######## slot_alloc_tracker ########
==> slot_alloc_tracker/layer_met2.png <==
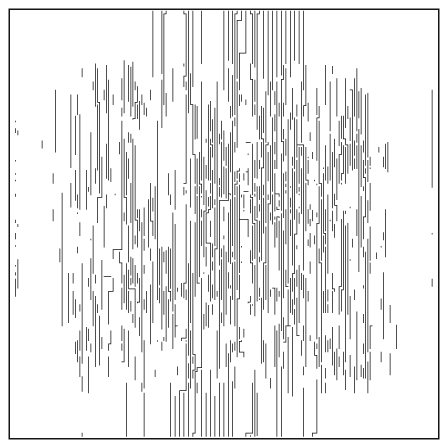

$ cat src/rtl/slot_alloc_tracker.sv
// Occupancy tracker for a pool of WIDTH entry slots with REQS allocation ways per cycle.
// Optional macro SLOT_ALLOC_BYPASS_EN lets slots released this cycle be re-granted immediately.
module slot_alloc_tracker #(
  parameter int WIDTH = 16,
  parameter int REQS  = 2
) (
  input  logic                       clock,
  input  logic                       reset,
  input  logic [WIDTH*REQS-1:0]      alloc_gnt_bus,
  input  logic [REQS-1:0]            alloc_valid,
  input  logic [WIDTH-1:0]           release_vec,
  input  logic                       flush,
  output logic [WIDTH-1:0]           free_vec,
  output logic [WIDTH-1:0]           occupied,
  output logic [$clog2(WIDTH+1)-1:0] free_count,
  output logic [$clog2(REQS+1)-1:0]  avail_ways,
  output logic                       stall,
  output logic                       alloc_err
);

  localparam int CW = $clog2(WIDTH+1);
  localparam int AW = $clog2(REQS+1);

  logic [WIDTH-1:0]            occupied_q, occupied_d;
  logic [CW-1:0]               free_count_q, free_count_d;
  logic                        alloc_err_q, alloc_err_d;
  logic [REQS-1:0][WIDTH-1:0]  way_gnt;
  logic [REQS-1:0]             way_bad;
  logic [WIDTH-1:0]            alloc_mask;
  logic [WIDTH-1:0]            overlap;
  logic [CW-1:0]               ones;

`ifdef SLOT_ALLOC_BYPASS_EN
  assign free_vec = ~occupied_q | release_vec;
`else
  assign free_vec = ~occupied_q;
`endif

  // Per-way qualification: invalid ways contribute nothing and cannot raise an error.
  for (genvar gi = 0; gi < REQS; gi++) begin : g_way
    logic [WIDTH-1:0] raw;
    logic             not_onehot;
    assign raw        = alloc_gnt_bus[(gi+1)*WIDTH-1 -: WIDTH];
    assign not_onehot = (raw == '0) || ((raw & (raw - WIDTH'(1))) != '0);
    assign way_gnt[gi] = alloc_valid[gi] ? raw : '0;
    assign way_bad[gi] = alloc_valid[gi] & (not_onehot | (|(raw & ~free_vec)));
  end

  always_comb begin
    alloc_mask = '0;
    overlap    = '0;
    for (int j = 0; j < REQS; j++) begin
      overlap    = overlap | (alloc_mask & way_gnt[j]);
      alloc_mask = alloc_mask | way_gnt[j];
    end

    // Allocation wins over release on the same slot; errors never roll state back.
    occupied_d = flush ? '0 : ((occupied_q & ~release_vec) | alloc_mask);

    ones = '0;
    for (int i = 0; i < WIDTH; i++) begin
      ones = ones + CW'(occupied_d[i]);
    end
    free_count_d = CW'(WIDTH) - ones;

    alloc_err_d = alloc_err_q | (~flush & ((|way_bad) | (|overlap)));
  end

  always_ff @(posedge clock) begin
    if (reset) begin
      occupied_q   <= '0;
      free_count_q <= CW'(WIDTH);
      alloc_err_q  <= 1'b0;
    end else begin
      occupied_q   <= occupied_d;
      free_count_q <= free_count_d;
      alloc_err_q  <= alloc_err_d;
    end
  end

  assign occupied   = occupied_q;
  assign free_count = free_count_q;
  assign alloc_err  = alloc_err_q;
  assign avail_ways = (free_count_q >= CW'(REQS)) ? AW'(REQS) : AW'(free_count_q);
  assign stall      = (free_count_q < CW'(REQS));

endmodule

$ cat config.mk
export PLATFORM = sky130hd
export DESIGN_NAME = slot_alloc_tracker
export DESIGN_NICKNAME = d
export VERILOG_FILES = /design/src/rtl/slot_alloc_tracker.sv
export SDC_FILE = /design/constraint.sdc
export NUM_CORES = 1
export LEC_CHECK = 0
export CAP_MARGIN = 20
export CORE_MARGIN = 8
export CORE_UTILIZATION = 38
export CTS_CLUSTER_DIAMETER = 60
export DETAILED_ROUTE_END_ITERATION = 8
export PLACE_DENSITY = 0.78
export SYNTH_ARGS = -nofsm -noshare
export SYNTH_HDL_FRONTEND = slang
export SYNTH_SLANG_ARGS = --single-unit
$ cat constraint.sdc
create_clock -name clock -period 5 [get_ports clock]
set_input_delay 1 -clock clock [delete_from_list [all_inputs] [get_ports clock]]
set_output_delay 1 -clock clock [all_outputs]
set_load 0.005 [all_outputs]
######## retire_stage ########
==> config.mk <==
export PLATFORM = sky130hd
export DESIGN_NAME = retire_stage
export DESIGN_NICKNAME = d
export VERILOG_FILES = /design/src/rtl/retire_stage.sv
export SDC_FILE = /design/constraint.sdc
export NUM_CORES = 1
export LEC_CHECK = 0
export CORE_MARGIN = 4
export CORE_UTILIZATION = 40
export CTS_CLUSTER_SIZE = 28
export DETAILED_ROUTE_END_ITERATION = 10
export PLACE_DENSITY = 0.76
export SYNTH_ARGS = -nofsm -noshare
export SYNTH_HDL_FRONTEND = slang
export SYNTH_SLANG_ARGS = --single-unit
==> constraint.sdc <==
create_clock -name clock -period 4.5 [get_ports clock]
set_input_delay 0.9 -clock clock [delete_from_list [all_inputs] [get_ports clock]]
set_output_delay 0.9 -clock clock [all_outputs]
set_load 0.02 [all_outputs]
==> src/rtl/retire_stage.sv <==
// In-order commit stage: retires up to N completed ROB head entries per cycle, maintains the
// architectural map table, releases stale physical registers, and handles flush/halt.
// Optional build macro RETIRE_STATS_EN adds retired_count and flush_count statistics outputs.
module retire_stage #(
  parameter int N         = 3,
  parameter int ARCH_REGS = 32,
  parameter int PHYS_REGS = 64,
  parameter int PREG_BITS = $clog2(PHYS_REGS),
  parameter int CNT_BITS  = $clog2(N + 1)
) (
  input  logic                           clock,
  input  logic                           reset,
  input  logic [CNT_BITS-1:0]            outputs_valid,
  input  logic [N-1:0]                   rob_complete,
  input  logic [N-1:0]                   rob_has_dest,
  input  logic [N*5-1:0]                 rob_arch_reg,
  input  logic [N*PREG_BITS-1:0]         rob_phys_reg,
  input  logic [N*PREG_BITS-1:0]         rob_old_phys_reg,
  input  logic [N-1:0]                   rob_mispredict,
  input  logic [N-1:0]                   rob_halt,
  output logic [CNT_BITS-1:0]            num_retiring,
  output logic [N-1:0]                   free_valid,
  output logic [N*PREG_BITS-1:0]         free_preg,
  output logic                           flush,
  output logic [ARCH_REGS*PREG_BITS-1:0] arch_map,
  output logic                           halted
`ifdef RETIRE_STATS_EN
  ,
  output logic [63:0]                    retired_count,
  output logic [31:0]                    flush_count
`endif
);

  typedef enum logic [1:0] {RUN, FLUSH, HALTED} state_t;

  state_t               state, next_state;
  logic [N-1:0]         retire_mask;
  logic [N-1:0]         write_mask;
  logic                 hit_mispredict;
  logic                 hit_halt;
  logic [PREG_BITS-1:0] map_q [ARCH_REGS];

  // NOTE: every variable gets a default before the scan so no path leaves one unassigned (no latches).
  always_comb begin
    logic stop;
    retire_mask    = '0;
    num_retiring   = '0;
    hit_mispredict = 1'b0;
    hit_halt       = 1'b0;
    stop           = 1'b0;
    if (!reset && state == RUN) begin
      for (int i = 0; i < N; i++) begin
        if (!stop && CNT_BITS'(i) < outputs_valid) begin
          if (rob_complete[i]) begin
            retire_mask[i] = 1'b1;
            num_retiring   = CNT_BITS'(i + 1);
            if (rob_halt[i]) begin
              hit_halt = 1'b1;
              stop     = 1'b1;
            end else if (rob_mispredict[i]) begin
              hit_mispredict = 1'b1;
              stop           = 1'b1;
            end
          end else begin
            stop = 1'b1;
          end
        end
      end
    end
  end

  always_comb begin
    for (int i = 0; i < N; i++)
      write_mask[i] = retire_mask[i] && rob_has_dest[i] && (rob_arch_reg[i*5 +: 5] != 5'd0);
  end

  always_comb begin
    next_state = state;
    case (state)
      RUN: begin
        if (hit_halt)            next_state = HALTED;
        else if (hit_mispredict) next_state = FLUSH;
      end
      FLUSH:   next_state = RUN;
      HALTED:  next_state = HALTED;
      default: next_state = RUN;
    endcase
  end

  always_ff @(posedge clock) begin
    if (reset) state <= RUN;
    else       state <= next_state;
  end

  assign flush  = (state == FLUSH);
  assign halted = (state == HALTED);

  // NOTE: the map table is a reset register file, not a RAM: recovery needs the identity mapping after reset.
  always_ff @(posedge clock) begin
    if (reset) begin
      for (int r = 0; r < ARCH_REGS; r++) map_q[r] <= PREG_BITS'(r);
      free_valid <= '0;
      free_preg  <= '0;
    end else begin
      free_valid <= write_mask;
      for (int i = 0; i < N; i++) begin
        free_preg[i*PREG_BITS +: PREG_BITS] <=
          write_mask[i] ? rob_old_phys_reg[i*PREG_BITS +: PREG_BITS] : '0;
        // NOTE: non-blocking writes in slot order, so the youngest slot's write to a register lands last and wins.
        if (write_mask[i])
          map_q[rob_arch_reg[i*5 +: 5]] <= rob_phys_reg[i*PREG_BITS +: PREG_BITS];
      end
    end
  end

  always_comb begin
    for (int r = 0; r < ARCH_REGS; r++) arch_map[r*PREG_BITS +: PREG_BITS] = map_q[r];
  end

`ifdef RETIRE_STATS_EN
  logic [64:0] retired_sum;
  assign retired_sum = {1'b0, retired_count} + 65'(num_retiring);

  always_ff @(posedge clock) begin
    if (reset) begin
      retired_count <= '0;
      flush_count   <= '0;
    end else begin
      retired_count <= retired_sum[64] ? '1 : retired_sum[63:0];
      if (state == RUN && next_state == FLUSH) flush_count <= flush_count + 32'd1;
    end
  end
`endif

endmodule

######## fp16_somador_sequencial ########
===== src/rtl/fp16_somador_sequencial.sv =====
// Multi-cycle binary16 adder/subtractor: one alignment or normalisation shift per cycle.
// Optional macro FP16_ARREDONDA_PAR_EN enables round-to-nearest-even; otherwise truncates.
module fp16_somador_sequencial #(
    parameter int LARG_ALINHA = 14
) (
    input  logic        clock,
    input  logic        reset,
    input  logic        inicio,
    input  logic        operacao,
    input  logic [15:0] entrada_a,
    input  logic [15:0] entrada_b,
    output logic [15:0] resultado,
    output logic        pronto,
    output logic        ocupado,
    output logic        overflow,
    output logic        underflow,
    output logic        invalido
);

    typedef enum logic [2:0] {
        OCIOSO, PREPARA, ALINHA, SOMA, NORMALIZA, ARREDONDA, FIM
    } estado_t;

    localparam logic [4:0] LIMITE = 5'(LARG_ALINHA);

    estado_t estado, estado_prox;

    logic [15:0] op_a, op_b;
    logic        op_sub;
    logic [13:0] sig_g, sig_p;
    logic        sin_g, sin_p;
    logic [14:0] sig;
    logic [5:0]  exp_cur;
    logic [4:0]  cont;
    logic [15:0] res_i;
    logic        ovf_i, unf_i, inv_i;

    logic [4:0]  exp_a, exp_b, exp_g, exp_p, dif;
    logic [9:0]  man_a, man_b, man_g, man_p;
    logic        sin_a, sin_b, nan_a, nan_b, inf_a, inf_b, zero_a, zero_b, a_maior;
    logic        especial, inv_especial;
    logic [15:0] res_especial;
    logic [14:0] soma_calc;
    logic        incr, carry_arr, ovf_arr;
    logic [11:0] man_arr;
    logic [5:0]  exp_arr;
    logic [15:0] res_arr;

    // Unpack, magnitude ordering and special-case resolution (used in PREPARA)
    always_comb begin
        exp_a  = op_a[14:10];
        exp_b  = op_b[14:10];
        man_a  = op_a[9:0];
        man_b  = op_b[9:0];
        sin_a  = op_a[15];
        sin_b  = op_b[15] ^ op_sub;
        nan_a  = (exp_a == 5'h1F) && (man_a != 10'd0);
        nan_b  = (exp_b == 5'h1F) && (man_b != 10'd0);
        inf_a  = (exp_a == 5'h1F) && (man_a == 10'd0);
        inf_b  = (exp_b == 5'h1F) && (man_b == 10'd0);
        zero_a = (exp_a == 5'd0);
        zero_b = (exp_b == 5'd0);
        a_maior = {exp_a, man_a} >= {exp_b, man_b};
        exp_g  = a_maior ? exp_a : exp_b;
        exp_p  = a_maior ? exp_b : exp_a;
        man_g  = a_maior ? man_a : man_b;
        man_p  = a_maior ? man_b : man_a;
        dif    = exp_g - exp_p;

        especial     = 1'b1;
        inv_especial = 1'b0;
        res_especial = 16'h0000;
        if (nan_a || nan_b || (inf_a && inf_b && (sin_a != sin_b))) begin
            res_especial = 16'h7E00;
            inv_especial = 1'b1;
        end else if (inf_a) begin
            res_especial = {sin_a, 5'h1F, 10'd0};
        end else if (inf_b) begin
            res_especial = {sin_b, 5'h1F, 10'd0};
        end else if (zero_a && zero_b) begin
            res_especial = {sin_a & sin_b, 15'd0};
        end else if (zero_a) begin
            res_especial = {sin_b, op_b[14:0]};
        end else if (zero_b) begin
            res_especial = {sin_a, op_a[14:0]};
        end else begin
            especial = 1'b0;
        end
    end

    // Significand add/subtract and rounding arithmetic
    always_comb begin
        soma_calc = (sin_g != sin_p) ? ({1'b0, sig_g} - {1'b0, sig_p})
                                     : ({1'b0, sig_g} + {1'b0, sig_p});
`ifdef FP16_ARREDONDA_PAR_EN
        incr = sig[2] & (sig[1] | sig[0] | sig[3]);
`else
        incr = 1'b0;
`endif
        man_arr   = {1'b0, sig[13:3]} + {11'd0, incr};
        carry_arr = man_arr[11];
        exp_arr   = exp_cur + {5'd0, carry_arr};
        ovf_arr   = exp_arr >= 6'd31;
        if (ovf_arr)
            res_arr = {sin_g, 5'h1F, 10'd0};
        else
            res_arr = {sin_g, exp_arr[4:0], carry_arr ? man_arr[10:1] : man_arr[9:0]};
    end

    always_ff @(posedge clock) begin
        if (reset)
            estado <= OCIOSO;
        else
            estado <= estado_prox;
    end

    always_comb begin
        estado_prox = estado;
        case (estado)
            OCIOSO:    if (inicio && !ocupado) estado_prox = PREPARA;
            PREPARA:   estado_prox = especial ? FIM : ((dif == 5'd0) ? SOMA : ALINHA);
            ALINHA:    if (cont == 5'd1) estado_prox = SOMA;
            SOMA: begin
                if (soma_calc == 15'd0)
                    estado_prox = FIM;
                else if (soma_calc[14] || !soma_calc[13])
                    estado_prox = NORMALIZA;
                else
                    estado_prox = ARREDONDA;
            end
            NORMALIZA: begin
                if (sig[14] || sig[12])
                    estado_prox = ARREDONDA;
                else if (exp_cur == 6'd1)
                    estado_prox = FIM;
            end
            ARREDONDA: estado_prox = FIM;
            FIM:       estado_prox = OCIOSO;
            default:   estado_prox = OCIOSO;
        endcase
    end

    // Datapath registers; outputs are only updated when leaving FIM
    always_ff @(posedge clock) begin
        if (reset) begin
            op_a <= '0; op_b <= '0; op_sub <= 1'b0;
            sig_g <= '0; sig_p <= '0; sin_g <= 1'b0; sin_p <= 1'b0;
            sig <= '0; exp_cur <= '0; cont <= '0;
            res_i <= '0; ovf_i <= 1'b0; unf_i <= 1'b0; inv_i <= 1'b0;
            resultado <= '0; pronto <= 1'b0; ocupado <= 1'b0;
            overflow <= 1'b0; underflow <= 1'b0; invalido <= 1'b0;
        end else begin
            pronto  <= (estado == FIM);
            ocupado <= (estado != OCIOSO);
            case (estado)
                OCIOSO: begin
                    if (inicio && !ocupado) begin
                        op_a      <= entrada_a;
                        op_b      <= entrada_b;
                        op_sub    <= operacao;
                        overflow  <= 1'b0;
                        underflow <= 1'b0;
                        invalido  <= 1'b0;
                    end
                end
                PREPARA: begin
                    res_i   <= res_especial;
                    inv_i   <= inv_especial;
                    ovf_i   <= 1'b0;
                    unf_i   <= 1'b0;
                    sig_g   <= {1'b1, man_g, 3'b000};
                    sig_p   <= {1'b1, man_p, 3'b000};
                    sin_g   <= a_maior ? sin_a : sin_b;
                    sin_p   <= a_maior ? sin_b : sin_a;
                    exp_cur <= {1'b0, exp_g};
                    cont    <= (dif > LIMITE) ? LIMITE : dif;
                end
                ALINHA: begin
                    sig_p <= {1'b0, sig_p[13:2], sig_p[1] | sig_p[0]};
                    cont  <= cont - 5'd1;
                end
                SOMA: begin
                    sig <= soma_calc;
                    if (soma_calc == 15'd0)
                        res_i <= 16'h0000;
                end
                NORMALIZA: begin
                    if (sig[14]) begin
                        sig     <= {1'b0, sig[14:2], sig[1] | sig[0]};
                        exp_cur <= exp_cur + 6'd1;
                    end else if (exp_cur == 6'd1) begin
                        res_i <= {sin_g, 15'd0};
                        unf_i <= 1'b1;
                    end else begin
                        sig     <= {sig[13:0], 1'b0};
                        exp_cur <= exp_cur - 6'd1;
                    end
                end
                ARREDONDA: begin
                    res_i <= res_arr;
                    ovf_i <= ovf_arr;
                end
                FIM: begin
                    resultado <= res_i;
                    overflow  <= ovf_i;
                    underflow <= unf_i;
                    invalido  <= inv_i;
                end
                default: ;
            endcase
        end
    end

endmodule


===== config.mk =====
export PLATFORM = sky130hd
export DESIGN_NAME = fp16_somador_sequencial
export DESIGN_NICKNAME = d
export VERILOG_FILES = /design/src/rtl/fp16_somador_sequencial.sv
export SDC_FILE = /design/constraint.sdc
export NUM_CORES = 1
export LEC_CHECK = 0
export CORE_MARGIN = 5
export CORE_UTILIZATION = 65
export CTS_BUF_LIST = sky130_fd_sc_hd__clkbuf_8
export CTS_CLUSTER_SIZE = 8
export DETAILED_ROUTE_END_ITERATION = 10
export PLACE_DENSITY = 0.87
export SETUP_SLACK_MARGIN = 0.5
export SYNTH_ARGS = -nofsm -noshare
export SYNTH_HDL_FRONTEND = slang
export SYNTH_SLANG_ARGS = --single-unit

===== constraint.sdc =====
create_clock -name clock -period 8.3 [get_ports clock]
set_input_delay 1.66 -clock clock [delete_from_list [all_inputs] [get_ports clock]]
set_output_delay 1.66 -clock clock [all_outputs]
set_load 0.02 [all_outputs]

######## addsub_seq ########
===== src/rtl/addsub_seq.sv =====
// Multi-cycle add/subtract unit. Each RUN cycle adds one CHUNK-bit slice, LSB first,
// and a carry register links the slices. Results and flags are held in DONE until accepted.
module addsub_seq #(
  parameter int WIDTH = 8,
  parameter int CHUNK = 4
) (
  input  logic             clk,
  input  logic             rst_n,
  input  logic             in_valid,
  output logic             in_ready,
  input  logic             op_sub,
  input  logic [WIDTH-1:0] A,
  input  logic [WIDTH-1:0] B,
  output logic             out_valid,
  input  logic             out_ready,
  output logic [WIDTH-1:0] Result,
  output logic             Carry,
  output logic             Overflow,
  output logic             Zero,
  output logic             Negative
);

  localparam int NCHUNK = WIDTH / CHUNK;
  localparam int CW     = (NCHUNK > 1) ? $clog2(NCHUNK) : 1;

  generate
    if (WIDTH < 2 || (WIDTH % CHUNK) != 0) begin : g_bad_cfg
      $error("addsub_seq: WIDTH must be >= 2 and a multiple of CHUNK");
    end
  endgenerate

  typedef enum logic [1:0] {IDLE, RUN, DONE} state_t;

  state_t           state, state_nx;
  logic [WIDTH-1:0] a_q, b_q, res_q, res_nx;
  logic             op_q, a_msb, b_msb, carry_q;
  logic [CW-1:0]    cnt;
  logic [CHUNK:0]   csum;
  logic             last;

  // One ripple slice per cycle; res_nx already holds the final slice on the DONE-entry edge.
  always_comb begin
    csum   = {1'b0, a_q[cnt*CHUNK +: CHUNK]} + {1'b0, b_q[cnt*CHUNK +: CHUNK]}
           + {{CHUNK{1'b0}}, carry_q};
    res_nx = res_q;
    res_nx[cnt*CHUNK +: CHUNK] = csum[CHUNK-1:0];
    last   = (cnt == CW'(NCHUNK - 1));
  end

  always_comb begin
    state_nx  = state;
    in_ready  = 1'b0;
    out_valid = 1'b0;
    case (state)
      IDLE: begin
        in_ready = 1'b1;
        if (in_valid) state_nx = RUN;
      end
      RUN: begin
        if (last) state_nx = DONE;
      end
      DONE: begin
        out_valid = 1'b1;
        if (out_ready) state_nx = IDLE;
      end
      default: state_nx = IDLE;
    endcase
  end

  always_ff @(posedge clk) begin
    if (!rst_n) state <= IDLE;
    else        state <= state_nx;
  end

  always_ff @(posedge clk) begin
    if (!rst_n) begin
      a_q      <= '0;
      b_q      <= '0;
      res_q    <= '0;
      op_q     <= 1'b0;
      a_msb    <= 1'b0;
      b_msb    <= 1'b0;
      carry_q  <= 1'b0;
      cnt      <= '0;
      Carry    <= 1'b0;
      Overflow <= 1'b0;
      Zero     <= 1'b0;
      Negative <= 1'b0;
    end else begin
      case (state)
        IDLE: begin
          if (in_valid) begin
            a_q     <= A;
            b_q     <= op_sub ? ~B : B;
            op_q    <= op_sub;
            a_msb   <= A[WIDTH-1];
            b_msb   <= B[WIDTH-1];
            carry_q <= op_sub;
            cnt     <= '0;
          end
        end
        RUN: begin
          res_q   <= res_nx;
          carry_q <= csum[CHUNK];
          cnt     <= cnt + CW'(1);
          if (last) begin
            Carry    <= op_q ^ csum[CHUNK];
            // Operand signs must match for add and differ for sub (original B).
            Overflow <= ((a_msb ^ b_msb) == op_q) && (res_nx[WIDTH-1] != a_msb);
            Zero     <= ~|res_nx;
            Negative <= res_nx[WIDTH-1];
          end
        end
        default: ;
      endcase
    end
  end

  assign Result = res_q;

endmodule


===== config.mk =====
export PLATFORM = sky130hd
export DESIGN_NAME = addsub_seq
export DESIGN_NICKNAME = d
export VERILOG_FILES = /design/src/rtl/addsub_seq.sv
export SDC_FILE = /design/constraint.sdc
export NUM_CORES = 1
export LEC_CHECK = 0
export CAP_MARGIN = 20
export CORE_ASPECT_RATIO = 0.5
export CORE_UTILIZATION = 50
export CTS_BUF_LIST = sky130_fd_sc_hd__clkbuf_8
export DETAILED_ROUTE_END_ITERATION = 16
export GPL_TIMING_DRIVEN = 0
export PLACE_DENSITY = 0.79
export SYNTH_ARGS = -nofsm -noshare
export SYNTH_HDL_FRONTEND = slang
export SYNTH_SLANG_ARGS = --single-unit

===== constraint.sdc =====
create_clock -name clk -period 5.7 [get_ports clk]
set_input_delay 1.71 -clock clk [delete_from_list [all_inputs] [get_ports clk]]
set_output_delay 1.71 -clock clk [all_outputs]
set_load 0.01 [all_outputs]

######## tdm2p ########
===== src/rtl/tdm2p.sv =====
// TDM receive deserializer: oversamples an 8ch x 32b TDM stream (256 bits/frame)
// into clk and delivers each complete frame as a 256-bit parallel word.

module tdm2p_sync #(
  parameter int DEPTH = 2
) (
  input  logic clk,
  input  logic rstn,
  input  logic d,
  output logic q
);
  logic [DEPTH-1:0] ff;

  always_ff @(posedge clk or negedge rstn) begin
    if (!rstn) ff <= '0;
    else       ff <= {ff[DEPTH-2:0], d};
  end

  assign q = ff[DEPTH-1];
endmodule

module tdm2p #(
  parameter int SYNC_FLOPS  = 2,
  parameter bit SAMPLE_RISE = 1'b1
) (
  input  logic         clk,
  input  logic         rstn,
  input  logic         enable,
  input  logic         sclk,
  input  logic         fs,
  input  logic         tdmin,
  output logic         valid,
  output logic [255:0] pdata,
  output logic         locked,
  output logic         frameErrIncr
);
  localparam int NSIG = 3;

  typedef enum logic {HUNT, RECV} state_t;

  logic [NSIG-1:0] raw, syn;
  logic            sclk_s, fs_s, tdmin_s, sclk_d, sev;

  assign raw = {tdmin, fs, sclk};

  genvar g;
  generate
    for (g = 0; g < NSIG; g++) begin : g_sync
      tdm2p_sync #(.DEPTH(SYNC_FLOPS)) u_sync (
        .clk  (clk),
        .rstn (rstn),
        .d    (raw[g]),
        .q    (syn[g])
      );
    end
  endgenerate

  assign {tdmin_s, fs_s, sclk_s} = syn;

  // Edge history belongs with the synchronizers: it keeps running while
  // disabled so re-enabling never sees a stale edge.
  always_ff @(posedge clk or negedge rstn) begin
    if (!rstn) sclk_d <= 1'b0;
    else       sclk_d <= sclk_s;
  end

  assign sev = SAMPLE_RISE ? (sclk_s & ~sclk_d) : (~sclk_s & sclk_d);

  state_t       state_q, state_n;
  logic [7:0]   idx_q, idx_n;
  logic [255:0] shreg_q, shreg_n;
  logic [255:0] pdata_q, pdata_n;
  logic         valid_q, valid_n;
  logic         locked_q, locked_n;
  logic         err_q, err_n;

  always_ff @(posedge clk or negedge rstn) begin
    if (!rstn) begin
      state_q  <= HUNT;
      idx_q    <= '0;
      shreg_q  <= '0;
      pdata_q  <= '0;
      valid_q  <= 1'b0;
      locked_q <= 1'b0;
      err_q    <= 1'b0;
    end else if (!enable) begin
      state_q  <= HUNT;
      idx_q    <= '0;
      shreg_q  <= '0;
      pdata_q  <= '0;
      valid_q  <= 1'b0;
      locked_q <= 1'b0;
      err_q    <= 1'b0;
    end else begin
      state_q  <= state_n;
      idx_q    <= idx_n;
      shreg_q  <= shreg_n;
      pdata_q  <= pdata_n;
      valid_q  <= valid_n;
      locked_q <= locked_n;
      err_q    <= err_n;
    end
  end

  always_comb begin
    state_n  = state_q;
    idx_n    = idx_q;
    shreg_n  = shreg_q;
    pdata_n  = pdata_q;
    valid_n  = 1'b0;
    locked_n = locked_q;
    err_n    = 1'b0;
    case (state_q)
      HUNT: begin
        if (sev && fs_s) begin
          shreg_n[0] = tdmin_s;
          idx_n      = 8'd1;
          state_n    = RECV;
        end
      end
      RECV: begin
        if (sev) begin
          if (fs_s) begin
            // FS anywhere but bit 0 is an error, but the bit still starts a frame
            if (idx_q != 8'd0) begin
              err_n    = 1'b1;
              locked_n = 1'b0;
            end
            shreg_n[0] = tdmin_s;
            idx_n      = 8'd1;
          end else if (idx_q == 8'd0) begin
            err_n    = 1'b1;
            locked_n = 1'b0;
            state_n  = HUNT;
          end else if (idx_q == 8'd255) begin
            pdata_n  = {tdmin_s, shreg_q[254:0]};
            valid_n  = 1'b1;
            locked_n = 1'b1;
            idx_n    = 8'd0;
          end else begin
            shreg_n[idx_q] = tdmin_s;
            idx_n          = idx_q + 8'd1;
          end
        end
      end
      default: state_n = HUNT;
    endcase
  end

  assign valid        = valid_q;
  assign pdata        = pdata_q;
  assign locked       = locked_q;
  assign frameErrIncr = err_q;
endmodule


===== config.mk =====
export PLATFORM = sky130hd
export DESIGN_NAME = tdm2p
export DESIGN_NICKNAME = d
export VERILOG_FILES = /design/src/rtl/tdm2p.sv
export SDC_FILE = /design/constraint.sdc
export NUM_CORES = 1
export LEC_CHECK = 0
export ABC_AREA = 1
export CAP_MARGIN = 0
export CELL_PAD_IN_SITES_DETAIL_PLACEMENT = 1
export CELL_PAD_IN_SITES_GLOBAL_PLACEMENT = 1
export CORE_MARGIN = 8
export CORE_UTILIZATION = 42
export CTS_CLUSTER_DIAMETER = 80
export DETAILED_ROUTE_END_ITERATION = 8
export GPL_TIMING_DRIVEN = 0
export PLACE_DENSITY_LB_ADDON = 0.1
export REMOVE_ABC_BUFFERS = 1
export SLEW_MARGIN = 10
export SYNTH_ARGS = -nofsm -noshare
export SYNTH_HDL_FRONTEND = slang
export SYNTH_SLANG_ARGS = --single-unit

===== constraint.sdc =====
create_clock -name clk -period 2.6 [get_ports clk]
set_clock_uncertainty 0.2 [all_clocks]
set_input_delay 0.26 -clock clk [delete_from_list [all_inputs] [get_ports clk]]
set_output_delay 0.26 -clock clk [all_outputs]
set_load 0.01 [all_outputs]


==> notes/layouts.md <==
Pictures saved along the way, in no particular order.

Signal wires on met1.
Supply wires on this layer in gray.
Plate I
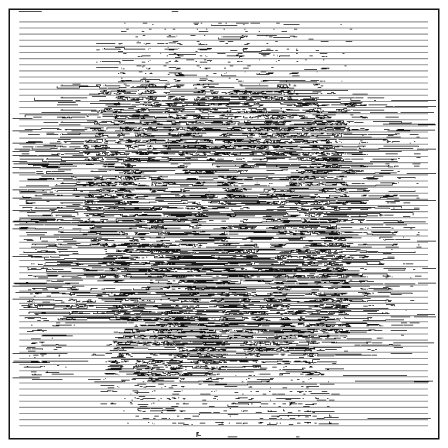
Plate II
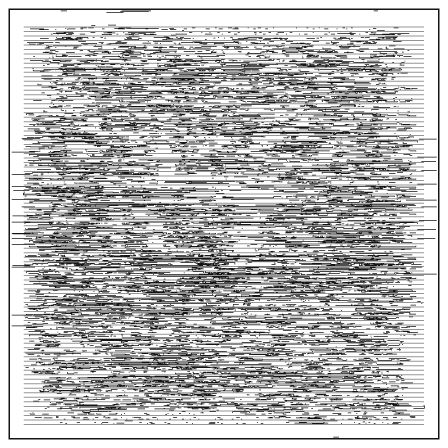
Plate III
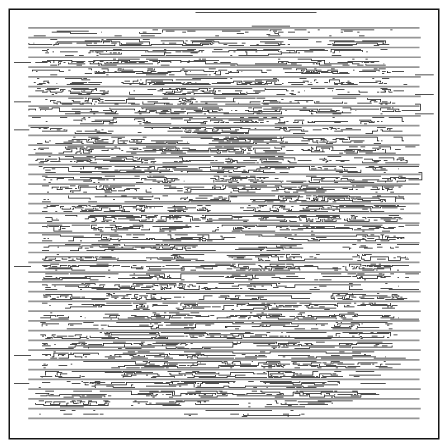
Plate IV
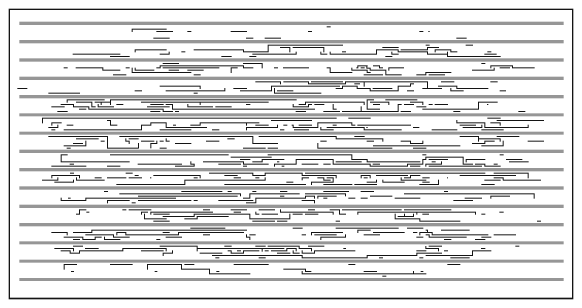
Plate V
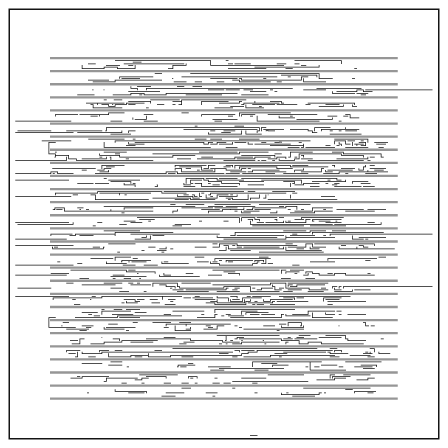
| picture | from |
|---|---|
| Plate III | fp16_somador_sequencial |
| Plate II | tdm2p |
| Plate IV | addsub_seq |
| Plate I | retire_stage |
| Plate V | slot_alloc_tracker |

Key to Plate IV:
share of all routed wire	53%
longest straight run	43.7 µm
nets with wire on the layer	220
wire length on this layer	1830 µm
main direction	horizontal

==> fp16_somador_sequencial/layer_met3.png <==
The bar under the picture is 20 µm long.
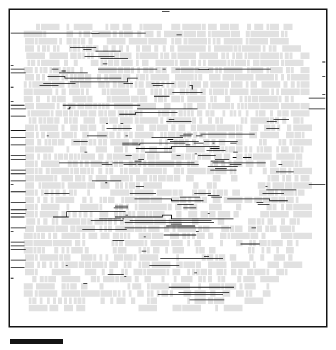
wire length on this layer	1410 µm
share of all routed wire	7.0%
longest straight run	39.8 µm
nets with wire on the layer	120
main direction	horizontal

==> results.txt, fp16_somador_sequencial <==
Status of the implementation.

- The initial antenna violation count was 0.
- In the layout the tool counted multi-input logic cells amounting to 783.
- VDD sags by at most 0.000438 V.
- The total global-route track usage is 0.286, for reference.
- The non-clock inverter instance count of the final layout is 58, for reference.
- After clock tree synthesis, the clock-pin slew on the worst setup and hold paths is 80 ps.
- The layout summary lists the proportion of cells stronger than drive strength 1 as 0.0507.
- The final non-filler cell total is 1213, for reference.
- The xor-xnor portion of the synthesized cell area is 0.0224, for reference.
- The length in cells of the worst reg-to-reg path is 11, for reference.
- The final layout report lists a filler cell count of 945.
- Leaving out the clock tree, the finished layout contains a buffer count of 65.
- For this block, the via count after detailed routing is 7501.
- The run finished with clean final reports.
- The static leakage is 3.25 nW, for reference.
- The effective utilization at floorplan is 0.654, for reference.
- The setup skew after layout is 13.2 ps, for reference.
- In this design, the stage delay of the slowest critical-path cell is 660 ps.
- The cell class with the largest area share is combinational gates, for reference.
- The via count of the first global-routing pass is 6761, for reference.
- The clock tree from TritonCTS is done, for reference.
[fp16_somador_sequencial: registers in the layout, indices dropped and copies added (netlist names), 3 cells and up]
name / count
resultado: 16
sig_g: 11
op_b: 16
sig: 15
estado: 3
sig_p: 14
op_a: 16
res_i: 16
cont: 5
exp_cur: 6
[fp16_somador_sequencial: layer usage]
| layer | vias to the layer above | GRT usage | share of wire |
|---|---|---|---|
| li1 | 3700 | - | - |
| met1 | 3470 | 0.381 | 0.45 |
| met2 | 279 | 0.458 | 0.45 |
| met3 | 52 | 0.0627 | 0.070 |
| met4 | 0 | 0.102 | 0.027 |
| met5 | - | 0 | 0 |
[fp16_somador_sequencial: worst max-delay path: cells and delay by family, from the launching register on]
kind	cells	cell delay, ps
buf+inv	1	70
flops	1	440
compound gates	4	1170
fa+ha+maj	1	380
mux	1	470
simple gates	4	1550
[fp16_somador_sequencial: through the flow]
step,setup WS (ps),instance area [µm²]
after CTS,4140,8710
after global placement,4260,8310
after global routing,3740,8710
final,4110,8710
after detailed placement,4190,8310
after floorplan,4940,7760
==> tdm2p/layer_met3.png <==
The bar under the picture is 100 µm long.
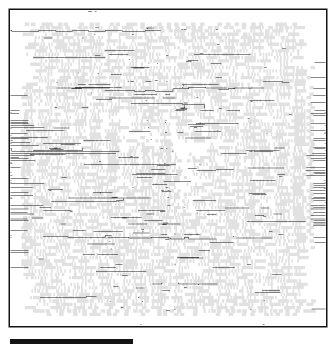
main direction	horizontal
longest straight run	87.6 µm
wire length on this layer	3970 µm
nets with wire on the layer	210

==> results.txt, tdm2p <==
Status of the implementation.

- The number of buffers and inverters on the critical path is 5, for reference.
- The tally of nets with antenna violations remaining after routing is 0, for reference.
- In this run the worst hold path is classified as in2async.
- The startpoint type of the worst setup path is a flip-flop, for reference.
- Of the cells placed in the final design, the portion with a size suffix greater than 1 is 0.0709.
- The total length of routed met3 wires is 3970 µm, for reference.
- In this run the number of H-tree levels came out at 2.
- The clock buffers instantiated in the layout total 98.
- The non-clock buffer instance count of the final layout is 349, for reference.
- The run finished with clean final reports.
- The share of total power dissipated in combinational logic is 0.045.
- The non-clock inverters instantiated in the layout total 387.
- Counting buffers and inverters, the worst setup path is 13 cells deep.
- Per the GRT congestion report, total overflow comes to 0.
- The timing report gives the worst reg2reg path a setup slack of 70 ps.
- The share of the Yosys chip area taken by registers is 0.540.
- The length in cells of the worst reg-to-reg path is 13, for reference.
==> tdm2p: registers in the layout (all words and copies together), names as in the netlist <==
signal and count:
pdata 256, shreg_q 255, idx_q 8, g_sync.u_sync.ff 6, frameErrIncr 1, locked 1, sclk_d 1, state_q 1
valid 1
==> tdm2p: metal layers <==
metal  GRT usage  vias to the layer above
met5           0                        -
met4      0.0905                        0
met3      0.0460                      149
met2       0.433                      467
met1       0.306                    11300
li1            -                    10300
==> tdm2p: power by group through the flow <==
stage                     Combinational, mW  Clock, mW  Sequential (mW)
after floorplan                       0.210          0             8.42
after global placement                0.584          0             8.45
after detailed placement              0.686          0             8.43
after CTS                             0.797       8.79             8.28
after global routing                  0.877       9.08             8.27
final                                 0.803       8.61             8.28
==> tdm2p: metrics by stage <==
stage               total power, mW   util  hold WS [ps]
floorplan                      8.63      -          -236
global placement               9.03  0.470           135
detailed placement             9.11  0.485           140
CTS                            17.9  0.532          83.4
global route                   18.2  0.536           134
finish                         17.7  0.536          76.9
==> tdm2p: cells by family after synthesis <==
group                    share of synthesized area
adder cells (fa/ha/maj)                    0.00255
AND-OR/OR-AND                               0.0850
flip-flops                                   0.540
AND/OR/NAND/NOR                              0.271
buffers and inverters                        0.101
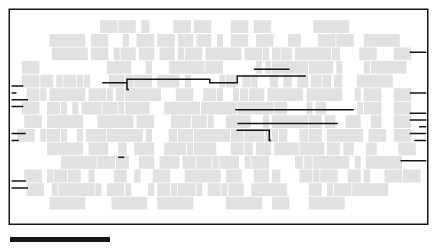
(addsub_seq/layer_met3.png)
The bar under the picture is 20 µm long.
wire length on this layer	145 µm
nets with wire on the layer	21
main direction	horizontal

==> results.txt, addsub_seq <==
Status of the implementation.

- The run finished with clean final reports.
- The tally of max-capacitance violations is 0, for reference.
- The final timing report lists a max-slew violation count of 0.
- The synthesized design contains 0 enable-type register cells.
- The count of port buffers added during placement is 32, for reference.
- The total length of routed met3 wires is 144 µm, for reference.
- The detailed-route DRC error count is 0, for reference.
- The overall die height is 42.8 µm, for reference.
- The switching power as a share of total power is 0.274, for reference.
- The initial antenna violation count came to 0.
- The portion of synthesized area spent on multiplexers is 0.0586.
- The aggregate routed wire length is 3450 µm, for reference.
- In this design, the largest share of critical-path delay is due to buffers and inverters.
- Setup repair after global routing left no endpoint under its margin.
- The length of routed met2 wiring is 1470 µm, for reference.
- The final layout reports a setup TNS of 0 ps.
- The library cell with the highest instance count after synthesis is nand2_1, for reference.
- Setup slack on the critical path of the routed design comes to 2590 ps.
- The worst path needs 3110 ps of the cycle, external delays included.
- The number of placement rows is 14, for reference.
- Synthesis handed over a netlist of 180 instances.
- The most area-hungry cell type in the Yosys netlist is dfxtp_1, for reference.
- For flop-to-flop paths, the worst setup slack is 3150 ps.
- The detailed router used layers up to and including met4.
- The number of diodes added for antenna fixing is 0, for reference.
- The synthesized netlist occupies a cell area of 0.00166 mm².
- The final RePlAce weighted congestion is 0.809, for reference.
[addsub_seq: power by group through the flow]
stage	Sequential, mW	Clock, mW	Combinational [mW]
final	0.265	0.182	0.123
after global routing	0.267	0.194	0.136
after CTS	0.265	0.184	0.123
after detailed placement	0.270	0	0.122
after global placement	0.270	0	0.119
after floorplan	0.270	0	0.0775
[addsub_seq: worst max path at each step]
stage / start / end / slack, ps / cells past startpoint
2_1_floorplan: in_valid / b_q[0] / 3260 / 4
3_3_place_gp: in_valid / b_q[7] / 2530 / 6
3_5_place_dp: in_valid / b_q[7] / 2520 / 6
4_1_cts: state[0] / in_ready / 2590 / 2
5_1_grt: state[0] / in_ready / 2540 / 2
6_report: state[0] / in_ready / 2590 / 2
[addsub_seq: layout make-up]
class,count,area (µm²),area share
buffer,11,56.3,0.0265
clock buffer,6,82.6,0.0388
clock inverter,2,8.76,0.00412
inverter,3,11.3,0.00530
multi-input combinational,132,916,0.431
sequential,34,681,0.320
tap,40,50.0,0.0235
timing repair buffer,32,320,0.151
[addsub_seq: worst register-to-register path, delay by kind of cell (launching register included)]
family	cells	cell delay, ps
buf+inv	2	310
flops	1	350
simple gates	1	160
xor+xnor	1	330
compound gates	2	380
mux	1	330
fa+ha+maj	2	630
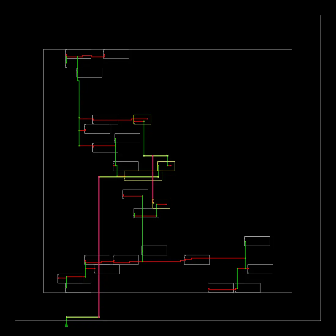
(slot_alloc_tracker/clocks.png)
clock latency on the worst-skew pair: 270 ps
Clk power: 0.171 mW
worst-case clock skew: 10.6 ps
num sequential: 22

## Picture notes: slot_alloc_tracker/layer_met2.png
main direction	vertical
longest straight run	37.1 µm
nets with wire on the layer	409
wire length on this layer	4420 µm
final wirelength: 9100 µm
grt met2 use: 0.387
routed via count: 2522

==> results.txt, slot_alloc_tracker <==
Status of the implementation.

- The script reports the combined buffer and inverter count of the critical path as 4.
- Nets still carrying antenna violations after routing amount to 0.
- After technology mapping, the gate count stands at 247.
- The start-to-end type of the worst setup path is in2reg, for reference.
- In this run the critical register-to-register path is captured at free_count[3].
- The synthesis-to-finish area growth is 81.8%, for reference.
- The overall die area is 0.00790 mm², for reference.
- The number of diodes added for antenna fixing is 0, for reference.
- The source of the worst register-to-register timing path is occupied[4], for reference.
- The layout report gives the register share of total cell area as 0.120.
- The total number of multi-input combinational cells is 185, for reference.
- The maximum number of pins on one net before global-route repair is 14, for reference.
- The count of pins over their slew limit is 0, for reference.
- The clock tree from TritonCTS is done, for reference.
- The via count normalized by instance count is 5.52, for reference.
- The average cell area after synthesis is 8.17 µm², for reference.
- The final report lists the setup-violating endpoint count as 0.
- OpenSTA lists the critical path startpoint as release_vec[6].
- STA classifies the critical path startpoint as an input port.
- The area reported by Yosys stat is 0.00202 mm², for reference.
- In this run the standard cell core region covers 0.00511 mm².
- OpenSTA lists the critical path endpoint as free_count[3].
- The OpenROAD report gives the critical path a data arrival time of 5060 ps.
- The layout summary lists the proportion of cells stronger than drive strength 1 as 0.264.
- The run finished with clean final reports.
- On met1, the global router reports a usage of 0.276.
slot_alloc_tracker: logic make-up (layout without fill, tap and decap cells):
logic type	Yosys count	after routing	synth area share
simple gates	76	76	0.201
mux	1	1	0.00496
xor+xnor	3	3	0.0130
compound gates	83	83	0.294
flops	22	22	0.218
buf+inv	40	180	0.0912
fa+ha+maj	22	22	0.177
slot_alloc_tracker: registers in the layout (all words and copies together), names as in the netlist:
name        cells
free_count      5
occupied       16
alloc_err       1
slot_alloc_tracker: worst min path at each step:
stage,from,to,slack (ps)
detailed placement,alloc_err,alloc_err,580
CTS,alloc_err,alloc_err,600
finish,alloc_err,alloc_err,600
global route,alloc_err,alloc_err,660
global placement,alloc_err,alloc_err,570
floorplan,alloc_err,alloc_err,560
slot_alloc_tracker: report_power, final:
part	internal, mW	switching, mW	leakage [nW]
Combinational	0.285	0.234	1.38
Clock	0.107	0.0643	0.0357
Sequential	0.202	0.0191	0.181
slot_alloc_tracker: through the flow:
step / instances / power [mW] / hold slack, ps
detailed placement: 446 / 0.716 / 582
finish: 457 / 0.911 / 596
CTS: 453 / 0.903 / 598
floorplan: 247 / 0.475 / 556
global route: 457 / 0.984 / 664
global placement: 446 / 0.694 / 567
==> retire_stage/clocks.png <==
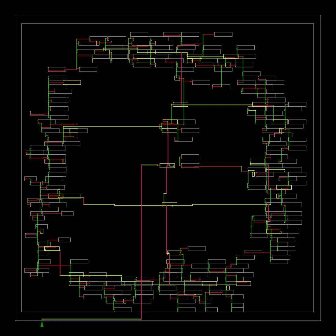
Layout clock buffers: 26
worst-case clock skew: 20.9 ps
number of sinks driven by the clock tree: 215
Clk power: 1.87 mW

==> results.txt, retire_stage <==
Status of the implementation.

- In the post-route report, total wirelength is listed as 58000 µm.
- The power report puts the leakage power at 5.69 nW.
- The combinational fraction of design power is 0.143, for reference.
- Setup repair after global routing left no endpoint under its margin.
- The overall die area is 0.0362 mm², for reference.
- Looking at the cell usage after synthesis, the top flip-flop cell is edfxtp_1.
- The final number of hold-violating endpoints is 0, for reference.
- Per the finish-stage timing summary, setup violations number 0.
- The design draws 4.80 mW.
- Per Yosys stat, the portion of area used by sequential elements is 0.469.
- In this run, power in flip-flops and latches comes to 2.24 mW.
- The shortest clock period the worst path allows after layout is 3950 ps, for reference.
- The fraction of post-synthesis cell area in the top cell type by area is 0.434, for reference.
- STA lists the startpoint of the worst register-to-register path as state[0].
- The launch point of the critical path was reported as reset.
- The final route contains 13.7k vias.
- The global route stage reports its total congestion overflow as 0.
- The final RePlAce weighted congestion is 1.08, for reference.
- The number of gates resized after cts is 0, for reference.
- The flow ran to the end, and the final reports show no timing, DRC or antenna violations.
- Measured on the finished design, the core utilization comes to 0.526.
- The top power group is sequential cells, for reference.
- Per the cell usage report, the commonest logic cells after layout are clkdlybuf4s50_1, edfxtp_1, nor2_1, nand2_1, a21oi_1.
- Sorting the Yosys area breakdown by cell type puts at the top edfxtp_1.
- The sequential cell area is 0.00623 mm², for reference.
- Entering global routing, the biggest net connects 33 pins.
- The synthesized area is 0.0133 mm², for reference.
- In the synthesized netlist, the number of instances is 1453.
- Looking at the post-CTS report, the setup buffer insertion count equals 0.
- The number of warning messages in the yosys log is 0, for reference.
[retire_stage: metal layers]
layer / routed length [µm] / share of wire / up-vias / GRT usage
met5: 8 / 0.00014 / - / 0
met4: 3770 / 0.065 / 2 / 0.153
met3: 8240 / 0.14 / 286 / 0.0941
met2: 24300 / 0.42 / 1190 / 0.456
met1: 21700 / 0.37 / 6305 / 0.403
li1: - / - / 5932 / -
[retire_stage: worst max path at each step]
stage,slack (ps),depth (start not counted),to
after floorplan,1680,9,map_q[4][0]
after global placement,550,5,map_q[21][1]
after detailed placement,470,5,map_q[21][4]
after CTS,530,4,num_retiring[0]
after global routing,450,4,num_retiring[0]
final,550,4,num_retiring[0]
[retire_stage: cells in the mapped netlist (7+ instances only)]
cell type    n
edfxtp_1   192
nor2_1     143
nand2_1    122
a21oi_1    120
clkbuf_1   103
nand4_1    101
o21ai_0     97
nand3_1     74
nor3_1      54
nor4_1      46
buf_2       42
mux2i_1     31
a31oi_1     30
and2_1      29
o211ai_1    28
dfxtp_1     23
and3_1      15
mux2_2      15
nand2b_1    15
inv_1       12
nor2b_1     12
o21ai_1     11
nor4_4      10
a211oi_1     9
buf_6        9
o21a_1       8
a41oi_1      7

######## calc_sequencer_flat ########
==> calc_sequencer_flat/clocks.png <==
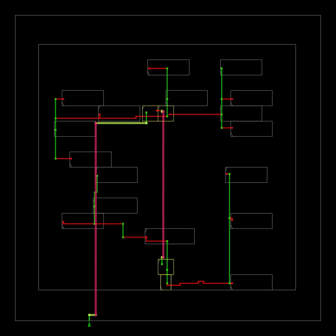

File: src/rtl/calc_seq_pkg.sv
// Shared definitions for the calculation-stage sequencer.
// Holds the opcode and FSM state enums, the instruction field positions,
// the mux_sta encodings and the decoded control bundle type.
package calc_seq_pkg;

  typedef enum logic [1:0] {
    OpcPushV = 2'b00,
    OpcLutOp = 2'b01,
    OpcAcc   = 2'b10,
    OpcEnd   = 2'b11
  } opc_e;

  typedef enum logic [1:0] {
    StIdle,
    StRun,
    StDrain,
    StDone
  } state_e;

  // Instruction word layout: [9:8] opc, [7:6] op, [5] pop, [4] val, [3:0] lut.
  localparam int unsigned OpcMsb = 9;
  localparam int unsigned OpcLsb = 8;
  localparam int unsigned OpMsb  = 7;
  localparam int unsigned OpLsb  = 6;
  localparam int unsigned PopBit = 5;
  localparam int unsigned ValBit = 4;
  localparam int unsigned LutMsb = 3;
  localparam int unsigned LutLsb = 0;

  // Stack-input mux selects.
  localparam logic [1:0] MuxIdle = 2'b00;
  localparam logic [1:0] MuxPush = 2'b00;
  localparam logic [1:0] MuxLut  = 2'b10;
  localparam logic [1:0] MuxAcc  = 2'b11;

  typedef struct packed {
    logic       en_push_force;
    logic       en_pop;
    logic       en_push;
    logic       en_stack_wr;
    logic [1:0] mux_sta;
    logic [1:0] op;
    logic [3:0] lut;
    logic       val;
    logic       do_pop;
    logic       ld_op;     // field registers to update on issue
    logic       ld_lut;
    logic       ld_val;
    logic       ld_pop;
    logic       toggle;    // instruction flips the cycle phase
    logic       is_end;
    logic       stk_push;  // net occupancy effect for the depth checker
    logic       stk_pop;
  } ctrl_t;

endpackage

File: src/rtl/calc_sequencer_if.sv
// Instruction and result handshake bundle of the sequencer.
//   in_valid/in_ready/in_instr : instruction stream into the sequencer
//   res_valid/res_ready/res_data : one-bit program result out of it
// master = program source / result sink, slave = calc_sequencer.
interface calc_sequencer_if #(
  parameter int unsigned INSTR_W = 10
) ();

  logic               in_valid;
  logic               in_ready;
  logic [INSTR_W-1:0] in_instr;
  logic               res_valid;
  logic               res_ready;
  logic               res_data;

  modport master (
    output in_valid, in_instr, res_ready,
    input  in_ready, res_valid, res_data
  );

  modport slave (
    input  in_valid, in_instr, res_ready,
    output in_ready, res_valid, res_data
  );

endinterface

File: src/rtl/calc_seq_decode.sv
// Purely combinational instruction decoder.
//   instr : instruction word
//   ctrl  : control bundle (enables, mux select, field values, load masks)
module calc_seq_decode
  import calc_seq_pkg::*;
#(
  parameter int unsigned INSTR_W = 10
) (
  input  logic [INSTR_W-1:0] instr,
  output ctrl_t              ctrl
);

  always_comb begin
    ctrl        = '0;
    ctrl.op     = instr[OpMsb:OpLsb];
    ctrl.lut    = instr[LutMsb:LutLsb];
    ctrl.val    = instr[ValBit];
    ctrl.do_pop = instr[PopBit];
    unique case (opc_e'(instr[OpcMsb:OpcLsb]))
      OpcPushV: begin
        ctrl.en_push_force = 1'b1;
        ctrl.en_stack_wr   = 1'b1;
        ctrl.mux_sta       = MuxPush;
        ctrl.ld_val        = 1'b1;
        ctrl.toggle        = 1'b1;
        ctrl.stk_push      = 1'b1;
      end
      OpcLutOp: begin
        // Pop-and-push replaces the top; the pop field drops one more entry.
        ctrl.en_pop      = 1'b1;
        ctrl.en_push     = 1'b1;
        ctrl.en_stack_wr = 1'b1;
        ctrl.mux_sta     = MuxLut;
        ctrl.ld_op       = 1'b1;
        ctrl.ld_lut      = 1'b1;
        ctrl.ld_pop      = 1'b1;
        ctrl.toggle      = 1'b1;
        ctrl.stk_pop     = instr[PopBit];
      end
      OpcAcc: begin
        ctrl.en_stack_wr = 1'b1;
        ctrl.mux_sta     = MuxAcc;
        ctrl.ld_op       = 1'b1;
        ctrl.ld_val      = 1'b1;
        ctrl.toggle      = 1'b1;
        ctrl.stk_pop     = instr[PopBit];
      end
      OpcEnd: begin
        ctrl.is_end = 1'b1;
      end
      default: ;
    endcase
  end

endmodule

File: src/rtl/calc_sequencer.sv
// Sequencer driving the calculation stage from an instruction stream.
//   clk, reset : clock, synchronous active-high reset
//   start      : pulse, starts a program when idle
//   bus        : instruction/result handshakes (calc_sequencer_if.slave)
//   stk_top    : bit 0 of the stage's out_stack, captured as the result
//   cycle, do_pop, val, en_*, op, mux_sta, lut : registered stage controls
//   err        : sticky stack overflow/underflow flag
// Optional feature: define CALC_SEQ_DEPTH_CHECK_EN to track per-phase stack
// occupancy against DEPTH and flag overflow/underflow; otherwise err is 0.
module calc_sequencer
  import calc_seq_pkg::*;
#(
  parameter int unsigned DEPTH   = 6,
  parameter int unsigned INSTR_W = 10
) (
  input  logic            clk,
  input  logic            reset,
  input  logic            start,
  calc_sequencer_if.slave bus,
  input  logic            stk_top,
  output logic            cycle,
  output logic            do_pop,
  output logic            val,
  output logic            en_push_force,
  output logic            en_pop,
  output logic            en_push,
  output logic            en_stack_wr,
  output logic [1:0]      op,
  output logic [1:0]      mux_sta,
  output logic [3:0]      lut,
  output logic            err
);

  state_e state_q, state_d;
  ctrl_t  dec;
  logic   accept;

  logic       cycle_q, do_pop_q, val_q, res_data_q;
  logic       en_push_force_q, en_pop_q, en_push_q, en_stack_wr_q;
  logic [1:0] op_q, mux_sta_q;
  logic [3:0] lut_q;

  calc_seq_decode #(
    .INSTR_W(INSTR_W)
  ) u_decode (
    .instr(bus.in_instr),
    .ctrl (dec)
  );

  // FSM state register.
  always_ff @(posedge clk) begin
    if (reset) begin
      state_q <= StIdle;
    end else begin
      state_q <= state_d;
    end
  end

  // FSM next state.
  always_comb begin
    state_d = state_q;
    unique case (state_q)
      StIdle:  if (start) state_d = StRun;
      StRun:   if (accept && dec.is_end) state_d = StDrain;
      StDrain: state_d = StDone;
      StDone:  if (bus.res_ready) state_d = StIdle;
      default: state_d = StIdle;
    endcase
  end

  // FSM outputs.
  always_comb begin
    bus.in_ready  = 1'b0;
    bus.res_valid = 1'b0;
    unique case (state_q)
      StRun:   bus.in_ready  = 1'b1;
      StDone:  bus.res_valid = 1'b1;
      default: ;
    endcase
  end

  assign accept       = bus.in_valid & bus.in_ready;
  assign bus.res_data = res_data_q;

  // Stage controls: enables pulse for one cycle per issue, field values
  // persist across bubbles so the stage sees stable operands.
  always_ff @(posedge clk) begin
    if (reset) begin
      en_push_force_q <= 1'b0;
      en_pop_q        <= 1'b0;
      en_push_q       <= 1'b0;
      en_stack_wr_q   <= 1'b0;
      mux_sta_q       <= MuxIdle;
      op_q            <= '0;
      lut_q           <= '0;
      val_q           <= 1'b0;
      do_pop_q        <= 1'b0;
      cycle_q         <= 1'b0;
      res_data_q      <= 1'b0;
    end else begin
      en_push_force_q <= accept & dec.en_push_force;
      en_pop_q        <= accept & dec.en_pop;
      en_push_q       <= accept & dec.en_push;
      en_stack_wr_q   <= accept & dec.en_stack_wr;
      mux_sta_q       <= accept ? dec.mux_sta : MuxIdle;
      if (accept && dec.ld_op)  op_q     <= dec.op;
      if (accept && dec.ld_lut) lut_q    <= dec.lut;
      if (accept && dec.ld_val) val_q    <= dec.val;
      if (accept && dec.ld_pop) do_pop_q <= dec.do_pop;
      if (accept && dec.toggle) cycle_q  <= ~cycle_q;
      // DRAIN always exits to DONE, so this is the DRAIN->DONE edge.
      if (state_q == StDrain) res_data_q <= stk_top;
    end
  end

  assign cycle         = cycle_q;
  assign do_pop        = do_pop_q;
  assign val           = val_q;
  assign en_push_force = en_push_force_q;
  assign en_pop        = en_pop_q;
  assign en_push       = en_push_q;
  assign en_stack_wr   = en_stack_wr_q;
  assign op            = op_q;
  assign mux_sta       = mux_sta_q;
  assign lut           = lut_q;

`ifdef CALC_SEQ_DEPTH_CHECK_EN
  localparam int unsigned   CntW   = $clog2(DEPTH + 1);
  localparam logic [CntW-1:0] CntMax = CntW'(DEPTH);

  // One occupancy counter per cycle phase, indexed by the phase in which
  // the instruction issues. Counters saturate; violations latch err.
  logic [CntW-1:0] cnt_q [2];
  logic            err_q;

  always_ff @(posedge clk) begin
    if (reset || (state_q == StIdle && start)) begin
      cnt_q[0] <= '0;
      cnt_q[1] <= '0;
      err_q    <= 1'b0;
    end else if (accept) begin
      if (dec.stk_pop) begin
        if (cnt_q[cycle_q] == '0) err_q <= 1'b1;
        else cnt_q[cycle_q] <= cnt_q[cycle_q] - CntW'(1);
      end else if (dec.stk_push) begin
        if (cnt_q[cycle_q] == CntMax) err_q <= 1'b1;
        else cnt_q[cycle_q] <= cnt_q[cycle_q] + CntW'(1);
      end
    end
  end

  assign err = err_q;
`else
  logic unused_depth;
  assign unused_depth = ^{dec.stk_push, dec.stk_pop};
  assign err          = 1'b0;
`endif

endmodule

File: src/flat_wrapper.sv
// flat-port wrapper written by rule: the top's interface ports become plain ports
module calc_sequencer_flat import calc_seq_pkg::*;
#(
  parameter int unsigned DEPTH   = 6,
  parameter int unsigned INSTR_W = 10
)
  (clk, reset, start, stk_top, cycle, do_pop, val, en_push_force, en_pop, en_push, en_stack_wr, op, mux_sta, lut, err, bus_in_valid, bus_in_instr, bus_res_ready, bus_in_ready, bus_res_valid, bus_res_data);
  calc_sequencer_if #(.INSTR_W(INSTR_W)) bus_i ();
  input  logic clk;
  input  logic reset;
  input  logic start;
  input  logic stk_top;
  output logic cycle;
  output logic do_pop;
  output logic val;
  output logic en_push_force;
  output logic en_pop;
  output logic en_push;
  output logic en_stack_wr;
  output logic [1:0] op;
  output logic [1:0] mux_sta;
  output logic [3:0] lut;
  output logic err;
  input wire logic [$bits(bus_i.in_valid)-1:0] bus_in_valid;
  input wire logic [$bits(bus_i.in_instr)-1:0] bus_in_instr;
  input wire logic [$bits(bus_i.res_ready)-1:0] bus_res_ready;
  output wire logic [$bits(bus_i.in_ready)-1:0] bus_in_ready;
  output wire logic [$bits(bus_i.res_valid)-1:0] bus_res_valid;
  output wire logic [$bits(bus_i.res_data)-1:0] bus_res_data;
  assign bus_i.in_valid = bus_in_valid;
  assign bus_i.in_instr = bus_in_instr;
  assign bus_i.res_ready = bus_res_ready;
  assign bus_in_ready = bus_i.in_ready;
  assign bus_res_valid = bus_i.res_valid;
  assign bus_res_data = bus_i.res_data;
  calc_sequencer #(.DEPTH(DEPTH), .INSTR_W(INSTR_W)) u_core (.clk(clk), .reset(reset), .start(start), .bus(bus_i), .stk_top(stk_top), .cycle(cycle), .do_pop(do_pop), .val(val), .en_push_force(en_push_force), .en_pop(en_pop), .en_push(en_push), .en_stack_wr(en_stack_wr), .op(op), .mux_sta(mux_sta), .lut(lut), .err(err));
endmodule
File: config.mk
export PLATFORM = sky130hd
export DESIGN_NAME = calc_sequencer_flat
export DESIGN_NICKNAME = d
export VERILOG_FILES = /design/src/rtl/calc_seq_pkg.sv /design/src/rtl/calc_sequencer_if.sv /design/src/rtl/calc_seq_decode.sv /design/src/rtl/calc_sequencer.sv /design/src/flat_wrapper.sv
export SDC_FILE = /design/constraint.sdc
export NUM_CORES = 1
export LEC_CHECK = 0
export CAP_MARGIN = 20
export CORE_MARGIN = 4
export CORE_UTILIZATION = 36
export DETAILED_ROUTE_END_ITERATION = 7
export PLACE_DENSITY = 0.83
export SYNTH_ARGS = -nofsm -noshare
export SYNTH_HDL_FRONTEND = slang
export SYNTH_SLANG_ARGS = --single-unit
File: constraint.sdc
create_clock -name clk -period 1.37 [get_ports clk]
set_input_delay 0.274 -clock clk [delete_from_list [all_inputs] [get_ports clk]]
set_output_delay 0.274 -clock clk [all_outputs]
set_load 0.03 [all_outputs]
######## ac97_stream_router_flat ########
`config.mk`:
```
export PLATFORM = sky130hd
export DESIGN_NAME = ac97_stream_router_flat
export DESIGN_NICKNAME = d
export VERILOG_FILES = /design/src/rtl/ac97_stream_router_if.sv /design/src/rtl/ac97_stream_router.sv /design/src/flat_wrapper.sv
export SDC_FILE = /design/constraint.sdc
export NUM_CORES = 1
export LEC_CHECK = 0
export CAP_MARGIN = 40
export CORE_MARGIN = 10
export CORE_UTILIZATION = 39
export DETAILED_ROUTE_END_ITERATION = 8
export GPL_TIMING_DRIVEN = 1
export PLACE_DENSITY = 0.62
export SLEW_MARGIN = 20
export SYNTH_ARGS = -nofsm -noshare
export SYNTH_HDL_FRONTEND = slang
export SYNTH_SLANG_ARGS = --single-unit
```
`constraint.sdc`:
```
create_clock -name clk -period 6.7 [get_ports clk]
set_input_delay 1.34 -clock clk [delete_from_list [all_inputs] [get_ports clk]]
set_output_delay 1.34 -clock clk [all_outputs]
set_load 0.05 [all_outputs]
```
`src/rtl/ac97_stream_router_if.sv`:
```
// Elastic valid/ready stream between the AC97 router and the user DSP core.
// master = router side, slave = DSP side.
interface ac97_stream_router_if #(
    parameter int unsigned W = 36
);
    logic [W-1:0] dsp_tx_data;
    logic         dsp_tx_valid;
    logic         dsp_tx_ready;
    logic [W-1:0] dsp_rx_data;
    logic         dsp_rx_valid;
    logic         dsp_rx_ready;

    modport master (
        output dsp_tx_data, dsp_tx_valid, dsp_rx_ready,
        input  dsp_tx_ready, dsp_rx_data, dsp_rx_valid
    );

    modport slave (
        input  dsp_tx_data, dsp_tx_valid, dsp_rx_ready,
        output dsp_tx_ready, dsp_rx_data, dsp_rx_valid
    );
endinterface

```
`src/rtl/ac97_stream_router.sv`:
```
// Routes NUM_CH AC97 sample lanes through loopback, DSP (FIFO-bridged), mute or test-tone modes,
// with per-lane arithmetic attenuation and saturating overrun/underrun counters.
module ac97_stream_router_fifo #(
    parameter int unsigned W  = 36,
    parameter int unsigned AW = 3
) (
    input  logic         clk,
    input  logic         n_reset,
    input  logic         i_flush,
    input  logic         i_push,
    input  logic         i_pop,
    input  logic [W-1:0] i_din,
    output logic [W-1:0] o_dout,
    output logic         o_full,
    output logic         o_empty
);
    logic [W-1:0] r_mem [0:(2**AW)-1];
    logic [AW:0]  r_wr;
    logic [AW:0]  r_rd;

    // Extra pointer MSB distinguishes full from empty when the index bits match.
    assign o_empty = (r_wr == r_rd);
    assign o_full  = (r_wr[AW] != r_rd[AW]) && (r_wr[AW-1:0] == r_rd[AW-1:0]);
    assign o_dout  = r_mem[r_rd[AW-1:0]];

    always_ff @(posedge clk or negedge n_reset) begin
        if (!n_reset) begin
            r_wr <= '0;
            r_rd <= '0;
        end else if (i_flush) begin
            r_wr <= '0;
            r_rd <= '0;
        end else begin
            if (i_push) r_wr <= r_wr + (AW+1)'(1);
            if (i_pop)  r_rd <= r_rd + (AW+1)'(1);
        end
    end

    always_ff @(posedge clk) begin
        if (i_push && !i_flush) r_mem[r_wr[AW-1:0]] <= i_din;
    end
endmodule

module ac97_stream_router #(
    parameter int unsigned DATA_W   = 18,
    parameter int unsigned NUM_CH   = 2,
    parameter int unsigned FIFO_AW  = 3,
    parameter int unsigned TONE_DIV = 24
) (
    input  logic                     clk,
    input  logic                     n_reset,
    input  logic                     frame_strobe,
    input  logic [NUM_CH*DATA_W-1:0] codec_in,
    output logic [NUM_CH*DATA_W-1:0] codec_out,
    input  logic [1:0]               mode,
    input  logic [3:0]               atten,
    ac97_stream_router_if.master     dsp,
    output logic [7:0]               overrun_cnt,
    output logic [7:0]               underrun_cnt
);
    localparam int unsigned FW    = NUM_CH * DATA_W;
    localparam int unsigned CNT_W = (TONE_DIV > 1) ? $clog2(TONE_DIV) : 1;
    localparam logic [DATA_W-1:0] TONE_POS = {2'b01, {(DATA_W-2){1'b0}}};
    localparam logic [DATA_W-1:0] TONE_NEG = {2'b11, {(DATA_W-2){1'b0}}};

    typedef enum logic [1:0] {
        MODE_LOOP = 2'd0,
        MODE_DSP  = 2'd1,
        MODE_MUTE = 2'd2,
        MODE_TONE = 2'd3
    } mode_e;

    mode_e            r_mode_q;
    mode_e            w_mode;
    logic             w_flush;
    logic             w_dsp_active;
    logic [CNT_W-1:0] r_tone_cnt;
    logic             r_tone_phase;
    logic [CNT_W-1:0] w_tone_cnt;
    logic             w_tone_phase;

    logic          w_tx_push, w_tx_pop, w_tx_full, w_tx_empty, w_tx_drop;
    logic          w_rx_push, w_rx_pop, w_rx_full, w_rx_empty;
    logic [FW-1:0] w_tx_dout, w_rx_dout;
    logic [FW-1:0] w_src, w_next;
    logic          w_load;

    function automatic logic [DATA_W-1:0] f_atten(input logic [DATA_W-1:0] s, input logic [3:0] sh);
        logic signed [DATA_W-1:0] v;
        v = s;
        return v >>> sh;
    endfunction

    assign w_mode       = mode_e'(mode);
    assign w_flush      = (w_mode != r_mode_q);
    // FIFO traffic is suppressed in the flush cycle, including when entering DSP mode.
    assign w_dsp_active = (r_mode_q == MODE_DSP) && !w_flush;

    assign w_tone_cnt   = w_flush ? '0 : r_tone_cnt;
    assign w_tone_phase = w_flush ? 1'b0 : r_tone_phase;

    assign dsp.dsp_tx_valid = w_dsp_active && !w_tx_empty;
    assign dsp.dsp_tx_data  = w_tx_dout;
    assign w_tx_pop         = dsp.dsp_tx_valid && dsp.dsp_tx_ready;
    assign w_tx_push        = frame_strobe && w_dsp_active && (!w_tx_full || w_tx_pop);
    assign w_tx_drop        = frame_strobe && w_dsp_active && w_tx_full && !w_tx_pop;

    assign w_rx_pop         = frame_strobe && w_dsp_active && !w_rx_empty;
    assign dsp.dsp_rx_ready = w_dsp_active && (!w_rx_full || w_rx_pop);
    assign w_rx_push        = dsp.dsp_rx_valid && dsp.dsp_rx_ready;

    ac97_stream_router_fifo #(.W(FW), .AW(FIFO_AW)) u_tx_fifo (
        .clk     (clk),
        .n_reset (n_reset),
        .i_flush (w_flush),
        .i_push  (w_tx_push),
        .i_pop   (w_tx_pop),
        .i_din   (codec_in),
        .o_dout  (w_tx_dout),
        .o_full  (w_tx_full),
        .o_empty (w_tx_empty)
    );

    ac97_stream_router_fifo #(.W(FW), .AW(FIFO_AW)) u_rx_fifo (
        .clk     (clk),
        .n_reset (n_reset),
        .i_flush (w_flush),
        .i_push  (w_rx_push),
        .i_pop   (w_rx_pop),
        .i_din   (dsp.dsp_rx_data),
        .o_dout  (w_rx_dout),
        .o_full  (w_rx_full),
        .o_empty (w_rx_empty)
    );

    always_comb begin
        w_src  = '0;
        w_load = 1'b0;
        if (frame_strobe) begin
            unique case (w_mode)
                MODE_LOOP: begin
                    w_src  = codec_in;
                    w_load = 1'b1;
                end
                MODE_DSP: begin
                    w_src  = w_rx_dout;
                    w_load = w_rx_pop;
                end
                MODE_MUTE: begin
                    w_load = 1'b1;
                end
                MODE_TONE: begin
                    w_src  = {NUM_CH{w_tone_phase ? TONE_NEG : TONE_POS}};
                    w_load = 1'b1;
                end
                default: ;
            endcase
        end
    end

    always_comb begin
        w_next = '0;
        for (int unsigned k = 0; k < NUM_CH; k++) begin
            w_next[k*DATA_W +: DATA_W] = f_atten(w_src[k*DATA_W +: DATA_W], atten);
        end
    end

    always_ff @(posedge clk or negedge n_reset) begin
        if (!n_reset) begin
            r_mode_q     <= MODE_LOOP;
            codec_out    <= '0;
            overrun_cnt  <= '0;
            underrun_cnt <= '0;
            r_tone_cnt   <= '0;
            r_tone_phase <= 1'b0;
        end else begin
            r_mode_q <= w_mode;
            if (w_load) codec_out <= w_next;
            if (w_tx_drop && (overrun_cnt != 8'hFF)) overrun_cnt <= overrun_cnt + 8'd1;
            if (frame_strobe && w_dsp_active && w_rx_empty && (underrun_cnt != 8'hFF))
                underrun_cnt <= underrun_cnt + 8'd1;
            if (w_flush && (w_mode == MODE_TONE)) begin
                r_tone_cnt   <= '0;
                r_tone_phase <= 1'b0;
            end
            if (frame_strobe && (w_mode == MODE_TONE)) begin
                if (w_tone_cnt == CNT_W'(TONE_DIV - 1)) begin
                    r_tone_cnt   <= '0;
                    r_tone_phase <= ~w_tone_phase;
                end else begin
                    r_tone_cnt   <= w_tone_cnt + CNT_W'(1);
                end
            end
        end
    end
endmodule

```
`src/flat_wrapper.sv`:
```
// flat-port wrapper written by rule: the top's interface ports become plain ports
module ac97_stream_router_flat 
#(
    parameter int unsigned DATA_W   = 18,
    parameter int unsigned NUM_CH   = 2,
    parameter int unsigned FIFO_AW  = 3,
    parameter int unsigned TONE_DIV = 24
)
  (clk, n_reset, frame_strobe, codec_in, codec_out, mode, atten, overrun_cnt, underrun_cnt, dsp_dsp_tx_data, dsp_dsp_tx_valid, dsp_dsp_rx_ready, dsp_dsp_tx_ready, dsp_dsp_rx_data, dsp_dsp_rx_valid);
  ac97_stream_router_if #(.W((36))) dsp_i ();
  input  logic clk;
  input  logic n_reset;
  input  logic frame_strobe;
  input  logic [NUM_CH*DATA_W-1:0] codec_in;
  output logic [NUM_CH*DATA_W-1:0] codec_out;
  input  logic [1:0] mode;
  input  logic [3:0] atten;
  output logic [7:0] overrun_cnt;
  output logic [7:0] underrun_cnt;
  output wire logic [$bits(dsp_i.dsp_tx_data)-1:0] dsp_dsp_tx_data;
  output wire logic [$bits(dsp_i.dsp_tx_valid)-1:0] dsp_dsp_tx_valid;
  output wire logic [$bits(dsp_i.dsp_rx_ready)-1:0] dsp_dsp_rx_ready;
  input wire logic [$bits(dsp_i.dsp_tx_ready)-1:0] dsp_dsp_tx_ready;
  input wire logic [$bits(dsp_i.dsp_rx_data)-1:0] dsp_dsp_rx_data;
  input wire logic [$bits(dsp_i.dsp_rx_valid)-1:0] dsp_dsp_rx_valid;
  assign dsp_dsp_tx_data = dsp_i.dsp_tx_data;
  assign dsp_dsp_tx_valid = dsp_i.dsp_tx_valid;
  assign dsp_dsp_rx_ready = dsp_i.dsp_rx_ready;
  assign dsp_i.dsp_tx_ready = dsp_dsp_tx_ready;
  assign dsp_i.dsp_rx_data = dsp_dsp_rx_data;
  assign dsp_i.dsp_rx_valid = dsp_dsp_rx_valid;
  ac97_stream_router #(.DATA_W(DATA_W), .NUM_CH(NUM_CH), .FIFO_AW(FIFO_AW), .TONE_DIV(TONE_DIV)) u_core (.clk(clk), .n_reset(n_reset), .frame_strobe(frame_strobe), .codec_in(codec_in), .codec_out(codec_out), .mode(mode), .atten(atten), .dsp(dsp_i), .overrun_cnt(overrun_cnt), .underrun_cnt(underrun_cnt));
endmodule
```
######## mlp_trainer ########
## config.mk

```make
export PLATFORM = sky130hd
export DESIGN_NAME = mlp_trainer
export DESIGN_NICKNAME = d
export VERILOG_FILES = /design/src/rtl/mlp_trainer_pkg.sv /design/src/rtl/mlp_trainer_sample_mem.sv /design/src/rtl/mlp_trainer.sv
export SDC_FILE = /design/constraint.sdc
export NUM_CORES = 1
export LEC_CHECK = 0
export ABC_AREA = 0
export CELL_PAD_IN_SITES_DETAIL_PLACEMENT = 1
export CELL_PAD_IN_SITES_GLOBAL_PLACEMENT = 2
export CORE_ASPECT_RATIO = 0.6
export CORE_MARGIN = 1
export CORE_UTILIZATION = 37
export DETAILED_ROUTE_END_ITERATION = 7
export GPL_ROUTABILITY_DRIVEN = 0
export MAX_ROUTING_LAYER = met4
export PLACE_DENSITY = 0.83
export REMOVE_ABC_BUFFERS = 1
export SETUP_SLACK_MARGIN = 0.1
export SYNTH_ARGS = -nofsm -noshare
export SYNTH_HDL_FRONTEND = slang
export SYNTH_SLANG_ARGS = --single-unit
export TNS_END_PERCENT = 10
```

## constraint.sdc

```tcl
create_clock -name clk -period 8.15 [get_ports clk]
set_clock_uncertainty 0.2 [all_clocks]
set_input_delay 1.63 -clock clk [delete_from_list [all_inputs] [get_ports clk]]
set_output_delay 1.63 -clock clk [all_outputs]
set_load 0.05 [all_outputs]
```

## src/rtl/mlp_trainer_pkg.sv

```systemverilog
// Shared types and signed fixed-point (Q8.8, 16-bit) helpers for the MLP trainer.
// All arithmetic saturates to [SFP_MIN, SFP_MAX] instead of wrapping.
package mlp_trainer_pkg;

  localparam int SFP_W = 16;
  localparam logic signed [SFP_W-1:0] SFP_MAX = 16'sh7FFF;
  localparam logic signed [SFP_W-1:0] SFP_MIN = 16'sh8000;

  typedef enum logic [2:0] {
    ST_IDLE,
    ST_APPLY,
    ST_SETTLE,
    ST_STEP,
    ST_EMIT,
    ST_NEXT,
    ST_FIN
  } trainer_state_e;

  function automatic logic signed [SFP_W-1:0] sfp_clamp(input logic signed [SFP_W:0] x);
    if (x > SFP_MAX) return SFP_MAX;
    else if (x < SFP_MIN) return SFP_MIN;
    else return x[SFP_W-1:0];
  endfunction

  function automatic logic signed [SFP_W-1:0] sfp_add_sat(input logic signed [SFP_W-1:0] a,
                                                          input logic signed [SFP_W-1:0] b);
    logic signed [SFP_W:0] s;
    s = {a[SFP_W-1], a} + {b[SFP_W-1], b};
    return sfp_clamp(s);
  endfunction

  function automatic logic signed [SFP_W-1:0] sfp_sub_sat(input logic signed [SFP_W-1:0] a,
                                                          input logic signed [SFP_W-1:0] b);
    logic signed [SFP_W:0] s;
    s = {a[SFP_W-1], a} - {b[SFP_W-1], b};
    return sfp_clamp(s);
  endfunction

  // |SFP_MIN| is not representable, so it folds onto SFP_MAX.
  function automatic logic signed [SFP_W-1:0] sfp_abs(input logic signed [SFP_W-1:0] a);
    if (a == SFP_MIN) return SFP_MAX;
    else if (a < 0) return -a;
    else return a;
  endfunction

endpackage

```

## src/rtl/mlp_trainer_sample_mem.sv

```systemverilog
// Sample/label store: one synchronous write port, one combinational read port.
// Contents are deliberately not reset so a loaded data set survives a run abort.
module mlp_sample_mem #(
  parameter int SAMPLES = 4,
  parameter int ENTRY_W = 48,
  parameter int AW      = 2
) (
  input  logic               clk,
  input  logic               we_i,
  input  logic [AW-1:0]      waddr_i,
  input  logic [ENTRY_W-1:0] wdata_i,
  input  logic [AW-1:0]      raddr_i,
  output logic [ENTRY_W-1:0] rdata_o
);

  logic [ENTRY_W-1:0] mem_q [SAMPLES];

  always_ff @(posedge clk) begin
    if (we_i) mem_q[waddr_i] <= wdata_i;
  end

  assign rdata_o = mem_q[raddr_i];

endmodule

```

## src/rtl/mlp_trainer.sv

```systemverilog
// Sequencer that streams stored samples into an MLP, strobes weight updates in
// training mode, returns predictions in inference mode, and tracks per-epoch loss.
module mlp_trainer
  import mlp_trainer_pkg::*;
#(
  parameter int INPUTS        = 2,
  parameter int OUTPUTS       = 1,
  parameter int SAMPLES       = 4,
  parameter int SETTLE_CYCLES = 2,
  parameter int EPOCH_W       = 16,
  localparam int AW = (SAMPLES > 1) ? $clog2(SAMPLES) : 1,
  localparam int VW = INPUTS * SFP_W,
  localparam int EW = OUTPUTS * SFP_W
) (
  input  logic               clk,
  input  logic               rst,
  input  logic               load_valid,
  output logic               load_ready,
  input  logic [AW-1:0]      load_addr,
  input  logic [VW-1:0]      load_values,
  input  logic [EW-1:0]      load_expected,
  input  logic               start,
  input  logic               train_mode,
  input  logic [EPOCH_W-1:0] num_epochs,
  output logic [VW-1:0]      mlp_values,
  output logic [EW-1:0]      mlp_expected,
  output logic               mlp_training,
  input  logic [EW-1:0]      mlp_prediction,
  output logic               res_valid,
  input  logic               res_ready,
  output logic [AW-1:0]      res_index,
  output logic [EW-1:0]      res_prediction,
  output logic               busy,
  output logic               done,
  output logic [EPOCH_W-1:0] epoch_count,
  output logic [SFP_W-1:0]   epoch_loss
);

  localparam int SW = (SETTLE_CYCLES > 1) ? $clog2(SETTLE_CYCLES) : 1;

  trainer_state_e          state_q, state_d;
  logic [AW-1:0]           idx_q, idx_d;
  logic [SW-1:0]           settle_q, settle_d;
  logic [EPOCH_W-1:0]      epoch_count_q, epoch_count_d;
  logic [EPOCH_W-1:0]      num_epochs_q, num_epochs_d;
  logic                    train_q, train_d;
  logic signed [SFP_W-1:0] acc_q, acc_d;
  logic signed [SFP_W-1:0] loss_q, loss_d;
  logic [VW-1:0]           vals_q, vals_d;
  logic [EW-1:0]           exp_q, exp_d;
  logic [EW-1:0]           res_pred_q, res_pred_d;
  logic [VW+EW-1:0]        rd_data;
  logic signed [SFP_W-1:0] sample_err;
  logic [EPOCH_W-1:0]      eff_epochs;

  mlp_sample_mem #(
    .SAMPLES(SAMPLES),
    .ENTRY_W(VW + EW),
    .AW     (AW)
  ) u_mem (
    .clk    (clk),
    .we_i   (load_valid && (state_q == ST_IDLE)),
    .waddr_i(load_addr),
    .wdata_i({load_values, load_expected}),
    .raddr_i(idx_q),
    .rdata_o(rd_data)
  );

  // Sum of per-output absolute errors for the sample currently on the bus.
  always_comb begin
    sample_err = '0;
    for (int o = 0; o < OUTPUTS; o++) begin
      sample_err = sfp_add_sat(sample_err,
                     sfp_abs(sfp_sub_sat($signed(exp_q[o*SFP_W +: SFP_W]),
                                         $signed(mlp_prediction[o*SFP_W +: SFP_W]))));
    end
  end

  assign eff_epochs = train_mode ? num_epochs : EPOCH_W'(1);

  always_comb begin
    state_d       = state_q;
    idx_d         = idx_q;
    settle_d      = settle_q;
    epoch_count_d = epoch_count_q;
    num_epochs_d  = num_epochs_q;
    train_d       = train_q;
    acc_d         = acc_q;
    loss_d        = loss_q;
    vals_d        = vals_q;
    exp_d         = exp_q;
    res_pred_d    = res_pred_q;
    unique case (state_q)
      ST_IDLE: begin
        if (start) begin
          train_d       = train_mode;
          num_epochs_d  = eff_epochs;
          idx_d         = '0;
          epoch_count_d = '0;
          acc_d         = '0;
          state_d       = (eff_epochs == '0) ? ST_FIN : ST_APPLY;
        end
      end
      ST_APPLY: begin
        vals_d   = rd_data[VW+EW-1:EW];
        exp_d    = rd_data[EW-1:0];
        settle_d = '0;
        state_d  = ST_SETTLE;
      end
      ST_SETTLE: begin
        if (settle_q == SW'(SETTLE_CYCLES - 1)) begin
          acc_d = sfp_add_sat(acc_q, sample_err);
          if (!train_q) res_pred_d = mlp_prediction;
          state_d = train_q ? ST_STEP : ST_EMIT;
        end else begin
          settle_d = settle_q + SW'(1);
        end
      end
      ST_STEP: state_d = ST_NEXT;
      ST_EMIT: begin
        if (res_ready) state_d = ST_NEXT;
      end
      ST_NEXT: begin
        if (idx_q == AW'(SAMPLES - 1)) begin
          idx_d         = '0;
          loss_d        = acc_q;
          acc_d         = '0;
          epoch_count_d = epoch_count_q + EPOCH_W'(1);
          state_d       = (epoch_count_d == num_epochs_q) ? ST_FIN : ST_APPLY;
        end else begin
          idx_d   = idx_q + AW'(1);
          state_d = ST_APPLY;
        end
      end
      ST_FIN:  state_d = ST_IDLE;
      default: state_d = ST_IDLE;
    endcase
  end

  always_ff @(posedge clk) begin
    if (rst) begin
      state_q       <= ST_IDLE;
      idx_q         <= '0;
      settle_q      <= '0;
      epoch_count_q <= '0;
      num_epochs_q  <= '0;
      train_q       <= 1'b0;
      acc_q         <= '0;
      loss_q        <= '0;
      vals_q        <= '0;
      exp_q         <= '0;
      res_pred_q    <= '0;
    end else begin
      state_q       <= state_d;
      idx_q         <= idx_d;
      settle_q      <= settle_d;
      epoch_count_q <= epoch_count_d;
      num_epochs_q  <= num_epochs_d;
      train_q       <= train_d;
      acc_q         <= acc_d;
      loss_q        <= loss_d;
      vals_q        <= vals_d;
      exp_q         <= exp_d;
      res_pred_q    <= res_pred_d;
    end
  end

  assign load_ready     = (state_q == ST_IDLE);
  assign busy           = (state_q != ST_IDLE);
  assign done           = (state_q == ST_FIN);
  assign mlp_training   = (state_q == ST_STEP);
  assign res_valid      = (state_q == ST_EMIT);
  assign res_index      = idx_q;
  assign res_prediction = res_pred_q;
  assign mlp_values     = vals_q;
  assign mlp_expected   = exp_q;
  assign epoch_count    = epoch_count_q;
  assign epoch_loss     = loss_q;

endmodule
```


==> layout pictures side by side <==
Signal wires on met1.
Supply wires on this layer in gray.
image #1
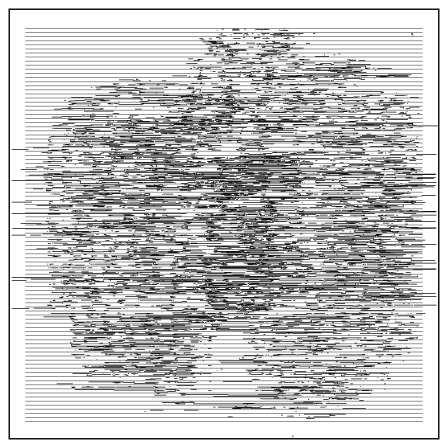
image #2
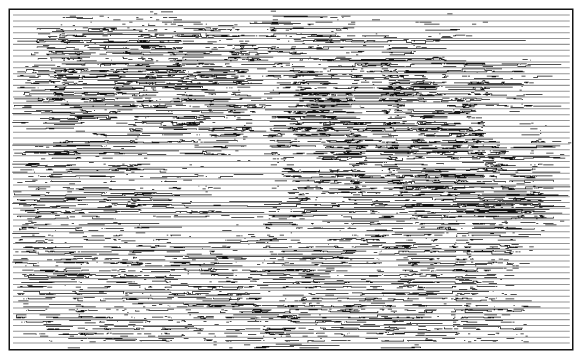
image #3
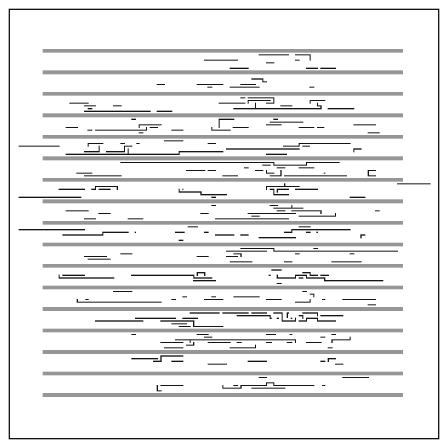
- image #2 = mlp_trainer
- image #1 = ac97_stream_router_flat
- image #3 = calc_sequencer_flat

Key to image #3:
nets with wire on the layer	122
wire length on this layer	609 µm
main direction	horizontal
longest straight run	19.3 µm

==> ac97_stream_router_flat/layer_met4.png <==
Supply wires on this layer in gray.
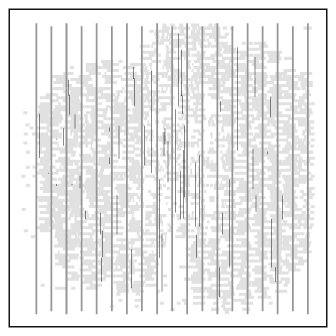
nets with wire on the layer	29
longest straight run	92.5 µm
final wirelength: 73000 µm
routed via count: 15.5k

==> results.txt, ac97_stream_router_flat <==
Status of the implementation.

- The run finished with clean final reports.
- The cell type that accounts for the most area after synthesis is edfxtp_1.
- The worst setup slack for register-to-register paths is 2870 ps, for reference.
- The CTS report gives the tree buffer count as 70.
- Dividing the detail-routed wire length by the instance count gives 26.4 µm.
- The tally of max-capacitance violations is 0, for reference.
- The kind of cell adding the most delay to the critical path is buffers and inverters, for reference.
- Setup repair after global routing left no endpoint under its margin.
- After layout, the worst setup slack is 1940 ps.
- Per the final layout report, the fraction of cells sized above drive strength 1 comes to 0.203.
- The finished cells cover 0.0326 mm².
- The detailed-routing wirelength on met1 is 31800 µm, for reference.
- The clock passes through at most 3 buffers.
- The via count normalized by instance count is 5.62, for reference.
- The filler cell count is 5860, for reference.
- The fraction of the mapped netlist area in adder cells is 0.00322, for reference.
- The final RePlAce weighted congestion is 0.902, for reference.
- The maximum clock frequency is 0.210 GHz, for reference.
- Clock-pin slew was measured on the worst setup and hold paths at 60 ps.
- For this run, the slowest stage of the critical path takes 710 ps.
- The routed design could run at a clock period as short as 4760 ps.
- The report gives the cell count of the worst hold path as 2.
- The count of port buffers added during placement is 172, for reference.
- The fraction of post-synthesis cell area in the top cell type by area is 0.635, for reference.
- The area fraction in compound gates after synthesis is 0.0670, for reference.
- According to the finish report, the design has a final net count of 1871.
- The number of warning messages in the yosys log is 0, for reference.
- The count of library flops with an enable pin is 576, for reference.
- Looking at the clock tree report, the root buffer type is clkbuf_16.
- Of the total power, the share spent switching nets is 0.219.
- In this run the horizontal extent of the chip is 284 µm.
- The combinational power is 0.597 mW, for reference.
- After legalization and detailed placement, the total HPWL measured 48800 µm.
- The worst setup path is launched from a flip-flop.
- Yosys shows that the main logic family after synthesis is multiplexers.
[ac97_stream_router_flat: state kept, by name, indices dropped and copies added, names as in the netlist]
signal,count
u_core.u_rx_fifo.r_rd,4
u_core.u_tx_fifo.r_rd,4
u_core.r_mode_q,2
u_core.underrun_cnt,8
u_core.u_rx_fifo.r_wr,4
u_core.r_tone_cnt,5
u_core.codec_out,36
u_core.u_tx_fifo.r_mem,288
u_core.overrun_cnt,8
u_core.u_tx_fifo.r_wr,4
u_core.r_tone_phase,1
u_core.u_rx_fifo.r_mem,288
[ac97_stream_router_flat: layout make-up]
type,count,area [µm²],share of cell area
inverter,11,41.3,0.00127
tap,931,1160,0.0358
multi-input combinational,826,7620,0.234
antenna,2,5.00,0.000154
clock buffer,94,1970,0.0604
timing repair buffer,220,2260,0.0695
clock inverter,25,294,0.00903
sequential,652,19200,0.590
[ac97_stream_router_flat: per-layer routing]
metal	track usage	up-vias
li1	-	6767
met1	0.245	8017
met2	0.275	595
met3	0.0469	115
met4	0.0464	14
met5	0	-
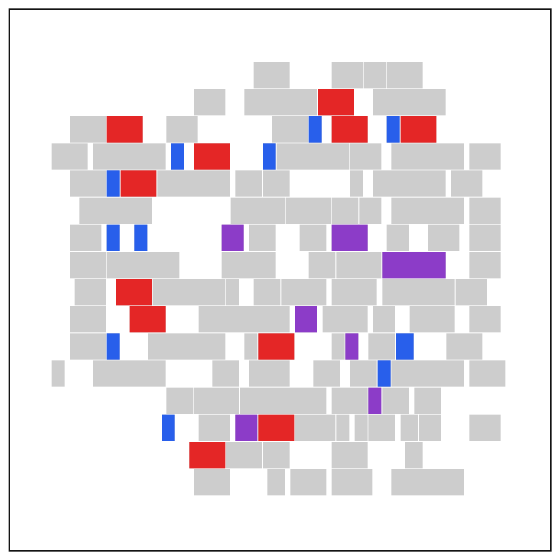
(calc_sequencer_flat/logic_types.png)
color	family	cells	most used
purple	NAND gates	7	nand2b_1
blue	NOR gates	11	nor2_1
red	multiplexers	11	mux2i_1

## Picture notes: calc_sequencer_flat/clocks.png
clock latency on the worst-skew pair: 290 ps
total clock buffers created by CTS: 3
Clk power: 0.265 mW
num sequential: 17
number of sinks driven by the clock tree: 17

==> results.txt, calc_sequencer_flat <==
Status of the implementation.

- The run finished with clean final reports.
- The global-route track usage on met3 is 0.0166, for reference.
- The tally of nets with antenna violations remaining after routing is 0, for reference.
- The count of pins over their slew limit is 0, for reference.
- The flow reports power dissipated in combinational cells as 0.683 mW.
- Summed over all nets, the switching power comes to 0.530 mW.
- The critical path endpoint category is an output pin, for reference.
- The routed layout reports a DRC error count of 0.
- The maximum clock frequency is 0.742 GHz, for reference.
- The count of final setup violators is 0, for reference.
- The number of maximum-capacitance violations recorded for the run is 0.
- The cell with the largest stage delay on the worst path is dfxtp_2, for reference.
- The area reported by Yosys stat is 766 µm², for reference.
- The number of placed instances, taps included, is 142.
- The count of port buffers added during placement is 33, for reference.
- The synthesized area is 766 µm², for reference.
- The flip-flop count of the largest register, all copies and words added is 4, for reference.
- The portion of synthesized area spent on multiplexers is 0.144.
- Synthesis inferred 17 register bits.
- In this run the full chip footprint comes out at 0.00293 mm².
- By startpoint and endpoint, the worst setup path is classified as reg2out.
- Yosys stat counts 76 cells in the synthesized netlist.
- The fraction of the mapped netlist area in adder cells is 0.163, for reference.
- The worst setup path is launched from a flip-flop.
- The most area-hungry cell type in the Yosys netlist is dfxtp_1, for reference.
- Setup repair after global routing could not meet its margin everywhere.
- The flow reports power dissipated in sequential cells as 0.592 mW.
- Per the detailed-route log, wirelength across all metal layers totals 1760 µm.
## calc_sequencer_flat: kinds of logic (layout without fill, tap and decap cells)
| logic type | after synthesis | after routing |
|---|---|---|
| DFF | 17 | 17 |
| buffers and inverters | 9 | 55 |
| muxes | 11 | 11 |
| other | 1 | 1 |
| adders and majority gates | 10 | 10 |
| and+or+nand+nor | 23 | 23 |
| AOI/OAI and AO/OA | 5 | 5 |
## calc_sequencer_flat: final timing paths
check	slack, ps	to	from	cells past startpoint
worst min-delay path	490	u_core.cycle	u_core.cycle	2
worst max register to register	30	u_core.state_q[1]	u_core.state_q[0]	5
worst min register to register	490	u_core.cycle	u_core.cycle	2
worst max-delay path	20	bus_res_valid	u_core.state_q[1]	3
## calc_sequencer_flat: timing repair
action                                  CTS  global route
resized                                  23             8
gates cloned                              0             0
setup buffers                             2             1
pin swaps                                 1             1
endpoints found under the setup margin   27            12
## calc_sequencer_flat: area by class of cell
type | count | area, µm²
clock buffers | 3 | 22.5
well taps | 27 | 33.8
multi-input cells | 50 | 419
clock inverters | 1 | 5.00
flip-flops and latches | 17 | 345
fillers | 157 | 727
repair buffers | 45 | 407
inverters | 6 | 22.5
==> mlp_trainer/layer_met2.png <==
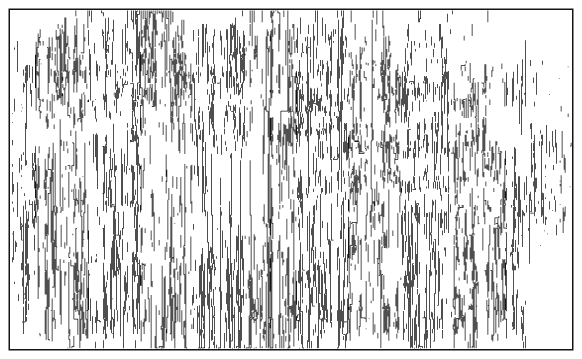
longest straight run	87.2 µm
nets with wire on the layer	1420
main direction	vertical
wire length on this layer	19500 µm
share of all routed wire	47%
final wirelength: 41700 µm
routed via count: 10.9k
grt met2 use: 0.335

==> results.txt, mlp_trainer <==
Status of the implementation.

- After routing the design area is 0.0184 mm².
- In the post-synthesis netlist, the cell with the most instances is nand2_1.
- The final reports fail on DRC.
- The floorplan step defined a die boundary enclosing 0.0411 mm².
- Overall power consumption after layout is estimated at 5.37 mW.
- Yosys attributes the largest share of cell area to edfxtp_1, dfxtp_1, mux4_2.
- The run finished, with violations left.
- The routed design could run at a clock period as short as 7610 ps.
- For hold timing, the worst endpoint is mlp_values[11].
- The start-to-end type of the worst setup path is in2reg, for reference.
- The path category of the worst min-delay check is reg2reg, for reference.
- The filler cell count is 4139, for reference.
- The hold slack is 255 ps, for reference.
- The initialized floorplan defines 56 standard-cell rows.
- The stage delay of the slowest cell on the critical path is 570 ps, for reference.
- The DRC violation total left in the routed layout is recorded as 8.
- The clock latency of the later-clocked register in the worst-skew pair is 580 ps, for reference.
- Per the layout report, the design carries 32 non-clock inverters.
- The final layout contains 1608 nets.
- Counting flops with an async set or reset pin after synthesis yields a share of 0.
- Counting pins that exceed their max-slew limit in the final report gives 0.
- The cell with the largest stage delay on the worst path is o21ai_2, for reference.
- The cell count after synthesis came out at 1313.
- The via count normalized by instance count is 5.38, for reference.
- The global routing report lists combined usage of all routing layers as 0.208.
[mlp_trainer: layer usage]
layer,vias up,part of all wire,routed length (µm)
met2,166,0.47,19500
met1,5551,0.48,20000
met4,0,0.011,467
met3,28,0.041,1720
met5,-,0,0
li1,5196,-,-
[mlp_trainer: power breakdown]
part	switching (mW)	leakage (nW)	total, mW	internal (mW)
clock	0.639	0.512	1.49	0.847
sequential	0.105	2.85	2.04	1.93
combinational	1.19	2.84	1.84	0.651
total	1.93	6.20	5.37	3.43
[mlp_trainer: registers in the layout (all words and copies together) (netlist names)]
name / flops
settle_q: 1
u_mem.mem_q: 192
res_index: 2
mlp_values: 32
res_prediction: 16
train_q: 1
num_epochs_q: 16
mlp_expected: 16
epoch_loss: 16
state_q: 3
epoch_count: 16
acc_q: 16
[mlp_trainer: critical path: cells and delay by family]
| kind | cells | cell delay, ps |
|---|---|---|
| AOI/OAI and AO/OA | 9 | 2900 |
| and+or+nand+nor | 6 | 1670 |
| adders and majority gates | 3 | 910 |
| buffers and inverters | 1 | 470 |
| xor gates and xnor gates | 1 | 230 |
[mlp_trainer: repair_timing]
action	4_1_cts	5_1_grt
hold buffers	0	0
endpoints found under the setup margin	0	14
resized	0	1


## Gallery

Clock routing.
(a)
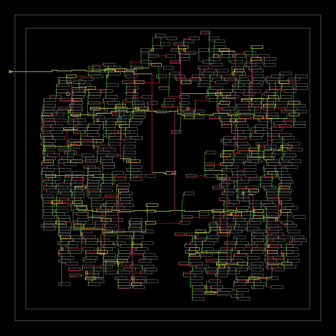
(b)
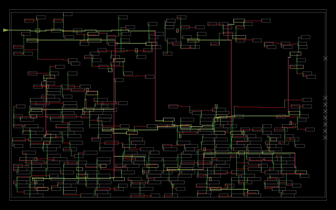
(c)
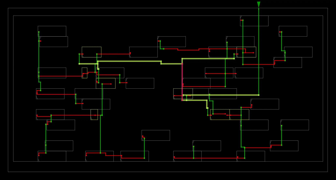
(d)
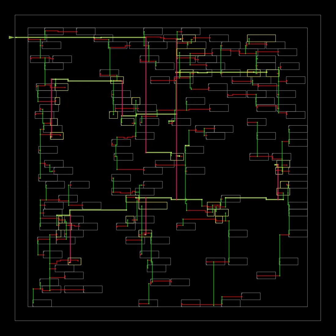
(e)
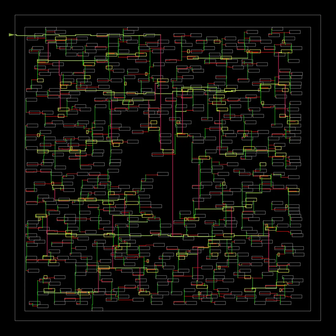
Of these, most sequential cells: (a)
Of these, fewest clock buffers: (c)
| from | picture |
|---|---|
| fp16_somador_sequencial | (d) |
| addsub_seq | (c) |
| ac97_stream_router_flat | (a) |
| mlp_trainer | (b) |
| tdm2p | (e) |


## Gallery

Signal wires on met2.
panel A
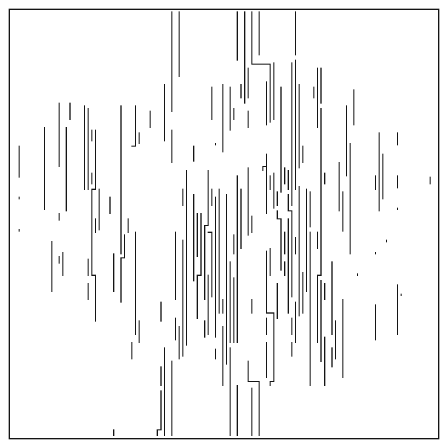
panel B
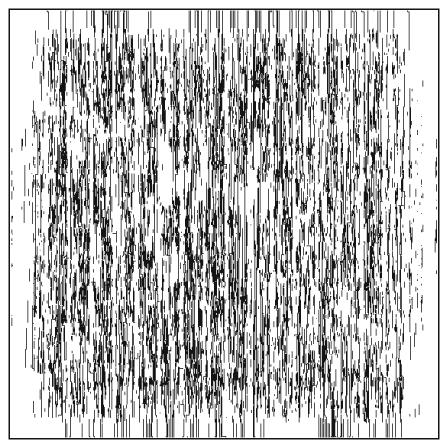
panel C
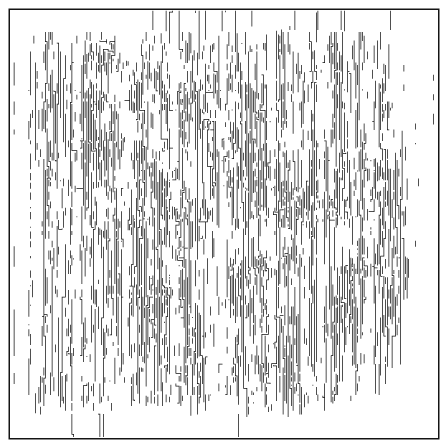
panel D
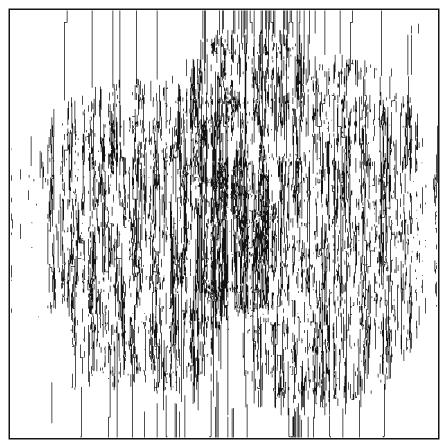
panel E
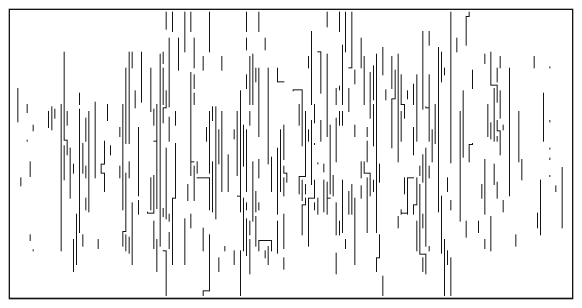
panel F
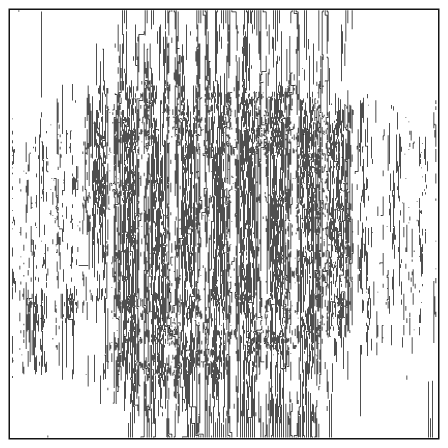
For fp16_somador_sequencial, see panel C.
For addsub_seq, see panel E.
For retire_stage, see panel F.
For tdm2p, see panel B.
For calc_sequencer_flat, see panel A.
For ac97_stream_router_flat, see panel D.

Key to panel C:
longest straight run	49.3 µm
wire length on this layer	9080 µm
share of all routed wire	45%

No activity file was given, so power comes from the tool's default toggle rates.
